==================== block 1
**Block 1: cell classes on the final placement**

(12 px per um)
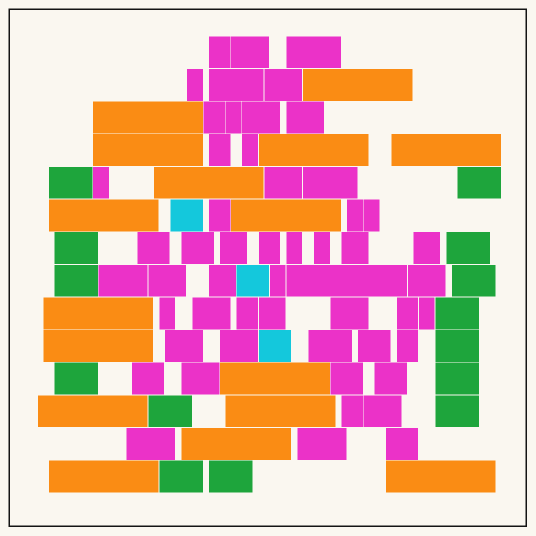
**Block 1: pin placement**

(8 px per um) Pins as bars across the die edge, other pins in grey.
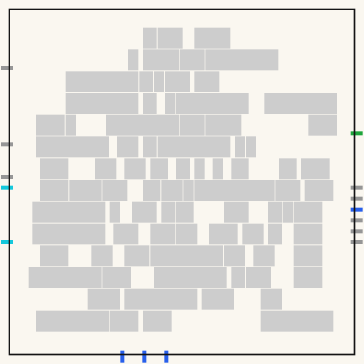
<file path="config.mk">
export PLATFORM = sky130hd
export DESIGN_NAME = rr_ring_arbiter
export DESIGN_NICKNAME = d
export VERILOG_FILES = /design/src/rtl/rr_arb_pkg.sv /design/src/rtl/rr_ring_ptr.sv /design/src/rtl/rr_ring_arbiter.sv
export SDC_FILE = /design/constraint.sdc
export NUM_CORES = 1
export LEC_CHECK = 0
export CORE_MARGIN = 2
export CORE_UTILIZATION = 53
export DETAILED_ROUTE_END_ITERATION = 16
export PLACE_DENSITY = 0.81
export SETUP_SLACK_MARGIN = 0.05
export SYNTH_ARGS = -nofsm -noshare
export SYNTH_HDL_FRONTEND = slang
export SYNTH_SLANG_ARGS = --single-unit
export TNS_END_PERCENT = 1
</file>
<file path="constraint.sdc">
create_clock -name clk -period 3.5 [get_ports clk]
set_input_delay 0.525 -clock clk [delete_from_list [all_inputs] [get_ports clk]]
set_output_delay 0.525 -clock clk [all_outputs]
set_load 0.01 [all_outputs]
</file>
<file path="src/rtl/rr_arb_pkg.sv">
// Shared types and helpers for the round-robin ring arbiter.
// rotl1 rotates a one-hot vector left by one inside an n-bit ring held in a wider container.
package rr_arb_pkg;

    typedef enum logic {IDLE, GRANT} arb_state_t;

    localparam int unsigned MAX_REQ = 32;

    typedef logic [MAX_REQ-1:0] ring_vec_t;

    function automatic ring_vec_t rotl1(input ring_vec_t v, input int unsigned n);
        ring_vec_t one;
        ring_vec_t top;
        ring_vec_t r;
        one = ring_vec_t'(1);
        top = one << (n - 1);
        // Shift up, drop anything pushed past the ring, then wrap the top bit to bit0.
        r = (v << 1) & ~(one << n);
        if ((v & top) != '0) begin
            r = r | one;
        end
        return r;
    endfunction

endpackage

</file>
<file path="src/rtl/rr_ring_ptr.sv">
// One-hot priority ring register; presets to bit0 and loads the rotate-left of vec on advance.
module rr_ring_ptr
    import rr_arb_pkg::*;
#(
    parameter int unsigned N_REQ = 4
) (
    input  logic             clk,
    input  logic             rst,
    input  logic             advance,
    input  logic [N_REQ-1:0] vec,
    output logic [N_REQ-1:0] ptr
);

    logic [N_REQ-1:0] ptr_d;
    logic [N_REQ-1:0] ptr_q;

    always_comb begin
        ptr_d = ptr_q;
        if (advance) begin
            ptr_d = N_REQ'(rotl1(ring_vec_t'(vec), N_REQ));
        end
    end

    always_ff @(posedge clk or posedge rst) begin
        if (rst) begin
            ptr_q <= N_REQ'(1);
        end else begin
            ptr_q <= ptr_d;
        end
    end

    assign ptr = ptr_q;

endmodule

</file>
<file path="src/rtl/rr_ring_arbiter.sv">
// Round-robin arbiter with one-hot rotating priority and a bounded grant hold time.
// Every release costs one idle cycle before the next grant is issued.
module rr_ring_arbiter
    import rr_arb_pkg::*;
#(
    parameter int unsigned N_REQ    = 4,
    parameter int unsigned MAX_HOLD = 8
) (
    input  logic                     clk,
    input  logic                     rst,
    input  logic                     en,
    input  logic [N_REQ-1:0]         req,
    output logic [N_REQ-1:0]         grant,
    output logic [$clog2(N_REQ)-1:0] grant_id,
    output logic                     busy,
    output logic                     timeout
);

    localparam int unsigned CNT_W = $clog2(MAX_HOLD + 1);
    localparam int unsigned IDX_W = $clog2(N_REQ);
    localparam int unsigned SUM_W = IDX_W + 1;

    arb_state_t       state_d, state_q;
    logic [N_REQ-1:0] grant_d, grant_q;
    logic [IDX_W-1:0] id_d, id_q;
    logic             busy_d, busy_q;
    logic             timeout_d, timeout_q;
    logic [CNT_W-1:0] hold_d, hold_q;

    logic [N_REQ-1:0] ptr;
    logic             ptr_adv;

    logic [IDX_W-1:0] ptr_idx;
    logic [N_REQ-1:0] req_rot;
    logic [SUM_W-1:0] pick_sum;
    logic [IDX_W-1:0] pick_idx;
    logic             pick_found;
    logic             owner_req;

    rr_ring_ptr #(
        .N_REQ (N_REQ)
    ) u_ptr (
        .clk     (clk),
        .rst     (rst),
        .advance (ptr_adv),
        .vec     (grant_q),
        .ptr     (ptr)
    );

    // Rotate requests so the pointer position lands on bit0, find the first set bit,
    // then map that offset back to an absolute requester index.
    always_comb begin
        ptr_idx = '0;
        for (int i = 0; i < int'(N_REQ); i++) begin
            if (ptr[i]) begin
                ptr_idx = IDX_W'(i);
            end
        end

        req_rot    = N_REQ'({req, req} >> ptr_idx);
        pick_sum   = '0;
        pick_found = 1'b0;
        for (int k = 0; k < int'(N_REQ); k++) begin
            if (!pick_found && req_rot[k]) begin
                pick_found = 1'b1;
                pick_sum   = SUM_W'(k) + {1'b0, ptr_idx};
            end
        end
        if (pick_sum >= SUM_W'(N_REQ)) begin
            pick_sum = pick_sum - SUM_W'(N_REQ);
        end
        pick_idx = IDX_W'(pick_sum);
    end

    assign owner_req = |(req & grant_q);

    always_comb begin
        state_d   = state_q;
        grant_d   = grant_q;
        id_d      = id_q;
        busy_d    = busy_q;
        hold_d    = hold_q;
        timeout_d = 1'b0;
        ptr_adv   = 1'b0;

        case (state_q)
            IDLE: begin
                if (en && pick_found) begin
                    state_d = GRANT;
                    grant_d = N_REQ'(1) << pick_idx;
                    id_d    = pick_idx;
                    busy_d  = 1'b1;
                    hold_d  = CNT_W'(1);
                end
            end
            GRANT: begin
                if (!owner_req || (hold_q == CNT_W'(MAX_HOLD))) begin
                    state_d   = IDLE;
                    grant_d   = '0;
                    id_d      = '0;
                    busy_d    = 1'b0;
                    hold_d    = '0;
                    ptr_adv   = 1'b1;
                    // A voluntary drop wins over the hold limit.
                    timeout_d = owner_req;
                end else begin
                    hold_d = hold_q + CNT_W'(1);
                end
            end
            default: begin
                state_d = IDLE;
                grant_d = '0;
                id_d    = '0;
                busy_d  = 1'b0;
                hold_d  = '0;
            end
        endcase
    end

    always_ff @(posedge clk or posedge rst) begin
        if (rst) begin
            state_q   <= IDLE;
            grant_q   <= '0;
            id_q      <= '0;
            busy_q    <= 1'b0;
            timeout_q <= 1'b0;
            hold_q    <= '0;
        end else begin
            state_q   <= state_d;
            grant_q   <= grant_d;
            id_q      <= id_d;
            busy_q    <= busy_d;
            timeout_q <= timeout_d;
            hold_q    <= hold_d;
        end
    end

    assign grant    = grant_q;
    assign grant_id = id_q;
    assign busy     = busy_q;
    assign timeout  = timeout_q;

endmodule

</file>
==> GITHUB_STEP_SUMMARY <==
### Flow metrics

| Metric | Value |
|---|---|
| FF/Latch Area | 400 um2 |
| Fin. Hold Viols | 0 |
| Hpwl dp | between 1 and 1.5 mm |
| Dpl ws | 1.25 ns |
| Registers, synthesis | 16 |
| List of most frequent post-synthesis cells | 16 x dfrtp_1, 8 x inv_1, 5 x a22o_1, 4 x o21ai_0 |
| Tool warning count | 27 |
| Cells after synthesis | 70 |
| Power per cell area | ~690 nW/um2 |
| Worst-case clock buffer depth | 2 |
| Pleak | 0.441 nW |
| VDD IR max | 0.000416 V |
| Vias | 619 |
| CTS H-tree depth | 1 |
| Uppermost layer routed | met4 |
| Gr usage total | 20.6% |
| Init Core Util | a little over half |
| Final setup vio count | 0 |
| Slew HR | 60.8% |
| Via density | roughly 6.1 |
| Top-area cell type share of the netlist area | 49.8% |
| Final worst setup slack | around 1.5 ns |
| Outcome | finished, final reports clean |
| Antenna cells | 0 |
| Setup_tns | 0 ns |
| Fillers | 122 |
| Crit-path leading delay family | buffers and inverters |
| CP required | 3.67 ns |
| # IOs | 15 |
| Final Non-Filler Cells | approximately 100 |
| Max Freq | roughly 0.5 GHz |
| Drt first pass iters | 6 |
| GR peak layer | met2 |
| Logic area | 363 um2 |
| Cell area leaders | dfrtp_1 50%, a22o_1 5.4%, mux2_2 4.2% |
| Antenna-violating nets left | 0 |
| Largest net degree at the start of global routing | 17 |
| Met3 WL | about 98 um |
| Most frequent cell after synthesis | dfrtp_1 |
| Area Overhead vs Synth | 21.3% |
| Combinational fraction of the cell area | 37.2% |
| Iter 0 DRT Violations | 14 |
| Yosys cell count | about 70 |
| Max Fanout on Critical Path | 6 |
| N_taps | 16 |
| Slew Viols, Final | 0 |
| Nets@finish | between 90 and 100 |
| # clk buffers | 3 |
| Hold Buf Count CTS | 0 |
| Clock sink total | 16 |
| # Max-Cap Violations | 0 |
| Hold Slack | just under 0.5 ns |
| CTS tree | yes |
| Clk root buf | clkbuf_4 |
| Seq/Total Area, Yosys | 49.8% |
| CP Capture Type | register |
| Ys async rst share | 100% |
About 'cell classes on the final placement' of block 1:
orange -> sequential cells  # cells 16, share of their area 42%
green -> remaining buffers and delay cells  # cells 14, share of their area 15%
cyan -> clock-net drivers  # cells 3, share of their area 2.4%
magenta -> remaining logic cells  # cells 53, share of their area 41%

About 'pin placement' of block 1:
green -> timeout  # pins 1, direction output, edge right
cyan -> grant_id  # pins 2, direction output, edge left
blue -> grant  # pins 4, direction output, edge 3 bottom, 1 right
all pins by edge = 7 right, 5 left, 3 bottom
Die H: 43.0 um
# port buffers: 14
Die Wd: 43.0 um

-- power breakdown --
group	switching [W]	internal [W]	total [W]
registers	0.0000559	0.000240	0.000296
logic	0.000136	0.000148	0.000284
clock network	0.0000555	0.0000399	0.0000954
total	0.000247	0.000428	0.000675
-- cell families (layout without fill, tap and decap cells) --
kind of cell               Yosys count  in the layout  synth area share, %
adders and majority gates            2              2                 3.11
muxes                                3              3                 4.20
buffers and inverters                9             25                 5.13
xor gates and xnor gates             1              1                 1.09
and+or+nand+nor                     12             12                 8.71
DFF                                 16             16                 49.8
AOI/OAI and AO/OA                   27             27                 28.0
-- worst paths after layout --
path	slack (ns)	to	cells past startpoint	startpoint
max reg2reg	1.72	grant_id[1]$_DFFE_PP0P_	6	hold_q[0]$_DFFE_PP0P_
max in group asynchronous	2.53	grant[1]$_DFFE_PP0P_	2	rst
min in group asynchronous	0.59	hold_q[2]$_DFFE_PP0P_	2	rst
max	1.53	u_ptr.ptr[2]$_DFFE_PP0P_	5	req[1]
min	0.49	grant_id[0]$_DFFE_PP0P_	1	grant_id[0]$_DFFE_PP0P_
min reg2reg	0.49	grant_id[0]$_DFFE_PP0P_	1	grant_id[0]$_DFFE_PP0P_

==================== block 2
$ cat config.mk
export PLATFORM = sky130hd
export DESIGN_NAME = ofmap_write_scheduler
export DESIGN_NICKNAME = d
export VERILOG_FILES = /design/src/rtl/ofmap_write_scheduler.sv
export SDC_FILE = /design/constraint.sdc
export NUM_CORES = 1
export LEC_CHECK = 0
export CAP_MARGIN = 0
export CELL_PAD_IN_SITES_DETAIL_PLACEMENT = 0
export CELL_PAD_IN_SITES_GLOBAL_PLACEMENT = 2
export CORE_MARGIN = 2
export CORE_UTILIZATION = 25
export CTS_CLUSTER_DIAMETER = 40
export DETAILED_ROUTE_END_ITERATION = 8
export HOLD_SLACK_MARGIN = 0.02
export PLACE_DENSITY = 0.8
export SYNTH_ARGS = -nofsm -noshare
export SYNTH_HDL_FRONTEND = slang
export SYNTH_SLANG_ARGS = --single-unit
$ cat constraint.sdc
create_clock -name w_clk -period 3.4 [get_ports w_clk]
set_input_delay 0.34 -clock w_clk [delete_from_list [all_inputs] [get_ports w_clk]]
set_output_delay 0.34 -clock w_clk [all_outputs]
set_load 0.02 [all_outputs]
$ cat src/rtl/ofmap_write_scheduler.sv
// rtl/ofmap_write_scheduler.sv - raster-order ofmap write sequencer
// Pops S*S pixels from per-column FWFT FIFOs in row-major order and issues one memory write per pixel.
module ofmap_write_scheduler #(
  parameter int NUM_COLS   = 8,
  parameter int DATA_WIDTH = 16,
  parameter int ADDR_WIDTH = 10,
  parameter int SIZE_WIDTH = 8
) (
  input  logic                           w_clk,
  input  logic                           reset,
  input  logic                           start,
  input  logic                           enable,
  input  logic [ADDR_WIDTH-1:0]          initial_address,
  input  logic [SIZE_WIDTH-1:0]          output_featuremapsize,
  input  logic [NUM_COLS-1:0]            is_empty,
  input  logic [NUM_COLS*DATA_WIDTH-1:0] fifo_data,
  output logic [NUM_COLS-1:0]            read_enable,
  output logic                           write_enable,
  output logic [ADDR_WIDTH-1:0]          c_address,
  output logic [DATA_WIDTH-1:0]          w_data,
  output logic                           busy,
  output logic                           done
);

  localparam int LANE_W = (NUM_COLS > 1) ? $clog2(NUM_COLS) : 1;

  typedef enum logic [1:0] {IDLE, RUN, DONE} state_t;

  state_t                  state_q, state_d;
  logic [SIZE_WIDTH-1:0]   row_q, row_d;
  logic [SIZE_WIDTH-1:0]   col_q, col_d;
  logic [LANE_W-1:0]       lane_q, lane_d;
  logic [SIZE_WIDTH-1:0]   size_q, size_d;
  logic [ADDR_WIDTH-1:0]   row_base_q, row_base_d;
  logic                    we_q, we_d;
  logic [ADDR_WIDTH-1:0]   addr_q, addr_d;
  logic [DATA_WIDTH-1:0]   wdata_q, wdata_d;

  logic                    lane_empty;
  logic [DATA_WIDTH-1:0]   lane_data;
  logic                    pop;
  logic [SIZE_WIDTH-1:0]   size_m1;
  logic                    last_col;
  logic                    last_row;

  // Lane mux by compare against constant indices so non-power-of-two NUM_COLS never indexes out of range.
  always_comb begin
    lane_empty = 1'b1;
    lane_data  = '0;
    for (int j = 0; j < NUM_COLS; j++) begin
      if (lane_q == LANE_W'(j)) begin
        lane_empty = is_empty[j];
        lane_data  = fifo_data[j*DATA_WIDTH +: DATA_WIDTH];
      end
    end
  end

  assign size_m1  = size_q - SIZE_WIDTH'(1);
  assign last_col = (col_q == size_m1);
  assign last_row = (row_q == size_m1);
  assign pop      = (state_q == RUN) && enable && !lane_empty;

  always_comb begin
    read_enable = '0;
    for (int j = 0; j < NUM_COLS; j++) begin
      read_enable[j] = pop && (lane_q == LANE_W'(j));
    end
  end

  always_comb begin
    state_d    = state_q;
    row_d      = row_q;
    col_d      = col_q;
    lane_d     = lane_q;
    size_d     = size_q;
    row_base_d = row_base_q;
    we_d       = 1'b0;
    addr_d     = addr_q;
    wdata_d    = wdata_q;
    case (state_q)
      IDLE: begin
        if (start) begin
          size_d     = output_featuremapsize;
          row_base_d = initial_address;
          row_d      = '0;
          col_d      = '0;
          lane_d     = '0;
          state_d    = (output_featuremapsize == '0) ? DONE : RUN;
        end
      end
      RUN: begin
        if (pop) begin
          we_d    = 1'b1;
          addr_d  = row_base_q + ADDR_WIDTH'(col_q);
          wdata_d = lane_data;
          if (last_col) begin
            col_d      = '0;
            lane_d     = '0;
            row_d      = row_q + SIZE_WIDTH'(1);
            row_base_d = row_base_q + ADDR_WIDTH'(size_q);
            if (last_row) state_d = DONE;
          end else begin
            col_d  = col_q + SIZE_WIDTH'(1);
            lane_d = (lane_q == LANE_W'(NUM_COLS - 1)) ? '0 : lane_q + LANE_W'(1);
          end
        end
      end
      DONE: begin
        row_d   = '0;
        col_d   = '0;
        lane_d  = '0;
        state_d = IDLE;
      end
      default: state_d = IDLE;
    endcase
  end

  always_ff @(posedge w_clk or negedge reset) begin
    if (!reset) begin
      state_q    <= IDLE;
      row_q      <= '0;
      col_q      <= '0;
      lane_q     <= '0;
      size_q     <= '0;
      row_base_q <= '0;
      we_q       <= 1'b0;
      addr_q     <= '0;
      wdata_q    <= '0;
    end else begin
      state_q    <= state_d;
      row_q      <= row_d;
      col_q      <= col_d;
      lane_q     <= lane_d;
      size_q     <= size_d;
      row_base_q <= row_base_d;
      we_q       <= we_d;
      addr_q     <= addr_d;
      wdata_q    <= wdata_d;
    end
  end

  assign write_enable = we_q;
  assign c_address    = addr_q;
  assign w_data       = wdata_q;
  assign busy         = (state_q == RUN);
  assign done         = (state_q == DONE);

endmodule

**Block 2: layout detail**

Window x 89 to 139, y 89 to 139 um. Cells in grey, sequential cells in the stronger grey; small squares are vias.
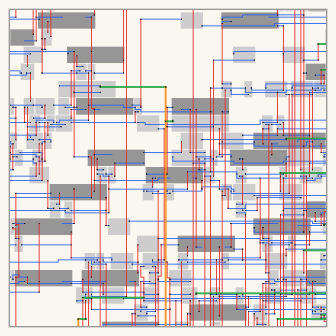
red -> M2
blue -> M1
orange -> M4
green -> M3
most frequent = clkdlybuf4s50_1 (20), o21ai_0 (17)
netlist names of flops here include = w_data (10), c_address (6)
cells with their middle in the window = 97
sequential cells in the window = 16

**Block 2: signal wires on met3**

(3 px per um) Cells faint in the background.
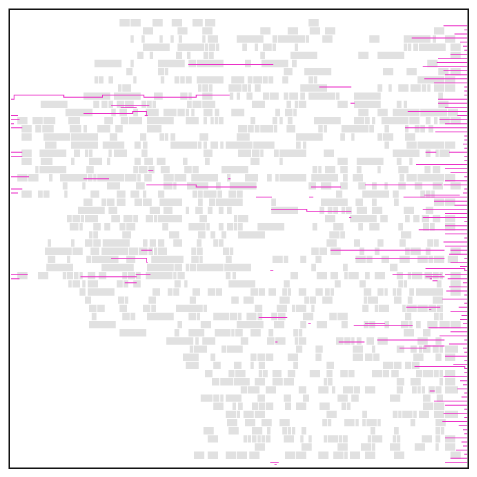
longest straight run = 37.7 um
main direction = horizontal
wire length on this layer = 1170 um
nets with wire on the layer = 144
share of all routed wire = 5.2%

==> GITHUB_STEP_SUMMARY <==
### Flow metrics

| Metric | Value |
|---|---|
| Routability cong. | 0.812 |
| Dpl ws | slightly above 0.3 ns |
| Slew Viols, Final | 0 |
| Gr usage total | 18.9% |
| # rows | 54 |
| First-pass GRT wire length | around 35 mm |
| Tool warning count | 30 |
| Seq/Total Area, Yosys | 30.0% |
| Area Overhead vs Synth | 48.3% |
| Dpl cells | 1164 |
| Grt ovf | 0 |
| Max reg flops | 16 |
| CTS tree | yes |
| Critical path class | reg2out |
| Clock skew | between 0.005 and 0.006 ns |
| Slowest cell delay on critical path | around 0.65 ns |
| Comb pwr share | 62.0% |
| Hold Buf Count CTS | 0 |
| CP Cell Sequence | ha_1, ha_2, nor4b_2, a22oi_1, o22ai_2, nand2_2, nor2_2, clkdlybuf4s50_1 |
| Worst-case clock buffer depth | 2 |
| Most frequent cells in the layout | 190 x clkdlybuf4s50_1, 116 x nand2_1, 80 x o21ai_0 |
| Prevailing post-synth register cell | dfrtp_1 |
| Mapped Nets | 903 |
| Pleak | 3.36 nW |
| Top pwr grp | combinational logic |
| Max Freq | 0.313 GHz |
| Net Sw Frac | a little under half |
| Outcome | finished, final reports clean |
| # port buffers | 194 |
| Met3 WL | 1.17 mm |
| DR WL/cell | 19.1 um |
| Met3 GRT Util | 3.47% |
| CP bufs+invs | 1 |
| Reg2reg end | lane_q[0]$_DFFE_PN0P_ |
| CP Capture Type | primary output |
| Uppermost layer routed | met4 |
| GR peak layer | met2 |
| CTS H-tree depth | 3 |
| Vias | roughly 6100 |
| Combinational cell power | 0.00384 W |
| Top cell excl fill/tap | clkdlybuf4s50_1 |
| Post-synthesis cell type count | 61 |
| Final Non-Filler Cells | roughly 1200 |
| CP startpoint | lane_q[0]$_DFFE_PN0P_ |
| Metal2 WL | about 11 mm |
| Via density | 5.12 |
| Crit path to | read_enable[6] |
| Antenna-violating nets left | 0 |
| Seq group | 0.00132 W |
| CP Depth | 8 |
| List of most frequent post-synthesis cells | 117 x nand2_1, 80 x o21ai_0, 66 x dfrtp_1, 54 x a21oi_1, 38 x clkbuf_1 |
| Top-area cell type share of the netlist area | 30.0% |
| Met2 Use GR | 33.9% |
| CP Launch Type | register |
| Metal1 wirelength | 9.89 mm |
| Fin crit share | 93.9% |
| Drt drc | 0 |
| Yosys top cell by area | dfrtp_1 |
| Clock sink total | 66 |
| Final worst setup slack | 0.208 ns |
| Die Wd | 152 um |
| Min Clock Period, post-route | 3.19 ns |
| Slowest cell on the critical path | clkdlybuf4s50_1 |
| Hold Crit Class | in2async |
## logic make-up (layout without fill, tap and decap cells)
kind of cell / Yosys count / in the layout / synth area share, %
XOR/XNOR: 26 / 26 / 4.38
multiplexers: 8 / 8 / 1.59
flip-flops: 66 / 66 / 30.0
AND-OR/OR-AND: 280 / 280 / 32.0
AND/OR/NAND/NOR: 236 / 236 / 20.3
other: 0 / 1 / 0
buffers and inverters: 75 / 258 / 5.31
adder cells (fa/ha/maj): 27 / 27 / 6.40
## stage by stage
stage          util (%)  total power [W]
2_1_floorplan         -          0.00372
3_3_place_gp       35.7          0.00514
3_5_place_dp       35.7          0.00515
4_1_cts            37.2          0.00621
5_1_grt            37.6          0.00669
6_report           37.6          0.00619
## cell type report
cell class              count  area (um2)
diodes                      1        2.50
clock buffers              11         243
clock inverters             5        77.6
fillers                  2284       13600
inverters                  24        90.1
multi-input cells         577        3610
flip-flops and latches     66        1650
well taps                 280         350
repair buffers            218        2150
## timing repair
item / CTS / global route
setup buffers: 0 / 1
setup endpoints to repair: 1 / 8
pin swaps: 0 / 1
resized: 2 / 14

==================== block 3
$ cat src/rtl/axi4_lite_csr_master.sv
// axi4_lite_csr_master: single-outstanding AXI4-Lite initiator behind a cmd/rsp handshake port pair.
// Define CSR_MASTER_TIMEOUT_EN to enable the per-bus-state watchdog (TIMEOUT_CYCLES).
module axi4_lite_csr_master #(
   parameter logic [31:0] BASE_ADDR      = 32'h0,
   parameter int unsigned TIMEOUT_CYCLES = 1024
) (
   input  logic        clk_i,
   input  logic        rst_n_i,
   input  logic        cmd_valid_i,
   output logic        cmd_ready_o,
   input  logic        cmd_we_i,
   input  logic [31:0] cmd_addr_i,
   input  logic [31:0] cmd_wdata_i,
   input  logic [3:0]  cmd_wstrb_i,
   output logic        rsp_valid_o,
   input  logic        rsp_ready_i,
   output logic [31:0] rsp_rdata_o,
   output logic [1:0]  rsp_resp_o,
   output logic        rsp_timeout_o,
   output logic        busy_o,
   output logic        csr_awvalid,
   input  logic        csr_awready,
   output logic [31:0] csr_awaddr,
   output logic [2:0]  csr_awprot,
   output logic        csr_wvalid,
   input  logic        csr_wready,
   output logic [31:0] csr_wdata,
   output logic [3:0]  csr_wstrb,
   input  logic        csr_bvalid,
   output logic        csr_bready,
   input  logic [1:0]  csr_bresp,
   output logic        csr_arvalid,
   input  logic        csr_arready,
   output logic [31:0] csr_araddr,
   output logic [2:0]  csr_arprot,
   input  logic        csr_rvalid,
   output logic        csr_rready,
   input  logic [31:0] csr_rdata,
   input  logic [1:0]  csr_rresp
);
   localparam logic [2:0] S_IDLE    = 3'd0;
   localparam logic [2:0] S_WR      = 3'd1;
   localparam logic [2:0] S_WR_RESP = 3'd2;
   localparam logic [2:0] S_RD_ADDR = 3'd3;
   localparam logic [2:0] S_RD_DATA = 3'd4;
   localparam logic [2:0] S_RSP     = 3'd5;

   if (TIMEOUT_CYCLES == 0) begin : g_bad_cfg
      $error("TIMEOUT_CYCLES must be nonzero");
   end

   logic [1:0]  rst_sync;
   logic        rst_n;
   logic [2:0]  state, state_d;
   logic [31:0] addr_q;
   logic        accept, wr_done, to_hit, tmo, rsp_enter;

   // async assert, sync deassert
   always_ff @(posedge clk_i or negedge rst_n_i) begin
      if (!rst_n_i) rst_sync <= 2'b00;
      else rst_sync <= {rst_sync[0], 1'b1};
   end
   assign rst_n = rst_sync[1];

   assign csr_awaddr = addr_q;
   assign csr_araddr = addr_q;
   assign csr_awprot = 3'b000;
   assign csr_arprot = 3'b000;
   assign busy_o     = state != S_IDLE;
   assign accept     = cmd_valid_i && cmd_ready_o;
   assign rsp_enter  = state_d == S_RSP && state != S_RSP;

   always_comb begin
      wr_done = (!csr_awvalid || csr_awready) && (!csr_wvalid || csr_wready);
      tmo = to_hit && ((state == S_WR && !wr_done) || (state == S_WR_RESP && !csr_bvalid) ||
                       (state == S_RD_ADDR && !csr_arready) || (state == S_RD_DATA && !csr_rvalid));
      state_d = state;
      case (state)
         S_IDLE:    state_d = accept ? (cmd_we_i ? S_WR : S_RD_ADDR) : S_IDLE;
         S_WR:      state_d = wr_done ? S_WR_RESP : tmo ? S_RSP : S_WR;
         S_WR_RESP: state_d = (csr_bvalid || tmo) ? S_RSP : S_WR_RESP;
         S_RD_ADDR: state_d = csr_arready ? S_RD_DATA : tmo ? S_RSP : S_RD_ADDR;
         S_RD_DATA: state_d = (csr_rvalid || tmo) ? S_RSP : S_RD_DATA;
         S_RSP:     state_d = rsp_ready_i ? S_IDLE : S_RSP;
         default:   state_d = S_IDLE;
      endcase
   end

   always_ff @(posedge clk_i or negedge rst_n) begin
      if (!rst_n) begin
         state       <= S_IDLE;
         cmd_ready_o <= 1'b0;
         addr_q      <= '0;
         csr_wdata   <= '0;
         csr_wstrb   <= '0;
         csr_awvalid <= 1'b0;
         csr_wvalid  <= 1'b0;
         csr_arvalid <= 1'b0;
         csr_bready  <= 1'b0;
         csr_rready  <= 1'b0;
         rsp_valid_o <= 1'b0;
         rsp_rdata_o <= '0;
         rsp_resp_o  <= '0;
      end else begin
         state       <= state_d;
         cmd_ready_o <= state_d == S_IDLE;
         if (accept) begin
            addr_q    <= BASE_ADDR + cmd_addr_i;
            csr_wdata <= cmd_wdata_i;
            csr_wstrb <= cmd_wstrb_i;
         end
         csr_awvalid <= accept ? cmd_we_i : csr_awvalid && !csr_awready && !tmo;
         csr_wvalid  <= accept ? cmd_we_i : csr_wvalid && !csr_wready && !tmo;
         csr_arvalid <= accept ? !cmd_we_i : csr_arvalid && !csr_arready && !tmo;
         csr_bready  <= state_d == S_WR_RESP;
         csr_rready  <= state_d == S_RD_DATA;
         rsp_valid_o <= state_d == S_RSP;
         if (rsp_enter) begin
            rsp_resp_o  <= tmo ? 2'b10 : state == S_WR_RESP ? csr_bresp : csr_rresp;
            rsp_rdata_o <= (state == S_RD_DATA && !tmo) ? csr_rdata : '0;
         end
      end
   end

`ifdef CSR_MASTER_TIMEOUT_EN
   logic [31:0] cnt;
   assign to_hit = cnt == TIMEOUT_CYCLES - 1;
   // counter restarts on every state change, so each bus state gets a full window
   always_ff @(posedge clk_i or negedge rst_n) begin
      if (!rst_n) begin
         cnt           <= '0;
         rsp_timeout_o <= 1'b0;
      end else begin
         cnt <= (state_d != state) ? '0 : cnt + 1;
         if (rsp_enter) rsp_timeout_o <= tmo;
      end
   end
`else
   assign to_hit        = 1'b0;
   assign rsp_timeout_o = 1'b0;
`endif
endmodule
$ cat config.mk
export PLATFORM = sky130hd
export DESIGN_NAME = axi4_lite_csr_master
export DESIGN_NICKNAME = d
export VERILOG_FILES = /design/src/rtl/axi4_lite_csr_master.sv
export SDC_FILE = /design/constraint.sdc
export NUM_CORES = 1
export LEC_CHECK = 0
export CAP_MARGIN = 20
export CORE_MARGIN = 3
export CORE_UTILIZATION = 41
export CTS_BUF_LIST = sky130_fd_sc_hd__clkbuf_4 sky130_fd_sc_hd__clkbuf_8 sky130_fd_sc_hd__clkbuf_16
export DETAILED_ROUTE_END_ITERATION = 8
export PLACE_DENSITY = 0.91
export SYNTH_ARGS = -nofsm -noshare
export SYNTH_HDL_FRONTEND = slang
export SYNTH_SLANG_ARGS = --single-unit
export TNS_END_PERCENT = 20
$ cat constraint.sdc
create_clock -name clk_i -period 6.61 [get_ports clk_i]
set_clock_uncertainty 0.1 [all_clocks]
set_input_delay 1.322 -clock clk_i [delete_from_list [all_inputs] [get_ports clk_i]]
set_output_delay 1.322 -clock clk_i [all_outputs]
set_load 0.05 [all_outputs]
==> GITHUB_STEP_SUMMARY <==
### Flow metrics

| Metric | Value |
|---|---|
| AND-OR/OR-AND Cells, Area Fraction | 7.86% |
| Non-clock inverters | 1 |
| Hold Buf Count CTS | 0 |
| Syn Area/Cell | 14.6 um2 |
| Met1 usage | 20.3% |
| CTS tree | yes |
| Grt ovf | 0 |
| Die H | 112 um |
| Reg2reg start | cmd_ready_o$_DFF_PN0_ |
| Hold Crit Depth | 0 |
| Yosys stat chip area | 4600 um2 |
| Comb area leader | multiplexers |
| N_taps | 140 |
| Outcome | finished, final reports clean |
| Largest net degree at the start of global routing | 59 |
| Xor+xnor area frac | 0% |
| Routability cong. | a little under 0.8 |
## synthesized netlist by cell type
| cell type | count | area (um2) |
|---|---|---|
| dfrtp_1 | 114 | 2850 |
| mux2_2 | 68 | 766 |
| buf_4 | 39 | 293 |
| a22o_1 | 32 | 280 |
| buf_2 | 12 | 60.1 |
| buf_6 | 5 | 56.3 |
| nand2_1 | 5 | 18.8 |
| mux2i_1 | 4 | 40.0 |
| nand3b_1 | 4 | 30.0 |
| o21ai_0 | 4 | 20.0 |
| nand2b_1 | 3 | 18.8 |
| nor2_1 | 3 | 11.3 |
| a21o_1 | 2 | 15.0 |
| a31oi_1 | 2 | 12.5 |
| conb_1 | 2 | 7.51 |
| nor3b_2 | 2 | 25.0 |
| o21ai_1 | 2 | 10.0 |
| or3_1 | 2 | 12.5 |
| a21bo_2 | 1 | 10.0 |
| a21oi_1 | 1 | 5.00 |
| a32oi_1 | 1 | 8.76 |
| and2_1 | 1 | 6.26 |
| clkbuf_1 | 1 | 3.75 |
| inv_1 | 1 | 3.75 |
| nor2b_1 | 1 | 6.26 |
| nor3_1 | 1 | 5.00 |
| nor3b_1 | 1 | 7.51 |
| or2_1 | 1 | 6.26 |
| or4_1 | 1 | 7.51 |
**Block 3: clock routing**

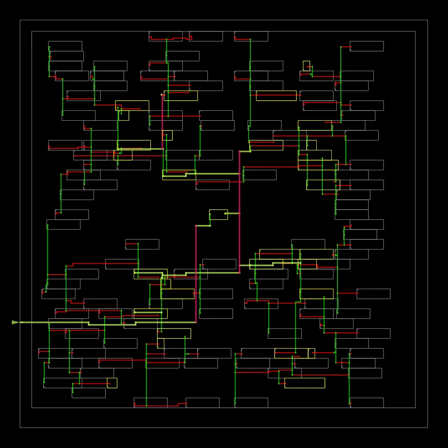
Num CTS Buffers: 17
Skew-Pair Late Insertion Delay: 0.49 ns

**Block 3: the metal 4 layer**

(3 px per um) Supply wires on this layer in grey. Cells faint in the background.
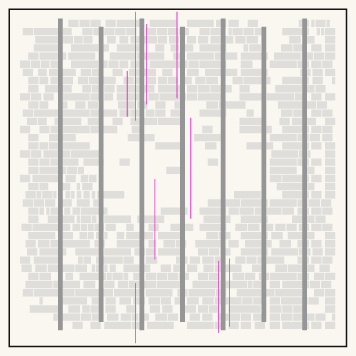
longest straight run = 36.0 um
wire length on this layer = 232 um
nets with wire on the layer = 8
share of all routed wire = 1.9%
main direction = vertical


==================== block 4
## config.mk

```make
export PLATFORM = sky130hd
export DESIGN_NAME = mem_port_arbiter
export DESIGN_NICKNAME = d
export VERILOG_FILES = /design/src/rtl/mem_port_arbiter.sv
export SDC_FILE = /design/constraint.sdc
export NUM_CORES = 1
export LEC_CHECK = 0
export ABC_CLOCK_PERIOD_IN_PS = 1550
export CORE_AREA = 2 2 104 106
export DETAILED_ROUTE_END_ITERATION = 8
export DIE_AREA = 0 0 106 108
export HOLD_SLACK_MARGIN = 0.08
export PLACE_DENSITY = 0.68
export SETUP_SLACK_MARGIN = 0.2
export SLEW_MARGIN = 0
export SYNTH_ARGS = -nofsm -noshare
export SYNTH_HDL_FRONTEND = slang
export SYNTH_SLANG_ARGS = --single-unit
export TNS_END_PERCENT = 5
```

## constraint.sdc

```tcl
create_clock -name clk -period 1.55 [get_ports clk]
set_clock_uncertainty 0.15 [all_clocks]
set_input_delay 0.155 -clock clk [delete_from_list [all_inputs] [get_ports clk]]
set_output_delay 0.155 -clock clk [all_outputs]
set_load 0.02 [all_outputs]
```

## src/rtl/mem_port_arbiter.sv

```systemverilog
// Shares one single-port memory between instruction fetch and data access; grants are combinational, read data returns 1 cycle after grant.
// Data wins by default, but a pending fetch is forced through after MAX_DSTREAK back-to-back data grants; losers simply hold their request.
module mem_port_arbiter #(
    parameter int AW          = 32,
    parameter int DW          = 32,
    parameter int MAX_DSTREAK = 4
) (
    input  logic          clk,
    input  logic          reset,
    input  logic          if_req,
    input  logic [AW-1:0] if_addr,
    output logic          if_gnt,
    output logic          if_rvalid,
    output logic [DW-1:0] if_rdata,
    input  logic          d_req,
    input  logic          d_we,
    input  logic [AW-1:0] d_addr,
    input  logic [DW-1:0] d_wdata,
    output logic          d_gnt,
    output logic          d_rvalid,
    output logic [DW-1:0] d_rdata,
    output logic          mem_en,
    output logic          mem_we,
    output logic [AW-1:0] mem_addr,
    output logic [DW-1:0] mem_wdata,
    input  logic [DW-1:0] mem_rdata
);

    typedef enum logic [1:0] {
        OWN_NONE = 2'd0,
        OWN_IF   = 2'd1,
        OWN_DRD  = 2'd2
    } own_t;

    localparam logic [3:0] DSTREAK_MAX = 4'(MAX_DSTREAK);

    own_t       resp_own;
    own_t       resp_own_nxt;
    logic [3:0] dstreak;
    logic [3:0] dstreak_nxt;

    always_ff @(posedge clk) begin
        if (!reset) begin
            resp_own <= OWN_NONE;
            dstreak  <= 4'd0;
        end else begin
            resp_own <= resp_own_nxt;
            dstreak  <= dstreak_nxt;
        end
    end

    always_comb begin
        if_gnt       = 1'b0;
        d_gnt        = 1'b0;
        resp_own_nxt = OWN_NONE;
        dstreak_nxt  = dstreak;

        if (reset) begin
            if (if_req && (!d_req || dstreak == DSTREAK_MAX)) begin
                if_gnt = 1'b1;
            end else if (d_req) begin
                d_gnt = 1'b1;
            end
        end

        if (if_gnt) begin
            resp_own_nxt = OWN_IF;
        end else if (d_gnt && !d_we) begin
            resp_own_nxt = OWN_DRD;
        end

        // The streak only measures starvation of a waiting fetch.
        if (if_gnt || !if_req) begin
            dstreak_nxt = 4'd0;
        end else if (d_gnt && dstreak != DSTREAK_MAX) begin
            dstreak_nxt = dstreak + 4'd1;
        end
    end

    always_comb begin
        mem_en    = if_gnt | d_gnt;
        mem_we    = d_gnt & d_we;
        mem_addr  = '0;
        mem_wdata = '0;
        if (if_gnt) begin
            mem_addr = if_addr;
        end else if (d_gnt) begin
            mem_addr  = d_addr;
            mem_wdata = d_wdata;
        end
    end

    // Gating with reset drops a response whose grant preceded a reset cycle.
    assign if_rvalid = reset && (resp_own == OWN_IF);
    assign d_rvalid  = reset && (resp_own == OWN_DRD);
    assign if_rdata  = if_rvalid ? mem_rdata : '0;
    assign d_rdata   = d_rvalid  ? mem_rdata : '0;

endmodule
```

**Block 4: cell classes on the final placement**

(6 px per um)
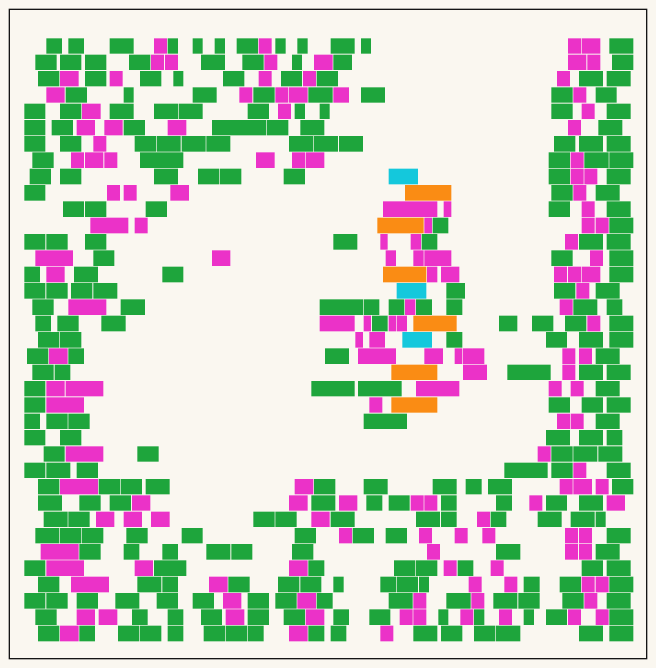
orange -> sequential cells  # cells 6, share of their area 2.9%
cyan -> clock-net drivers  # cells 3, share of their area 0.97%
green -> remaining buffers and delay cells  # cells 285, share of their area 67%
magenta -> remaining logic cells  # cells 153, share of their area 29%
# rows: 37
Final Instance Area: 4420 um2
CORE AREA: 10200 um2
flop share of the area: 2.83%

**Block 4: clock routing**

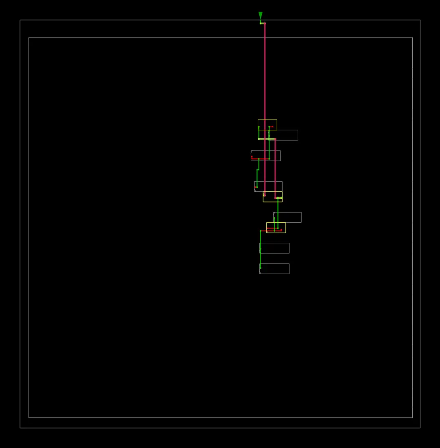
# clk buffers: 3
clock sink total: 6
Flop Count: 6

## layout make-up
cell class              instances  area, um2
flip-flops and latches          6        125
repair buffers                285       2870
inverters                       4       15.0
fillers                      1009       5810
multi-input cells             149       1210
clock buffers                   3       41.3
well taps                     136        170
## logic make-up (layout without fill, tap and decap cells)
group           after synthesis  in the layout  share of synthesized area [%]
simple gates                109            109                           53.9
flops                         6              6                           9.50
fa+ha+maj                     2              2                           1.98
xor+xnor                      2              2                           1.39
compound gates               36             36                           24.6
buf+inv                      20            292                           8.60
## worst max path at each step
stage	start	slack, ns	endpoint	cells past startpoint
3_3_place_gp	reset	-0.76	mem_addr[19]	6
2_1_floorplan	dstreak[1]$_SDFFE_PP0P_	-0.13	mem_addr[10]	7
6_report	dstreak[1]$_SDFFE_PP0P_	-0.49	mem_addr[9]	8
3_5_place_dp	reset	-0.78	mem_addr[17]	6
5_1_grt	dstreak[1]$_SDFFE_PP0P_	-0.54	mem_addr[6]	8
4_1_cts	dstreak[1]$_SDFFE_PP0P_	-0.54	mem_addr[9]	8
## state kept, by name, summed over array words and instances (netlist names)
name and flops:
resp_own 2, dstreak 4
==> GITHUB_STEP_SUMMARY <==
### Flow metrics

| Metric | Value |
|---|---|
| Pleak | 2.05 nW |
| Worst Tran Pin Value | 0.211 ns |
| Initial antenna violation count | 0 |
| Hold Buf Count CTS | 0 |
| Number of gates resized after cts | 657 |
| CP bufs+invs | 4 |
| DR WL/cell | 14.3 um |
| Top pwr grp | combinational logic |
| Min-Delay Endpoint | dstreak[0]$_SDFFE_PP0P_ |
| CTS tree | yes |
| Final Non-Filler Cells | 583 |
| Area Overhead vs Synth | 250% |
| Dpl ws | -0.780 ns |
| Critical path class | reg2out |
| FF-to-FF path depth | 6 |
| Outcome | finished, violations left |
| Hold Slack | about 0.37 ns |
| Drt drc | 0 |
| Failing checks | setup timing |
| Clk power | approximately 0.00023 W |
| Post-CTS Setup Bufs | 0 |
| Most frequent CP cell | buf_6 |
| Most frequent cell after synthesis | and2_1 |
| # port buffers | between 200 and 300 |
| CP Cell Sequence | inv_2, ha_4, nand3b_4, o211a_4, buf_12, buf_6, a22o_4, buf_6 |
| Combinational cell power | 0.000975 W |
| # IOs | 267 |
| Die H | around 110 um |
| Met3 WL | 888 um |
| Die Wd | 106 um |
| Final worst setup slack | -0.491 ns |
| VDD IR max | between 0.00015 and 0.0002 V |
| Critical path arrival | 1.74 ns |
| Top-area cell type share of the netlist area | between 40% and 50% |
| Final setup vio count | 73 |
| Cells after synthesis | 175 |
| Power share of the clock group | about 17% |
| GR peak layer | met2 |
| Dpl cells | 577 |

==================== block 5
**Block 5: clock routing**

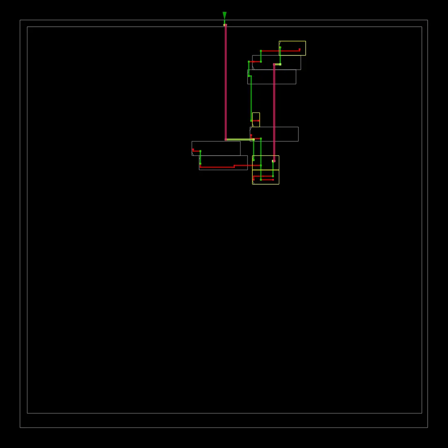
### config.mk
export PLATFORM = sky130hd
export DESIGN_NAME = otter_hazard_ctrl_flat
export DESIGN_NICKNAME = d
export VERILOG_FILES = /design/src/rtl/otter_hazard_ctrl_if.sv /design/src/rtl/otter_hazard_ctrl.sv /design/src/flat_wrapper.sv
export SDC_FILE = /design/constraint.sdc
export NUM_CORES = 1
export LEC_CHECK = 0
export ABC_AREA = 1
export CAP_MARGIN = 20
export CELL_PAD_IN_SITES_DETAIL_PLACEMENT = 1
export CELL_PAD_IN_SITES_GLOBAL_PLACEMENT = 2
export CORE_UTILIZATION = 18
export DETAILED_ROUTE_END_ITERATION = 16
export PLACE_DENSITY = 0.77
export SLEW_MARGIN = 20
export SYNTH_ARGS = -nofsm -noshare
export SYNTH_HDL_FRONTEND = slang
export SYNTH_SLANG_ARGS = --single-unit
### constraint.sdc
create_clock -name CLK -period 2.2 [get_ports CLK]
set_clock_uncertainty 0.15 [all_clocks]
set_input_delay 0.55 -clock CLK [delete_from_list [all_inputs] [get_ports CLK]]
set_output_delay 0.55 -clock CLK [all_outputs]
set_load 0.005 [all_outputs]
### src/rtl/otter_hazard_ctrl_if.sv
// ============================================================================
// Module   : otter_hazard_ctrl_if
// Brief    : Pipeline <-> hazard controller signal bundle.
// Revision : 1.0
// ============================================================================
`default_nettype none

interface otter_hazard_ctrl_if;
    logic [4:0] DEC_RS1;
    logic [4:0] DEC_RS2;
    logic       DEC_USES_RS1;
    logic       DEC_USES_RS2;
    logic [4:0] EX_RD;
    logic [4:0] MEM_RD;
    logic [4:0] WB_RD;
    logic       EX_REG_WRITE;
    logic       MEM_REG_WRITE;
    logic       WB_REG_WRITE;
    logic       EX_MEM_READ;
    logic       MEM_MEM_READ;
    logic       BR_TAKEN;
    logic [2:0] EX_PC_SRC;
    logic       INT_REQ;

    logic       PC_WRITE;
    logic [2:0] PC_SRC;
    logic       DECODE_EN;
    logic       CLEAR_DECODE;
    logic       CLEAR_EXECUTE;
    logic       INT_TAKEN;
    logic [1:0] FWD_A;
    logic [1:0] FWD_B;

    modport master (
        output DEC_RS1, DEC_RS2, DEC_USES_RS1, DEC_USES_RS2,
        output EX_RD, MEM_RD, WB_RD,
        output EX_REG_WRITE, MEM_REG_WRITE, WB_REG_WRITE,
        output EX_MEM_READ, MEM_MEM_READ,
        output BR_TAKEN, EX_PC_SRC, INT_REQ,
        input  PC_WRITE, PC_SRC, DECODE_EN, CLEAR_DECODE, CLEAR_EXECUTE,
        input  INT_TAKEN, FWD_A, FWD_B
    );

    modport slave (
        input  DEC_RS1, DEC_RS2, DEC_USES_RS1, DEC_USES_RS2,
        input  EX_RD, MEM_RD, WB_RD,
        input  EX_REG_WRITE, MEM_REG_WRITE, WB_REG_WRITE,
        input  EX_MEM_READ, MEM_MEM_READ,
        input  BR_TAKEN, EX_PC_SRC, INT_REQ,
        output PC_WRITE, PC_SRC, DECODE_EN, CLEAR_DECODE, CLEAR_EXECUTE,
        output INT_TAKEN, FWD_A, FWD_B
    );
endinterface

`default_nettype wire

### src/rtl/otter_hazard_ctrl.sv
// ============================================================================
// Module   : otter_hazard_ctrl
// Brief    : OTTER pipeline stall/flush/forward and interrupt-entry control.
//            Define OTTER_FWD_EN to enable operand forwarding.
// Revision : 1.0
// ============================================================================
`default_nettype none

module otter_hazard_ctrl #(
    parameter int unsigned DRAIN_CYCLES = 3
) (
    input  wire logic          CLK,
    input  wire logic          RST_N,
    otter_hazard_ctrl_if.slave hz
);

    localparam logic [1:0] c_RUN   = 2'd0;
    localparam logic [1:0] c_FLUSH = 2'd1;
    localparam logic [1:0] c_DRAIN = 2'd2;
    localparam logic [1:0] c_ENTER = 2'd3;

    localparam logic [2:0] c_PC_SEQ   = 3'd0;
    localparam logic [2:0] c_PC_MTVEC = 3'd4;
    localparam logic [2:0] c_DRAIN_LD = 3'(DRAIN_CYCLES);

    logic [1:0] state_q, state_d;
    logic [2:0] cnt_q,   cnt_d;
    logic       w_load_use;
    logic       w_stall;

    function automatic logic f_match(input logic [4:0] rs, input logic used,
                                     input logic [4:0] rd, input logic en);
        return used && (rs != 5'd0) && (rs == rd) && en;
    endfunction

    always_comb begin
        w_load_use = f_match(hz.DEC_RS1, hz.DEC_USES_RS1, hz.EX_RD,  hz.EX_MEM_READ)
                   | f_match(hz.DEC_RS1, hz.DEC_USES_RS1, hz.MEM_RD, hz.MEM_MEM_READ)
                   | f_match(hz.DEC_RS2, hz.DEC_USES_RS2, hz.EX_RD,  hz.EX_MEM_READ)
                   | f_match(hz.DEC_RS2, hz.DEC_USES_RS2, hz.MEM_RD, hz.MEM_MEM_READ);
    end

`ifdef OTTER_FWD_EN
    logic [1:0] w_fwd_a, w_fwd_b;

    // Youngest producer wins; loads are never forwarded, they stall instead.
    function automatic logic [1:0] f_fwd(input logic [4:0] rs, input logic used,
                                         input logic [4:0] ex_rd, input logic ex_fwd,
                                         input logic [4:0] mem_rd, input logic mem_fwd,
                                         input logic [4:0] wb_rd, input logic wb_fwd);
        if (f_match(rs, used, ex_rd, ex_fwd))        return 2'b01;
        else if (f_match(rs, used, mem_rd, mem_fwd)) return 2'b10;
        else if (f_match(rs, used, wb_rd, wb_fwd))   return 2'b11;
        else                                         return 2'b00;
    endfunction

    always_comb begin
        w_fwd_a = f_fwd(hz.DEC_RS1, hz.DEC_USES_RS1,
                        hz.EX_RD,  hz.EX_REG_WRITE  && !hz.EX_MEM_READ,
                        hz.MEM_RD, hz.MEM_REG_WRITE && !hz.MEM_MEM_READ,
                        hz.WB_RD,  hz.WB_REG_WRITE);
        w_fwd_b = f_fwd(hz.DEC_RS2, hz.DEC_USES_RS2,
                        hz.EX_RD,  hz.EX_REG_WRITE  && !hz.EX_MEM_READ,
                        hz.MEM_RD, hz.MEM_REG_WRITE && !hz.MEM_MEM_READ,
                        hz.WB_RD,  hz.WB_REG_WRITE);
        w_stall = w_load_use;
    end
`else
    logic [1:0] w_fwd_a, w_fwd_b;
    logic       w_raw;

    // Without bypass paths any in-flight producer must reach the register file first.
    always_comb begin
        w_raw = f_match(hz.DEC_RS1, hz.DEC_USES_RS1, hz.EX_RD,  hz.EX_REG_WRITE)
              | f_match(hz.DEC_RS1, hz.DEC_USES_RS1, hz.MEM_RD, hz.MEM_REG_WRITE)
              | f_match(hz.DEC_RS1, hz.DEC_USES_RS1, hz.WB_RD,  hz.WB_REG_WRITE)
              | f_match(hz.DEC_RS2, hz.DEC_USES_RS2, hz.EX_RD,  hz.EX_REG_WRITE)
              | f_match(hz.DEC_RS2, hz.DEC_USES_RS2, hz.MEM_RD, hz.MEM_REG_WRITE)
              | f_match(hz.DEC_RS2, hz.DEC_USES_RS2, hz.WB_RD,  hz.WB_REG_WRITE);
        w_fwd_a = 2'b00;
        w_fwd_b = 2'b00;
        w_stall = w_load_use | w_raw;
    end
`endif

    always_ff @(posedge CLK or negedge RST_N) begin
        if (!RST_N) begin
            state_q <= c_RUN;
            cnt_q   <= 3'd0;
        end else begin
            state_q <= state_d;
            cnt_q   <= cnt_d;
        end
    end

    always_comb begin
        state_d = state_q;
        cnt_d   = cnt_q;
        case (state_q)
            c_RUN: begin
                if (hz.BR_TAKEN) begin
                    state_d = c_FLUSH;
                end else if (hz.INT_REQ) begin
                    state_d = c_DRAIN;
                    cnt_d   = c_DRAIN_LD;
                end
            end
            c_DRAIN: begin
                // Entry is committed once accepted; INT_REQ is not re-examined.
                if (cnt_q <= 3'd1) begin
                    state_d = c_ENTER;
                    cnt_d   = 3'd0;
                end else begin
                    cnt_d   = cnt_q - 3'd1;
                end
            end
            c_ENTER: state_d = c_FLUSH;
            c_FLUSH: state_d = c_RUN;
            default: state_d = c_RUN;
        endcase
    end

    always_comb begin
        hz.PC_WRITE      = 1'b1;
        hz.PC_SRC        = c_PC_SEQ;
        hz.DECODE_EN     = 1'b1;
        hz.CLEAR_DECODE  = 1'b0;
        hz.CLEAR_EXECUTE = 1'b0;
        hz.INT_TAKEN     = 1'b0;
        hz.FWD_A         = w_fwd_a;
        hz.FWD_B         = w_fwd_b;
        if (!RST_N) begin
            hz.PC_WRITE      = 1'b0;
            hz.DECODE_EN     = 1'b0;
            hz.CLEAR_DECODE  = 1'b1;
            hz.CLEAR_EXECUTE = 1'b1;
            hz.FWD_A         = 2'b00;
            hz.FWD_B         = 2'b00;
        end else begin
            case (state_q)
                c_RUN: begin
                    if (hz.BR_TAKEN) begin
                        hz.PC_SRC        = hz.EX_PC_SRC;
                        hz.CLEAR_DECODE  = 1'b1;
                        hz.CLEAR_EXECUTE = 1'b1;
                    end else if (w_stall) begin
                        hz.PC_WRITE      = 1'b0;
                        hz.DECODE_EN     = 1'b0;
                        hz.CLEAR_EXECUTE = 1'b1;
                    end
                end
                c_FLUSH: begin
                    // Kill the instruction fetched from the stale PC by the synchronous memory.
                    hz.CLEAR_DECODE = 1'b1;
                end
                c_DRAIN: begin
                    hz.PC_WRITE      = 1'b0;
                    hz.DECODE_EN     = 1'b0;
                    hz.CLEAR_EXECUTE = 1'b1;
                end
                c_ENTER: begin
                    hz.INT_TAKEN     = 1'b1;
                    hz.PC_SRC        = c_PC_MTVEC;
                    hz.CLEAR_DECODE  = 1'b1;
                    hz.CLEAR_EXECUTE = 1'b1;
                end
                default: ;
            endcase
        end
    end

endmodule

`default_nettype wire

### src/flat_wrapper.sv
// flat-port wrapper written by rule: the top's interface ports become plain ports
module otter_hazard_ctrl_flat 
#(
    parameter int unsigned DRAIN_CYCLES = 3
)
  (CLK, RST_N, hz_DEC_RS1, hz_DEC_RS2, hz_DEC_USES_RS1, hz_DEC_USES_RS2, hz_EX_RD, hz_MEM_RD, hz_WB_RD, hz_EX_REG_WRITE, hz_MEM_REG_WRITE, hz_WB_REG_WRITE, hz_EX_MEM_READ, hz_MEM_MEM_READ, hz_BR_TAKEN, hz_EX_PC_SRC, hz_INT_REQ, hz_PC_WRITE, hz_PC_SRC, hz_DECODE_EN, hz_CLEAR_DECODE, hz_CLEAR_EXECUTE, hz_INT_TAKEN, hz_FWD_A, hz_FWD_B);
  otter_hazard_ctrl_if hz_i ();
  input  wire logic CLK;
  input  wire logic RST_N;
  input wire logic [$bits(hz_i.DEC_RS1)-1:0] hz_DEC_RS1;
  input wire logic [$bits(hz_i.DEC_RS2)-1:0] hz_DEC_RS2;
  input wire logic [$bits(hz_i.DEC_USES_RS1)-1:0] hz_DEC_USES_RS1;
  input wire logic [$bits(hz_i.DEC_USES_RS2)-1:0] hz_DEC_USES_RS2;
  input wire logic [$bits(hz_i.EX_RD)-1:0] hz_EX_RD;
  input wire logic [$bits(hz_i.MEM_RD)-1:0] hz_MEM_RD;
  input wire logic [$bits(hz_i.WB_RD)-1:0] hz_WB_RD;
  input wire logic [$bits(hz_i.EX_REG_WRITE)-1:0] hz_EX_REG_WRITE;
  input wire logic [$bits(hz_i.MEM_REG_WRITE)-1:0] hz_MEM_REG_WRITE;
  input wire logic [$bits(hz_i.WB_REG_WRITE)-1:0] hz_WB_REG_WRITE;
  input wire logic [$bits(hz_i.EX_MEM_READ)-1:0] hz_EX_MEM_READ;
  input wire logic [$bits(hz_i.MEM_MEM_READ)-1:0] hz_MEM_MEM_READ;
  input wire logic [$bits(hz_i.BR_TAKEN)-1:0] hz_BR_TAKEN;
  input wire logic [$bits(hz_i.EX_PC_SRC)-1:0] hz_EX_PC_SRC;
  input wire logic [$bits(hz_i.INT_REQ)-1:0] hz_INT_REQ;
  output wire logic [$bits(hz_i.PC_WRITE)-1:0] hz_PC_WRITE;
  output wire logic [$bits(hz_i.PC_SRC)-1:0] hz_PC_SRC;
  output wire logic [$bits(hz_i.DECODE_EN)-1:0] hz_DECODE_EN;
  output wire logic [$bits(hz_i.CLEAR_DECODE)-1:0] hz_CLEAR_DECODE;
  output wire logic [$bits(hz_i.CLEAR_EXECUTE)-1:0] hz_CLEAR_EXECUTE;
  output wire logic [$bits(hz_i.INT_TAKEN)-1:0] hz_INT_TAKEN;
  output wire logic [$bits(hz_i.FWD_A)-1:0] hz_FWD_A;
  output wire logic [$bits(hz_i.FWD_B)-1:0] hz_FWD_B;
  assign hz_i.DEC_RS1 = hz_DEC_RS1;
  assign hz_i.DEC_RS2 = hz_DEC_RS2;
  assign hz_i.DEC_USES_RS1 = hz_DEC_USES_RS1;
  assign hz_i.DEC_USES_RS2 = hz_DEC_USES_RS2;
  assign hz_i.EX_RD = hz_EX_RD;
  assign hz_i.MEM_RD = hz_MEM_RD;
  assign hz_i.WB_RD = hz_WB_RD;
  assign hz_i.EX_REG_WRITE = hz_EX_REG_WRITE;
  assign hz_i.MEM_REG_WRITE = hz_MEM_REG_WRITE;
  assign hz_i.WB_REG_WRITE = hz_WB_REG_WRITE;
  assign hz_i.EX_MEM_READ = hz_EX_MEM_READ;
  assign hz_i.MEM_MEM_READ = hz_MEM_MEM_READ;
  assign hz_i.BR_TAKEN = hz_BR_TAKEN;
  assign hz_i.EX_PC_SRC = hz_EX_PC_SRC;
  assign hz_i.INT_REQ = hz_INT_REQ;
  assign hz_PC_WRITE = hz_i.PC_WRITE;
  assign hz_PC_SRC = hz_i.PC_SRC;
  assign hz_DECODE_EN = hz_i.DECODE_EN;
  assign hz_CLEAR_DECODE = hz_i.CLEAR_DECODE;
  assign hz_CLEAR_EXECUTE = hz_i.CLEAR_EXECUTE;
  assign hz_INT_TAKEN = hz_i.INT_TAKEN;
  assign hz_FWD_A = hz_i.FWD_A;
  assign hz_FWD_B = hz_i.FWD_B;
  otter_hazard_ctrl #(.DRAIN_CYCLES(DRAIN_CYCLES)) u_core (.CLK(CLK), .RST_N(RST_N), .hz(hz_i));
endmodule
==> GITHUB_STEP_SUMMARY <==
### Flow metrics

| Metric | Value |
|---|---|
| Fillers | approximately 730 |
| Combinational fraction of the cell area | between 50% and 60% |
| Routed WL | 3.68 mm |
| Buffers, non-clock | slightly above 60 |
| Reg2reg end | u_core.cnt_q[2]$_DFFE_PN0P_ |
| Metal2 WL | 1.68 mm |
| Die Size | 6000 um2 |
| Failing checks | setup timing |
| Number of gates resized after cts | ~150 |
| Setup_tns | -0.480 ns |
| Init Core Util | a little under a fifth |
| Cell area leaders | nand2_1 24%, dfrtp_1 12%, nor2_1 11% |
| Most frequent cell after synthesis | nand2_1 |
| Flop share of the area | 7.03% |
| Comb gates | roughly 150 |
| Non-clock inverters | 33 |
| First-pass GRT wire length | between 5 and 6 mm |
| Prevailing post-synth register cell | dfrtp_1 |
| Pleak | 0.942 nW |
| Reg2reg start | u_core.state_q[0]$_DFFE_PN0P_ |
| Max Freq | around 0.42 GHz |
| Outcome | finished, violations left |
| Tool warning count | 32 |
| Fin crit share | 108% |
| Logic area | 926 um2 |
| Fin. Hold Viols | 0 |
| Layout cell share with drive strength beyond 1 | 40.9% |
| Yosys stat chip area | 1020 um2 |
| Hold Crit Class | in2async |
| Met3 WL | 127 um |
| Flip-flops with a built-in enable | 0 |
| Max reg flops | 3 |
| Critical path class | in2out |
| Routability cong. | 0.760 |
| List of most frequent post-synthesis cells | 65 x nand2_1, 29 x nor2_1, 27 x inv_1, 10 x xor2_1, 9 x nand3_1 |
| Reg clk slew, reported paths | 0.04 ns |
| CP Capture Type | primary output |
| VDD IR max | 0.000340 V |
| Final worst setup slack | -0.181 ns |
| # Max-Cap Violations | 0 |
| Critical path arrival | roughly 1.7 ns |
| Met3 GRT Util | 1.29% |
| Hold Buf Count CTS | 0 |
| Top-area cell type share of the netlist area | 23.8% |
| Met2 Use GR | roughly a fifth |
| Final setup vio count | 3 |
| Initial antenna violation count | 0 |
| Syn Area/Cell | about 5.4 um2 |
| Vias | 1300 |
## Picture notes: 'clock routing' of block 5
clock sink total: 5
# clk buffers: 4

kinds of logic after synthesis:
family / count (synthesis) / synth area share (%)
simple gates: 110 / 43.7
buf+inv: 38 / 15.8
flops: 5 / 12.2
xor+xnor: 13 / 11.1
fa+ha+maj: 6 / 7.33
compound gates: 17 / 9.52
other cells: 1 / 0.366
power breakdown:
part | internal [W] | switching, W
combinational | 0.000376 | 0.000399
sequential | 0.000126 | 0.0000231
clock | 0.000125 | 0.0000468
total | 0.000626 | 0.000469
placed cells by master, fill, tap and decap left out, types with 3 or more instances in the layout:
| cell type | count |
|---|---|
| buf_2 | 17 |
| buf_4 | 14 |
| buf_6 | 6 |
| clkbuf_2 | 6 |
| clkbuf_8 | 3 |
| clkdlybuf4s50_1 | 7 |
| conb_1 | 4 |
| dfrtp_1 | 5 |
| dlygate4sd2_1 | 7 |
| ha_1 | 3 |
| inv_1 | 16 |
| inv_2 | 16 |
| nand2_1 | 56 |
| nand2_2 | 8 |
| nand3_1 | 3 |
| nand3_2 | 7 |
| nor2_1 | 20 |
| nor2_2 | 6 |
| nor2_4 | 4 |
| o21ai_0 | 3 |
| o21ai_1 | 5 |
| xor2_1 | 7 |
| xor2_2 | 3 |

==================== block 6
**src/rtl/bip_control.sv**
```systemverilog
// bip_control: registered multi-cycle control unit for the BIP accumulator processor.
//   Ports: i_clk/i_rst_n (async active-low reset), i_start, i_instr_valid/i_op_code/o_instr_ready
//   (opcode handshake), i_ram_ready (data RAM read valid), i_acc_zero (accumulator zero flag),
//   o_sel_A/o_sel_B/o_alu_op (datapath decode), o_r_ram/o_w_ram/o_w_acc/o_w_pc/o_pc_sel (strobes),
//   o_busy/o_halted/o_illegal (status), o_cycle_cnt/o_instr_cnt (saturating counters).
module bip_control #(
    parameter int OPBTS = 5,
    parameter int CNT_W = 16
) (
    input  logic             i_clk,
    input  logic             i_rst_n,
    input  logic             i_start,
    input  logic             i_instr_valid,
    input  logic [OPBTS-1:0] i_op_code,
    output logic             o_instr_ready,
    input  logic             i_ram_ready,
    input  logic             i_acc_zero,
    output logic [1:0]       o_sel_A,
    output logic             o_sel_B,
    output logic [2:0]       o_alu_op,
    output logic             o_r_ram,
    output logic             o_w_ram,
    output logic             o_w_acc,
    output logic             o_w_pc,
    output logic             o_pc_sel,
    output logic             o_busy,
    output logic             o_halted,
    output logic             o_illegal,
    output logic [CNT_W-1:0] o_cycle_cnt,
    output logic [CNT_W-1:0] o_instr_cnt
);
    typedef enum logic [2:0] {IDLE, RUN, MEM, EXEC, HALT} state_t;

    localparam logic [OPBTS-1:0] OP_HLT = OPBTS'(0);
    localparam logic [OPBTS-1:0] OP_STO = OPBTS'(1);
    localparam logic [OPBTS-1:0] OP_LD  = OPBTS'(2);
    localparam logic [OPBTS-1:0] OP_LDI = OPBTS'(3);
    localparam logic [OPBTS-1:0] OP_ADD = OPBTS'(4);
    localparam logic [OPBTS-1:0] OP_XOR = OPBTS'(12);
    localparam logic [OPBTS-1:0] OP_SHL = OPBTS'(14);
    localparam logic [OPBTS-1:0] OP_SHR = OPBTS'(15);
    localparam logic [OPBTS-1:0] OP_BEQ = OPBTS'(16);
    localparam logic [OPBTS-1:0] OP_BNE = OPBTS'(17);
    localparam logic [OPBTS-1:0] OP_JMP = OPBTS'(18);

    state_t           state_q, state_d;
    logic [OPBTS-1:0] op_q, op_d;
    logic             illegal_q, illegal_d;
    logic [CNT_W-1:0] cycle_q, cycle_d, instr_q, instr_d;

    // Register-operand ALU ops (ADD, SUB, AND, OR, XOR) sit on the even codes 4..12.
    function automatic logic is_mem(input logic [OPBTS-1:0] op);
        return op == OP_LD || (op >= OP_ADD && op <= OP_XOR && !op[0]);
    endfunction

    logic             busy, in_dec, exec, alu_grp;
    logic [OPBTS-1:0] alu_idx;

    always_comb begin
        state_d   = state_q;
        op_d      = op_q;
        illegal_d = illegal_q;
        case (state_q)
            IDLE: state_d = i_start ? RUN : IDLE;
            RUN: if (i_instr_valid) begin
                op_d      = i_op_code;
                illegal_d = i_op_code > OP_JMP;
                state_d   = (i_op_code == OP_HLT || i_op_code > OP_JMP) ? HALT :
                            is_mem(i_op_code) ? MEM : EXEC;
            end
            MEM:  state_d = i_ram_ready ? EXEC : MEM;
            EXEC: state_d = RUN;
            default: state_d = HALT;
        endcase
        busy    = state_q == RUN || state_q == MEM || state_q == EXEC;
        exec    = state_q == EXEC;
        in_dec  = state_q == MEM || exec;
        cycle_d = (busy && cycle_q != '1) ? cycle_q + 1'b1 : cycle_q;
        instr_d = (exec && instr_q != '1) ? instr_q + 1'b1 : instr_q;
        alu_grp = op_q >= OP_ADD && op_q <= OP_SHR;
        // Each ALU function occupies a register/immediate code pair starting at ADD; SHR breaks the pairing.
        alu_idx = (op_q - OP_ADD) >> 1;
    end

    always_ff @(posedge i_clk or negedge i_rst_n) begin
        if (!i_rst_n) begin
            state_q   <= IDLE;
            op_q      <= OP_HLT;
            illegal_q <= 1'b0;
            cycle_q   <= '0;
            instr_q   <= '0;
        end else begin
            state_q   <= state_d;
            op_q      <= op_d;
            illegal_q <= illegal_d;
            cycle_q   <= cycle_d;
            instr_q   <= instr_d;
        end
    end

    assign o_instr_ready = state_q == RUN;
    assign o_busy        = busy;
    assign o_halted      = state_q == HALT;
    assign o_illegal     = illegal_q;
    assign o_cycle_cnt   = cycle_q;
    assign o_instr_cnt   = instr_q;
    assign o_r_ram       = state_q == MEM;
    assign o_sel_A       = !in_dec ? 2'b00 : op_q == OP_LDI ? 2'b01 : alu_grp ? 2'b10 : 2'b00;
    assign o_sel_B       = in_dec && (op_q == OP_LDI || (alu_grp && (op_q[0] || op_q == OP_SHL)));
    assign o_alu_op      = !(in_dec && alu_grp) ? 3'd0 : op_q == OP_SHR ? 3'd6 : alu_idx[2:0];
    assign o_w_acc       = exec && op_q >= OP_LD && op_q <= OP_SHR;
    assign o_w_ram       = exec && op_q == OP_STO;
    assign o_w_pc        = exec;
    // Branch resolution follows i_acc_zero live during EXEC.
    assign o_pc_sel      = exec && (op_q == OP_JMP || (op_q == OP_BEQ && i_acc_zero) ||
                                    (op_q == OP_BNE && !i_acc_zero));
endmodule
```
**config.mk**
```make
export PLATFORM = sky130hd
export DESIGN_NAME = bip_control
export DESIGN_NICKNAME = d
export VERILOG_FILES = /design/src/rtl/bip_control.sv
export SDC_FILE = /design/constraint.sdc
export NUM_CORES = 1
export LEC_CHECK = 0
export CORE_MARGIN = 4
export CORE_UTILIZATION = 49
export CTS_CLUSTER_SIZE = 16
export DETAILED_ROUTE_END_ITERATION = 7
export PLACE_DENSITY_LB_ADDON = 0.1
export SYNTH_ARGS = -nofsm -noshare
export SYNTH_HDL_FRONTEND = slang
export SYNTH_SLANG_ARGS = --single-unit
```
**constraint.sdc**
```tcl
create_clock -name i_clk -period 2.2 [get_ports i_clk]
set_clock_uncertainty 0.2 [all_clocks]
set_input_delay 0.22 -clock i_clk [delete_from_list [all_inputs] [get_ports i_clk]]
set_output_delay 0.22 -clock i_clk [all_outputs]
set_load 0.03 [all_outputs]
```
==> GITHUB_STEP_SUMMARY <==
### Flow metrics

| Metric | Value |
|---|---|
| Outcome | finished, violations left |
| Failing checks | setup timing |
| Final Non-Filler Cells | 346 |
| Adders+Majority by Area | 2.82% |
| Tool warning count | 29 |
| Nets@finish | 309 |
| Skew-Pair Late Insertion Delay | 0.28 ns |
| Power share of the clock group | ~43% |
| Via density | 5.45 |
| Final setup vio count | 1 |
| NonClk Buf Share | 21.3% |
| Max Freq | 0.454 GHz |
| Power per cell area | around 460 nW/um2 |
| Hold Crit Class | in2async |
| Final worst setup slack | -0.00455 ns |
| Clk power | 0.000613 W |
| Simple share | about a quarter |
| Yosys cell count | 221 |
| # Max-Cap Violations | 0 |
| Worst-case clock buffer depth | 2 |
| # clk buffers | 7 |
| Clock sink total | 41 |
| Comb area leader | simple AND/OR/NAND/NOR gates |
| Fin. Hold Viols | 0 |
| Cells after synthesis | 221 |
| Slowest cell delay on critical path | roughly 0.45 ns |
| AND-OR/OR-AND Cells, Area Fraction | 8.00% |
| Number of synthesis warnings | 0 |
| Drt drc | 0 |
==> repair_timing <==
item                       4_1_cts  5_1_grt
hold buffers                     1        0
hold endpoints to repair        26        0
buffers inserted                 3        0
setup endpoints to repair       12       10
resized                         10       19
pin swaps                        0        1
==> worst paths after layout <==
path                                                    end  slack (ns)
worst max-delay path                            o_alu_op[1]      -0.005
max in group asynchronous        o_cycle_cnt[5]$_DFFE_PN0P_        0.97
worst min register to register  o_cycle_cnt[10]$_DFFE_PN0P_        0.30
worst max register to register   o_cycle_cnt[1]$_DFFE_PN0P_        0.29
min in group i_clk              o_cycle_cnt[10]$_DFFE_PN0P_        0.30
worst min-delay path             o_instr_cnt[7]$_DFFE_PN0P_        0.27
==> registers in the layout, summed over array words and instances (netlist names) <==
register	cells
o_cycle_cnt	16
state_q	3
op_q	5
o_illegal	1
o_instr_cnt	16
==> metal layers <==
metal  track usage [%]  vias up  share of wire, %
met3              3.17        2               4.7
li1                  -      944                 -
met2              26.6       45                47
met4              4.66        0              0.40
met1              26.5      895                48
met5                 0        -                 0
**Block 6: pin placement**

(4 px per um) Pins as bars across the die edge, other pins in grey.
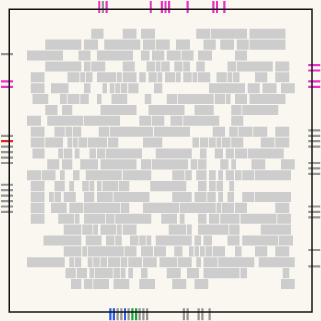
red -> i_start  # pins 1, direction input, edge left
blue -> o_alu_op  # pins 3, direction output, edge bottom
green -> o_sel_A  # pins 2, direction output, edge bottom
magenta -> o_cycle_cnt  # pins 16, direction output, edge 10 top, 4 right, 2 left
all pins by edge = 16 bottom, 16 right, 15 left, 11 top

**Block 6: signal wires on met3**

(6 px per um) Cells faint in the background.
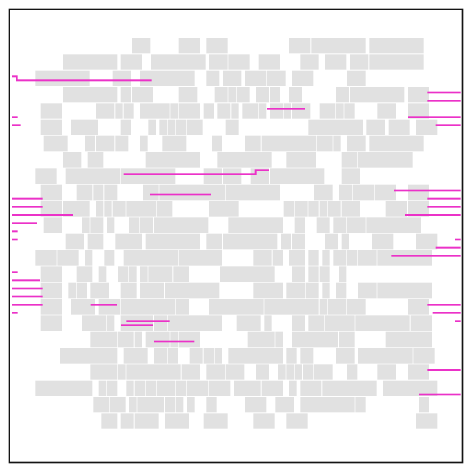
share of all routed wire = 4.7%
longest straight run = 22.3 um
wire length on this layer = 225 um
nets with wire on the layer = 37
main direction = horizontal
Routed WL: 4.78 mm
Vias: 1886
met3 GRT Util: 3.17%


==================== block 7
File: src/rtl/wb_stage_pipe.sv
// wb_stage_pipe: writeback stage of the pipelined MIPS core.
// Holds the MEM/WB pipeline entry, aligns and extends load data, selects
// the writeback source and drives the register-file write port.
// Loads wait in the stage until the data memory returns mem_rvalid.
//
// Optional feature macro: WB_BYPASS_EN
//   When defined, adds byp_valid/byp_wa/byp_wd, which present the last
//   retired nonzero-register write for ID-stage forwarding.
//
// Handshake: an instruction transfers from MEM when in_valid && in_ready
// on a rising edge, unless flush is high in that cycle (flush wins and the
// instruction is dropped). in_ready depends only on registered state, never
// on in_valid, so there is no combinational path from in_valid to in_ready.
module wb_stage_pipe #(
  parameter int DW       = 32,
  parameter int RAW      = 5,
  parameter int LINK_OFF = 8
) (
  input  logic           clk,
  input  logic           reset,
  input  logic           in_valid,
  output logic           in_ready,
  input  logic           flush,
  input  logic [31:0]    in_pc,
  input  logic [DW-1:0]  in_result,
  input  logic [DW-1:0]  in_dout,
  input  logic [1:0]     in_sel,
  input  logic [1:0]     in_ld_size,
  input  logic           in_ld_signed,
  input  logic           in_we,
  input  logic [RAW-1:0] in_wa,
  input  logic [DW-1:0]  mem_rdata,
  input  logic           mem_rvalid,
  output logic           rf_we,
  output logic [RAW-1:0] rf_wa,
  output logic [DW-1:0]  rf_wd,
  output logic           busy,
  output logic [1:0]     state_dbg
`ifdef WB_BYPASS_EN
  ,
  output logic           byp_valid,
  output logic [RAW-1:0] byp_wa,
  output logic [DW-1:0]  byp_wd
`endif
);

  // Number of byte-offset bits inside one datapath word.
  localparam int OW = $clog2(DW / 8);

  // Writeback source encodings.
  localparam logic [1:0] SEL_RESULT = 2'd0;
  localparam logic [1:0] SEL_MEM    = 2'd1;
  localparam logic [1:0] SEL_LINK   = 2'd2;
  localparam logic [1:0] SEL_DOUT   = 2'd3;

  // Load size encodings.
  localparam logic [1:0] SZ_BYTE = 2'd0;
  localparam logic [1:0] SZ_HALF = 2'd1;
  localparam logic [1:0] SZ_WORD = 2'd2;

  typedef enum logic [1:0] {
    IDLE = 2'd0,  // empty
    HOLD = 2'd1,  // non-load captured, retiring this cycle
    WAIT = 2'd2,  // load captured, waiting for mem_rvalid
    DONE = 2'd3   // load data latched, retiring this cycle
  } state_t;

  state_t state;
  state_t state_nx;

  logic           capture;
  logic           we_q;
  logic [RAW-1:0] wa_q;
  logic [OW-1:0]  off_q;
  logic [1:0]     size_q;
  logic           signed_q;

  logic [31:0]    link_val;
  logic [DW-1:0]  alu_wd;
  logic [DW-1:0]  load_wd;

  // Selects the lane addressed by off and sign/zero-extends it to DW.
  // Misaligned half/word offsets floor to the containing lane. A dword
  // request returns the whole word: for DW=64 that is the dword, and for
  // DW=32 the single word lane is the whole bus, matching word behaviour.
  function automatic logic [DW-1:0] ld_extend(
    input logic [DW-1:0] data,
    input logic [OW-1:0] off,
    input logic [1:0]    size,
    input logic          sgn
  );
    logic [5:0]  bsh;
    logic [5:0]  hsh;
    logic [5:0]  wsh;
    logic [7:0]  b;
    logic [15:0] h;
    logic [31:0] w;
    logic [DW-1:0] res;
    bsh = 6'({off, 3'b000});
    hsh = 6'({off[OW-1:1], 4'b0000});
    if (DW == 64) begin
      wsh = 6'({off[OW-1], 5'b00000});
    end else begin
      wsh = 6'd0;
    end
    b = 8'(data >> bsh);
    h = 16'(data >> hsh);
    w = 32'(data >> wsh);
    case (size)
      SZ_BYTE: begin
        if (sgn) res = DW'($signed(b));
        else     res = DW'(b);
      end
      SZ_HALF: begin
        if (sgn) res = DW'($signed(h));
        else     res = DW'(h);
      end
      SZ_WORD: begin
        if (sgn) res = DW'($signed(w));
        else     res = DW'(w);
      end
      default: res = data;
    endcase
    return res;
  endfunction

  // Handshake, capture qualification and next-state logic.
  always_comb begin
    state_nx = state;
    in_ready = (state != WAIT);
    busy     = (state != IDLE);
    capture  = in_valid && in_ready && !flush;
    if (capture) begin
      state_nx = (in_sel == SEL_MEM) ? WAIT : HOLD;
    end else begin
      case (state)
        HOLD:    state_nx = IDLE;
        DONE:    state_nx = IDLE;
        WAIT:    if (mem_rvalid) state_nx = DONE;
        default: state_nx = state;
      endcase
    end
  end

  assign state_dbg = state;

  // State register.
  always_ff @(posedge clk or posedge reset) begin
    if (reset) state <= IDLE;
    else       state <= state_nx;
  end

  // Writeback value for non-load sources, formed from the presented inputs
  // so it can be registered on the capture edge. Link adds in 32 bits and
  // wraps before zero-extension to DW.
  always_comb begin
    link_val = in_pc + 32'(LINK_OFF);
    case (in_sel)
      SEL_LINK: alu_wd = DW'(link_val);
      SEL_DOUT: alu_wd = in_dout;
      default:  alu_wd = in_result;
    endcase
    load_wd = ld_extend(mem_rdata, off_q, size_q, signed_q);
  end

  // Pipeline entry fields needed later by a load waiting for its data.
  always_ff @(posedge clk or posedge reset) begin
    if (reset) begin
      we_q     <= 1'b0;
      wa_q     <= '0;
      off_q    <= '0;
      size_q   <= 2'd0;
      signed_q <= 1'b0;
    end else if (capture) begin
      we_q     <= in_we;
      wa_q     <= in_wa;
      off_q    <= in_result[OW-1:0];
      size_q   <= in_ld_size;
      signed_q <= in_ld_signed;
    end
  end

  // Register-file write port: rf_we pulses for the single cycle the entry
  // spends in HOLD or DONE; address and data change only when a real write
  // is about to retire, so they hold their last values otherwise. Writes to
  // register 0 never pulse rf_we.
  always_ff @(posedge clk or posedge reset) begin
    if (reset) begin
      rf_we <= 1'b0;
      rf_wa <= '0;
      rf_wd <= '0;
    end else begin
      rf_we <= 1'b0;
      if (capture && (in_sel != SEL_MEM)) begin
        if (in_we && (in_wa != '0)) begin
          rf_we <= 1'b1;
          rf_wa <= in_wa;
          rf_wd <= alu_wd;
        end
      end else if ((state == WAIT) && mem_rvalid) begin
        if (we_q && (wa_q != '0)) begin
          rf_we <= 1'b1;
          rf_wa <= wa_q;
          rf_wd <= load_wd;
        end
      end
    end
  end

`ifdef WB_BYPASS_EN
  // Remembers the most recent retired register write for ID forwarding.
  always_ff @(posedge clk or posedge reset) begin
    if (reset) begin
      byp_valid <= 1'b0;
      byp_wa    <= '0;
      byp_wd    <= '0;
    end else if (rf_we) begin
      byp_valid <= 1'b1;
      byp_wa    <= rf_wa;
      byp_wd    <= rf_wd;
    end
  end
`endif

endmodule

File: config.mk
export PLATFORM = sky130hd
export DESIGN_NAME = wb_stage_pipe
export DESIGN_NICKNAME = d
export VERILOG_FILES = /design/src/rtl/wb_stage_pipe.sv
export SDC_FILE = /design/constraint.sdc
export NUM_CORES = 1
export LEC_CHECK = 0
export CORE_UTILIZATION = 35
export CTS_CLUSTER_DIAMETER = 30
export DETAILED_ROUTE_END_ITERATION = 7
export GPL_TIMING_DRIVEN = 1
export PLACE_DENSITY = 0.82
export SLEW_MARGIN = 15
export SYNTH_ARGS = -nofsm -noshare
export SYNTH_HDL_FRONTEND = slang
export SYNTH_SLANG_ARGS = --single-unit
export TNS_END_PERCENT = 30
File: constraint.sdc
create_clock -name clk -period 4.6 [get_ports clk]
set_clock_uncertainty 0.2 [all_clocks]
set_input_delay 1.15 -clock clk [delete_from_list [all_inputs] [get_ports clk]]
set_output_delay 1.15 -clock clk [all_outputs]
set_load 0.1 [all_outputs]
**Block 7: clock routing**

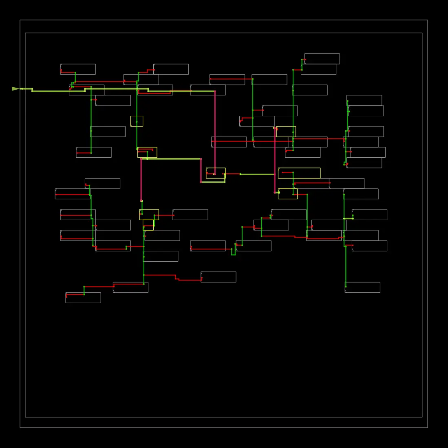
# clk buffers: 5
Num CTS Buffers: 5

**Block 7: the metal 4 layer**

(4 px per um) Supply wires on this layer in grey. Cells faint in the background.
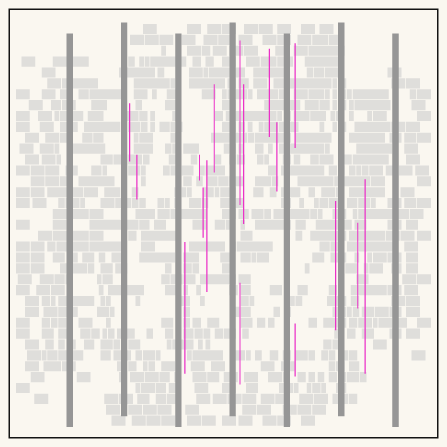
wire length on this layer = 410 um
longest straight run = 48.3 um
Vias: 4722
Routed WL: 16.3 mm

==> GITHUB_STEP_SUMMARY <==
### Flow metrics

| Metric | Value |
|---|---|
| Outcome | finished, final reports clean |
| Worst-case clock buffer depth | 2 |
| DP Area | 5830 um2 |
| Initial antenna violation count | 0 |
| Mapped cell area | 3840 um2 |
| Seq/Total Area, Yosys | 33.2% |
| Xor+xnor area frac | 3.65% |
| Gr usage total | 28.5% |
| Final Instance Area | 5950 um2 |
| Adders+Majority by Area | less than 1% |
| Flop Count | 51 |
| Combinational fraction of the cell area | 39.8% |
| Flop share of the area | 21.5% |
| Sequential share of power | 23.6% |
| Registers, synthesis | 51 |
| Reg2reg end | rf_wd[3]$_DFFE_PP0P_ |
| CORE AREA | approximately 10000 um2 |
| DR WL/cell | 20.9 um |
| Clock sink total | 51 |
| Max Freq | 0.279 GHz |
| FF-to-FF path depth | 5 |
| VDD IR max | 0.000708 V |
| Cell area leaders | dfrtp_1 33%, nand2_1 4.7%, mux2_2 4.1% |
| Fin. Hold Viols | 0 |
| # rows | 37 |
| CP bufs+invs | 2 |
| CP Launch Type | register |
| Mapped Nets | 613 |
| Comb gates | 369 |
| Max reg flops | 32 |
| Critical path arrival | 2.23 ns |
| Worst Min Path Start | rf_wd[0]$_DFFE_PP0P_ |
| Iter 0 DRT Violations | 468 |
| FF/Latch Area | ~1300 um2 |
| Final Non-Filler Cells | 781 |
| Power, Total | 0.00342 W |
| Number of global-route vias before repair | about 4700 |
| CP Cell Sequence | nor2b_1, inv_1, clkdlybuf4s50_1 |
| Min-Delay Endpoint | rf_wd[0]$_DFFE_PP0P_ |
| Setup_tns | 0 ns |
| CTS H-tree depth | 2 |
| Logic area | roughly 2400 um2 |
| # Max-Cap Violations | 0 |
| Mux share | 5.41% |
| Flip-flops with a built-in enable | 0 |
| Fillers | 950 |
| Slew Viols, Final | 0 |
| Skew-Pair Late Insertion Delay | roughly 0.31 ns |
| Slowest cell on the critical path | clkdlybuf4s50_1 |
| Die Wd | 107 um |
| Comb pwr share | roughly 67% |
| Clk root buf | clkbuf_8 |
| Syn Area/Cell | around 8.2 um2 |
[per-stage QoR]
stage          worst slack, ns  util [%]  hold WS (ns)
4_1_cts                   1.03      56.9         0.302
3_3_place_gp             0.869      55.8         0.277
6_report                  1.02      56.9         0.302
2_1_floorplan             1.10         -         0.294
3_5_place_dp             0.810      55.8         0.266
5_1_grt                  0.890      56.9         0.313
[cell usage after synthesis (4+ instances only)]
cell type,count
a211oi_1,18
a21o_1,6
a21oi_1,22
a221oi_1,17
a222oi_1,5
a22o_1,8
a22oi_1,4
a31oi_1,9
buf_2,5
clkbuf_1,22
dfrtp_1,51
inv_1,18
mux2_2,14
mux2i_1,5
nand2_1,48
nand2b_1,4
nand3_1,16
nand4_1,10
nor2_1,41
nor2b_1,4
nor3_1,11
nor4_1,9
o211ai_1,4
o21ai_0,28
o21ai_1,4
o22ai_1,9
o32ai_1,4
or2_2,4
or3_1,4
xnor2_1,9
xor2_1,7
[metal layers]
metal / track usage, % / wire [um] / vias up
li1: - / - / 2144
met1: 36.9 / 6620 / 2264
met2: 48.5 / 7800 / 278
met3: 5.17 / 1520 / 36
met4: 8.32 / 410 / 0
met5: 0 / 0 / -

==================== block 8
$ cat src/rtl/sync_fifo_param_pkg.sv
// sync_fifo_param_pkg: shared definitions for the parametrised synchronous FIFO.
//   - ptr_w():        address/pointer width for a given depth
//   - is_pow2():      depth legality helper used by the elaboration check
//   - FWFT_* consts:  read-mode selector values
package sync_fifo_param_pkg;

  localparam int FWFT_OFF = 0;  // registered read, one-cycle latency
  localparam int FWFT_ON  = 1;  // head word presented combinationally

  function automatic int ptr_w(input int depth);
    return $clog2(depth);
  endfunction

  function automatic bit is_pow2(input int v);
    return (v >= 2) && ((v & (v - 1)) == 0);
  endfunction

  function automatic bit params_ok(input int data_w, input int depth,
                                   input int af, input int ae, input int fwft);
    return (data_w >= 1) && is_pow2(depth) &&
           (af >= 1) && (af <= depth) &&
           (ae >= 0) && (ae <= depth - 1) &&
           ((fwft == FWFT_OFF) || (fwft == FWFT_ON));
  endfunction

endpackage

$ cat src/rtl/sync_fifo_param_if.sv
// sync_fifo_param_if: producer/consumer bundle of the FIFO.
//   master: the surrounding logic (drives wr_en/wr_data/rd_en, sees status)
//   slave:  the FIFO itself
interface sync_fifo_param_if #(
  parameter int DATA_W = 8,
  parameter int DEPTH  = 16
);
  localparam int CNT_W = $clog2(DEPTH) + 1;

  logic [DATA_W-1:0] wr_data;
  logic              wr_en;
  logic              full;
  logic              almost_full;
  logic [DATA_W-1:0] rd_data;
  logic              rd_en;
  logic              rd_valid;
  logic              empty;
  logic              almost_empty;
  logic [CNT_W-1:0]  count;
  logic              overflow;
  logic              underflow;

  modport master (
    output wr_data, wr_en, rd_en,
    input  full, almost_full, rd_data, rd_valid, empty, almost_empty,
           count, overflow, underflow
  );

  modport slave (
    input  wr_data, wr_en, rd_en,
    output full, almost_full, rd_data, rd_valid, empty, almost_empty,
           count, overflow, underflow
  );
endinterface

$ cat src/rtl/sync_fifo_param_mem_2p.sv
// fifo_mem_2p: DEPTH x DATA_W register array, one synchronous write port and
// one asynchronous read port. No reset: contents survive FIFO reset.
//   clk   - write clock
//   we    - write enable, waddr/wdata - write address/data
//   raddr - read address, rdata - combinational read data (old data on a
//           same-edge write to the same address)
module fifo_mem_2p #(
  parameter int DATA_W = 8,
  parameter int DEPTH  = 16,
  parameter int AW     = $clog2(DEPTH)
) (
  input  logic              clk,
  input  logic              we,
  input  logic [AW-1:0]     waddr,
  input  logic [DATA_W-1:0] wdata,
  input  logic [AW-1:0]     raddr,
  output logic [DATA_W-1:0] rdata
);

  logic [DATA_W-1:0] mem_q [DEPTH];

  always_ff @(posedge clk) begin
    if (we) mem_q[waddr] <= wdata;
  end

  assign rdata = mem_q[raddr];

endmodule

$ cat src/rtl/sync_fifo_param.sv
// sync_fifo_param: parametrised same-clock FIFO.
//   clk, reset - clock and synchronous active-high reset
//   bus        - slave side of sync_fifo_param_if: write (wr_en/wr_data/full/
//                almost_full), read (rd_en/rd_data/rd_valid/empty/
//                almost_empty), occupancy count and sticky overflow/underflow.
// All status outputs are registered from the next-state count, so nothing
// combinational runs from wr_en/rd_en to a flag.
module sync_fifo_param
  import sync_fifo_param_pkg::*;
#(
  parameter int DATA_W   = 8,
  parameter int DEPTH    = 16,
  parameter int AF_LEVEL = DEPTH - 2,
  parameter int AE_LEVEL = 2,
  parameter int FWFT     = FWFT_OFF
) (
  input  logic                clk,
  input  logic                reset,
  sync_fifo_param_if.slave    bus
);

  localparam int AW = ptr_w(DEPTH);
  localparam int CW = AW + 1;

  if (!params_ok(DATA_W, DEPTH, AF_LEVEL, AE_LEVEL, FWFT)) begin : g_bad_param
    $error("sync_fifo_param: illegal DATA_W/DEPTH/AF_LEVEL/AE_LEVEL/FWFT");
  end

  logic [AW-1:0]     wr_ptr_q, wr_ptr_d, rd_ptr_q, rd_ptr_d;
  logic [CW-1:0]     count_q, count_d;
  logic              full_q, full_d, afull_q, afull_d;
  logic              empty_q, empty_d, aempty_q, aempty_d;
  logic              ovf_q, ovf_d, unf_q, unf_d;
  logic              rd_valid_q, rd_valid_d;
  logic [DATA_W-1:0] rd_data_q, rd_data_d;
  logic [DATA_W-1:0] mem_rd;
  logic              rd_acc, wr_acc;

  fifo_mem_2p #(.DATA_W(DATA_W), .DEPTH(DEPTH), .AW(AW)) u_mem (
    .clk   (clk),
    .we    (wr_acc),
    .waddr (wr_ptr_q),
    .wdata (bus.wr_data),
    .raddr (rd_ptr_q),
    .rdata (mem_rd)
  );

  always_comb begin
    rd_acc = bus.rd_en & ~empty_q;
    // A read in the same cycle frees a slot, so a write into a full FIFO is
    // still accepted alongside it. On empty the read is refused: no write-through.
    wr_acc = bus.wr_en & (~full_q | rd_acc);

    wr_ptr_d = wr_ptr_q + AW'(wr_acc);
    rd_ptr_d = rd_ptr_q + AW'(rd_acc);

    count_d = count_q;
    case ({wr_acc, rd_acc})
      2'b10:   count_d = count_q + CW'(1);
      2'b01:   count_d = count_q - CW'(1);
      default: count_d = count_q;
    endcase

    full_d   = (count_d == CW'(DEPTH));
    empty_d  = (count_d == '0);
    afull_d  = (count_d >= CW'(AF_LEVEL));
    aempty_d = (count_d <= CW'(AE_LEVEL));

    ovf_d = ovf_q | (bus.wr_en & ~wr_acc);
    unf_d = unf_q | (bus.rd_en & empty_q);

    // Output register for registered-read mode; holds its value between pops.
    rd_valid_d = rd_acc;
    rd_data_d  = rd_acc ? mem_rd : rd_data_q;
  end

  always_ff @(posedge clk) begin
    if (reset) begin
      wr_ptr_q   <= '0;
      rd_ptr_q   <= '0;
      count_q    <= '0;
      full_q     <= 1'b0;
      afull_q    <= 1'b0;
      empty_q    <= 1'b1;
      aempty_q   <= 1'b1;
      ovf_q      <= 1'b0;
      unf_q      <= 1'b0;
      rd_valid_q <= 1'b0;
      rd_data_q  <= '0;
    end else begin
      wr_ptr_q   <= wr_ptr_d;
      rd_ptr_q   <= rd_ptr_d;
      count_q    <= count_d;
      full_q     <= full_d;
      afull_q    <= afull_d;
      empty_q    <= empty_d;
      aempty_q   <= aempty_d;
      ovf_q      <= ovf_d;
      unf_q      <= unf_d;
      rd_valid_q <= rd_valid_d;
      rd_data_q  <= rd_data_d;
    end
  end

  if (FWFT == FWFT_ON) begin : g_fwft
    // Head word is shown while non-empty; forced to zero when empty so the
    // output matches its reset value instead of exposing stale memory.
    assign bus.rd_data  = empty_q ? '0 : mem_rd;
    assign bus.rd_valid = ~empty_q;
  end else begin : g_reg_rd
    assign bus.rd_data  = rd_data_q;
    assign bus.rd_valid = rd_valid_q;
  end

  assign bus.count        = count_q;
  assign bus.full         = full_q;
  assign bus.almost_full  = afull_q;
  assign bus.empty        = empty_q;
  assign bus.almost_empty = aempty_q;
  assign bus.overflow     = ovf_q;
  assign bus.underflow    = unf_q;

endmodule

$ cat src/flat_wrapper.sv
// flat-port wrapper written by rule: the top's interface ports become plain ports
module sync_fifo_param_flat import sync_fifo_param_pkg::*;
#(
  parameter int DATA_W   = 8,
  parameter int DEPTH    = 16,
  parameter int AF_LEVEL = DEPTH - 2,
  parameter int AE_LEVEL = 2,
  parameter int FWFT     = FWFT_OFF
)
  (clk, reset, bus_wr_data, bus_wr_en, bus_rd_en, bus_full, bus_almost_full, bus_rd_data, bus_rd_valid, bus_empty, bus_almost_empty, bus_count, bus_overflow, bus_underflow);
  sync_fifo_param_if #(.DATA_W(DATA_W), .DEPTH(DEPTH)) bus_i ();
  input  logic clk;
  input  logic reset;
  input wire logic [$bits(bus_i.wr_data)-1:0] bus_wr_data;
  input wire logic [$bits(bus_i.wr_en)-1:0] bus_wr_en;
  input wire logic [$bits(bus_i.rd_en)-1:0] bus_rd_en;
  output wire logic [$bits(bus_i.full)-1:0] bus_full;
  output wire logic [$bits(bus_i.almost_full)-1:0] bus_almost_full;
  output wire logic [$bits(bus_i.rd_data)-1:0] bus_rd_data;
  output wire logic [$bits(bus_i.rd_valid)-1:0] bus_rd_valid;
  output wire logic [$bits(bus_i.empty)-1:0] bus_empty;
  output wire logic [$bits(bus_i.almost_empty)-1:0] bus_almost_empty;
  output wire logic [$bits(bus_i.count)-1:0] bus_count;
  output wire logic [$bits(bus_i.overflow)-1:0] bus_overflow;
  output wire logic [$bits(bus_i.underflow)-1:0] bus_underflow;
  assign bus_i.wr_data = bus_wr_data;
  assign bus_i.wr_en = bus_wr_en;
  assign bus_i.rd_en = bus_rd_en;
  assign bus_full = bus_i.full;
  assign bus_almost_full = bus_i.almost_full;
  assign bus_rd_data = bus_i.rd_data;
  assign bus_rd_valid = bus_i.rd_valid;
  assign bus_empty = bus_i.empty;
  assign bus_almost_empty = bus_i.almost_empty;
  assign bus_count = bus_i.count;
  assign bus_overflow = bus_i.overflow;
  assign bus_underflow = bus_i.underflow;
  sync_fifo_param #(.DATA_W(DATA_W), .DEPTH(DEPTH), .AF_LEVEL(AF_LEVEL), .AE_LEVEL(AE_LEVEL), .FWFT(FWFT)) u_core (.clk(clk), .reset(reset), .bus(bus_i));
endmodule
$ cat config.mk
export PLATFORM = sky130hd
export DESIGN_NAME = sync_fifo_param_flat
export DESIGN_NICKNAME = d
export VERILOG_FILES = /design/src/rtl/sync_fifo_param_pkg.sv /design/src/rtl/sync_fifo_param_if.sv /design/src/rtl/sync_fifo_param_mem_2p.sv /design/src/rtl/sync_fifo_param.sv /design/src/flat_wrapper.sv
export SDC_FILE = /design/constraint.sdc
export NUM_CORES = 1
export LEC_CHECK = 0
export ABC_AREA = 1
export CAP_MARGIN = 20
export CORE_MARGIN = 2
export CORE_UTILIZATION = 45
export DETAILED_ROUTE_END_ITERATION = 8
export HOLD_SLACK_MARGIN = 0.06
export PLACE_DENSITY = 0.72
export SYNTH_ARGS = -nofsm -noshare
export SYNTH_HDL_FRONTEND = slang
export SYNTH_HIERARCHICAL = 1
export SYNTH_SLANG_ARGS = --single-unit
$ cat constraint.sdc
create_clock -name clk -period 7.2 [get_ports clk]
set_clock_uncertainty 0.15 [all_clocks]
set_input_delay 1.44 -clock clk [delete_from_list [all_inputs] [get_ports clk]]
set_output_delay 1.44 -clock clk [all_outputs]
set_load 0.02 [all_outputs]
**Block 8: pin placement**

(3 px per um) Pins as bars across the die edge, other pins in grey.
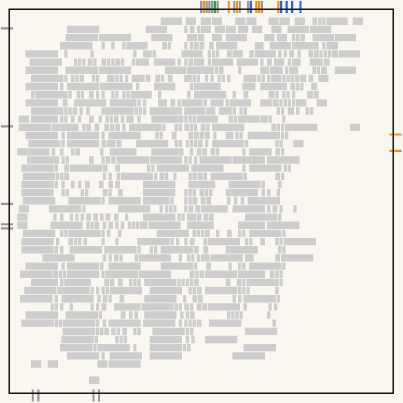
blue -> bus_count  # pins 5, direction output, edge top
orange -> bus_rd_data  # pins 8, direction output, edge 6 top, 2 right
green -> bus_full  # pins 1, direction output, edge top

**Block 8: signal wires on met3**

(4 px per um) Cells faint in the background.
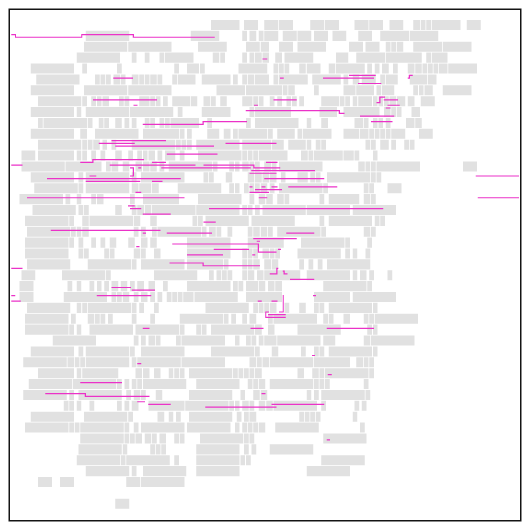
main direction = horizontal
wire length on this layer = 850 um
met3 GRT Util: 4.27%
Routed WL: 14.8 mm
Vias: 4631

**Block 8: layout detail**

Window x 71 to 121, y 71 to 121 um. Cells in grey, sequential cells in the stronger grey; small squares are vias.
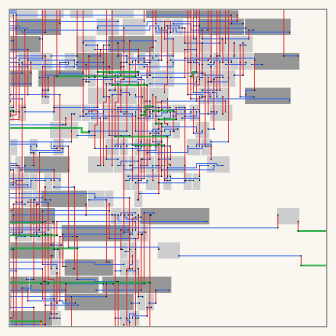
red -> M2
blue -> M1
green -> M3
orange -> M4
netlist names of flops here include = u_core/u_mem/mem_q (8), u_core/bus.count (3), u_core/bus.rd_data (3)
cells with their middle in the window = 132
sequential cells in the window = 20
most frequent = nand2_1 (31), inv_1 (16), dfxtp_1 (11)

==> GITHUB_STEP_SUMMARY <==
### Flow metrics

| Metric | Value |
|---|---|
| Prevailing post-synth register cell | edfxtp_1 |
| Die H | 128 um |
| Flop Count | 156 |
| CTS tree | yes |
| Int Power | 0.00165 W |
| Post-CTS Setup Bufs | 0 |
| Combinational cell power | approximately 0.0004 W |
| Power share of the clock group | between 30% and 40% |
| Comb gates | 397 |
| VDD IR max | roughly 0.00029 V |
| Clk power | 0.000864 W |
| Antenna cells | 0 |
| CP Launch Type | input pin |
| Comb pwr share | 17.1% |
| Largest net degree at the start of global routing | 66 |
| Min Clock Period, post-route | 4.08 ns |
| Simple share | 23.3% |
| CORE AREA | 15000 um2 |
| Adders+Majority by Area | between 1 and 1.5% |
| Max Fanout on Critical Path | 12 |
| Nets@finish | 748 |
| Mapped cell area | 6870 um2 |
| Largest class | registers |
| # IOs | 32 |
| Hold Buf Count CTS | 0 |
| Final Util | 52.0% |
| Slew HR | 29.8% |
| Non-clock inverters | approximately 120 |
| Comb area leader | simple AND/OR/NAND/NOR gates |
| CP startpoint | bus_rd_en |
| Number of synthesis warnings | 6 |
| Outcome | finished, final reports clean |
| Drt drc | 0 |
| N_taps | 188 |
| Num CTS Buffers | 17 |
| # port buffers | 31 |
| Net Sw Frac | 27.9% |
| Area Overhead vs Synth | 13.9% |
| Iter 0 DRT Violations | 361 |
| Fin. Hold Viols | 0 |
| # clk buffers | 20 |
| Flop share of the area | 56.3% |
| Reg clk slew, reported paths | about 0.060 ns |
| AND-OR/OR-AND Cells, Area Fraction | approximately 1.2% |
| Unrepaired setup endpoints after global routing | no |
## critical path: cells and delay by family
| kind | cells | cell delay, ns |
|---|---|---|
| buffers and inverters | 5 | 0.91 |
| and+or+nand+nor | 11 | 1.41 |
| adders and majority gates | 2 | 0.44 |
| AOI/OAI and AO/OA | 1 | 0.09 |
## state kept, by name, indices dropped and copies added, names as in the netlist, 4 cells and up
signal / cells
u_core/bus.rd_data: 8
u_core/bus.count: 5
u_core/u_mem/mem_q: 128
u_core/rd_ptr_q: 4
u_core/wr_ptr_q: 4
## cell usage after synthesis (6+ instances only)
cell type | n | area (um2)
buf_2 | 14 | 70.1
edfxtp_1 | 128 | 3840
nor2_1 | 48 | 180
nand2_1 | 195 | 732
nand2_2 | 7 | 43.8
inv_1 | 118 | 443
dfxtp_1 | 28 | 561
ha_1 | 7 | 87.6
inv_2 | 6 | 22.5
buf_6 | 6 | 67.6
nand3_1 | 106 | 531
o21ai_0 | 9 | 45.0
## routing by layer
layer	wire length [um]	global-route usage (%)	up-vias	part of all wire [%]
li1	-	-	2301	-
met1	6270	25.1	2131	42
met2	7160	30.6	167	48
met3	850	4.27	32	5.8
met4	486	8.47	0	3.3
met5	0	0	-	0


==> layout pictures side by side <==
Signal wires on met3.
Plate I
(6 px per um) Cells faint in the background.
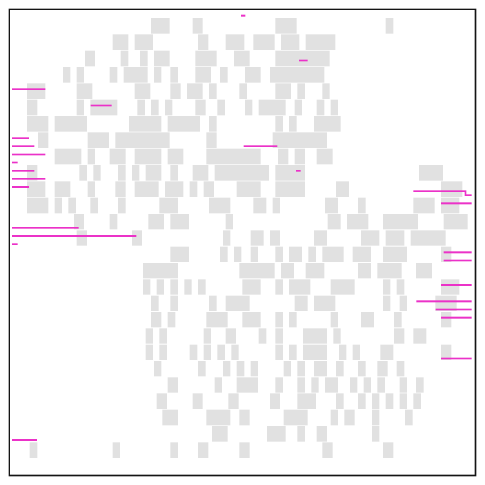
Plate II
(12 px per um) Cells faint in the background.
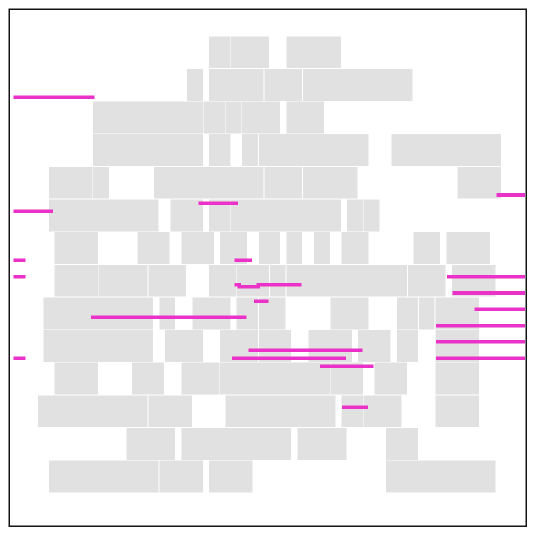
Plate III
(4 px per um) Cells faint in the background.
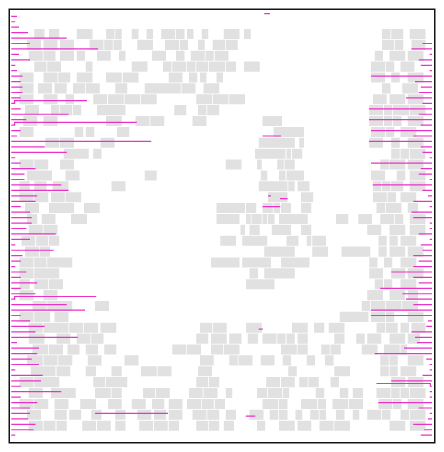
Plate IV
(4 px per um) Cells faint in the background.
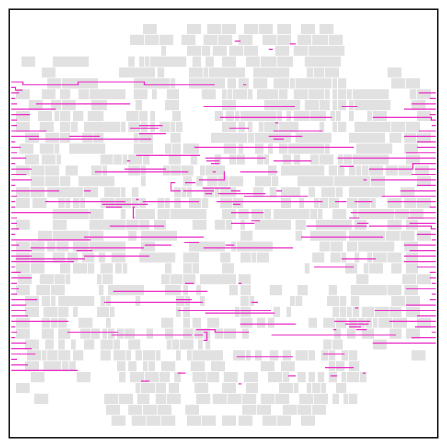
Plate V
(4 px per um) Cells faint in the background.
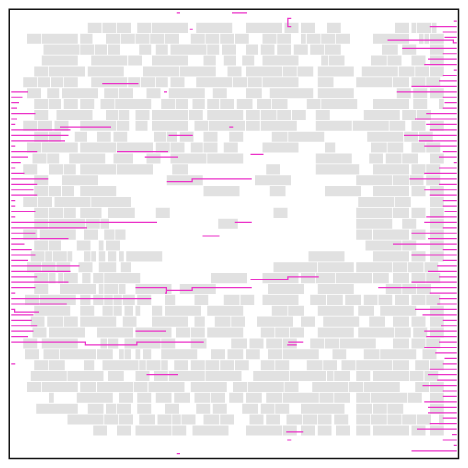
Plate IV -> block 7
Plate I -> block 5
Plate II -> block 1
Plate III -> block 4
Plate V -> block 3

Key to Plate IV:
longest straight run = 39.6 um
share of all routed wire = 9.3%
nets with wire on the layer = 172


==> gallery <==
Pin placement.
shot_01.png
(2 px per um) Pins as bars across the die edge, other pins in grey.
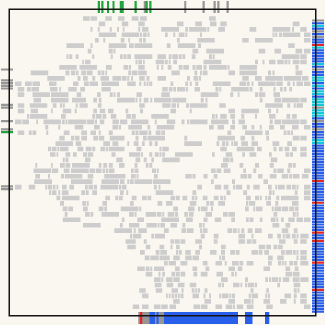
shot_02.png
(3 px per um) Pins as bars across the die edge, other pins in grey.
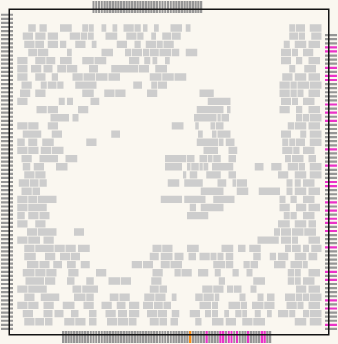
shot_03.png
(4 px per um) Pins as bars across the die edge, other pins in grey.
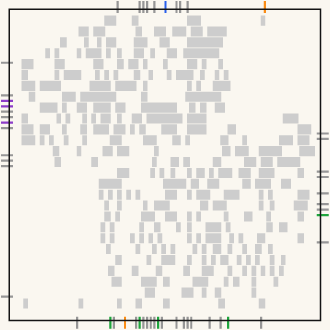
shot_04.png
(4 px per um) Pins as bars across the die edge, other pins in grey.
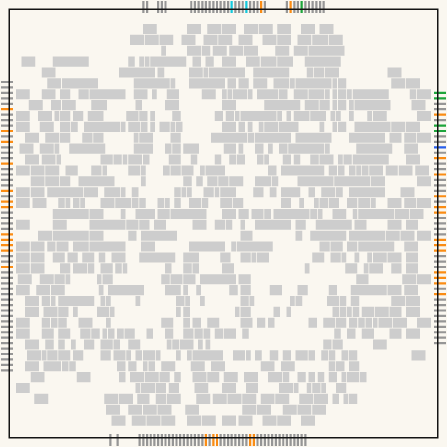
shot_05.png
(3 px per um) Pins as bars across the die edge, other pins in grey.
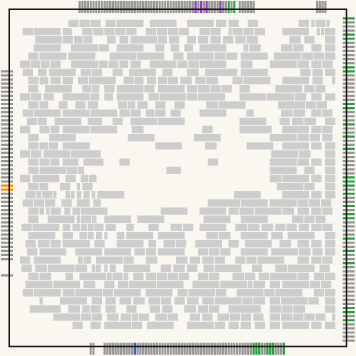
- fewest pins: shot_03.png
- smallest die: shot_03.png
shot_03.png -> block 5
shot_05.png -> block 3
shot_04.png -> block 7
shot_02.png -> block 4
shot_01.png -> block 2

Key to shot_01.png:
cyan -> w_data  # pins 16, direction output, edge right
red -> read_enable  # pins 8, direction output, edge 7 right, 1 bottom
blue -> fifo_data  # pins 128, direction input, edge 78 right, 50 bottom
green -> initial_address  # pins 10, direction input, edge 9 top, 1 left
all pins by edge = 108 right, 60 bottom, 15 top, 12 left

Power figures rest on the tool's default switching activity, not on a simulated workload.
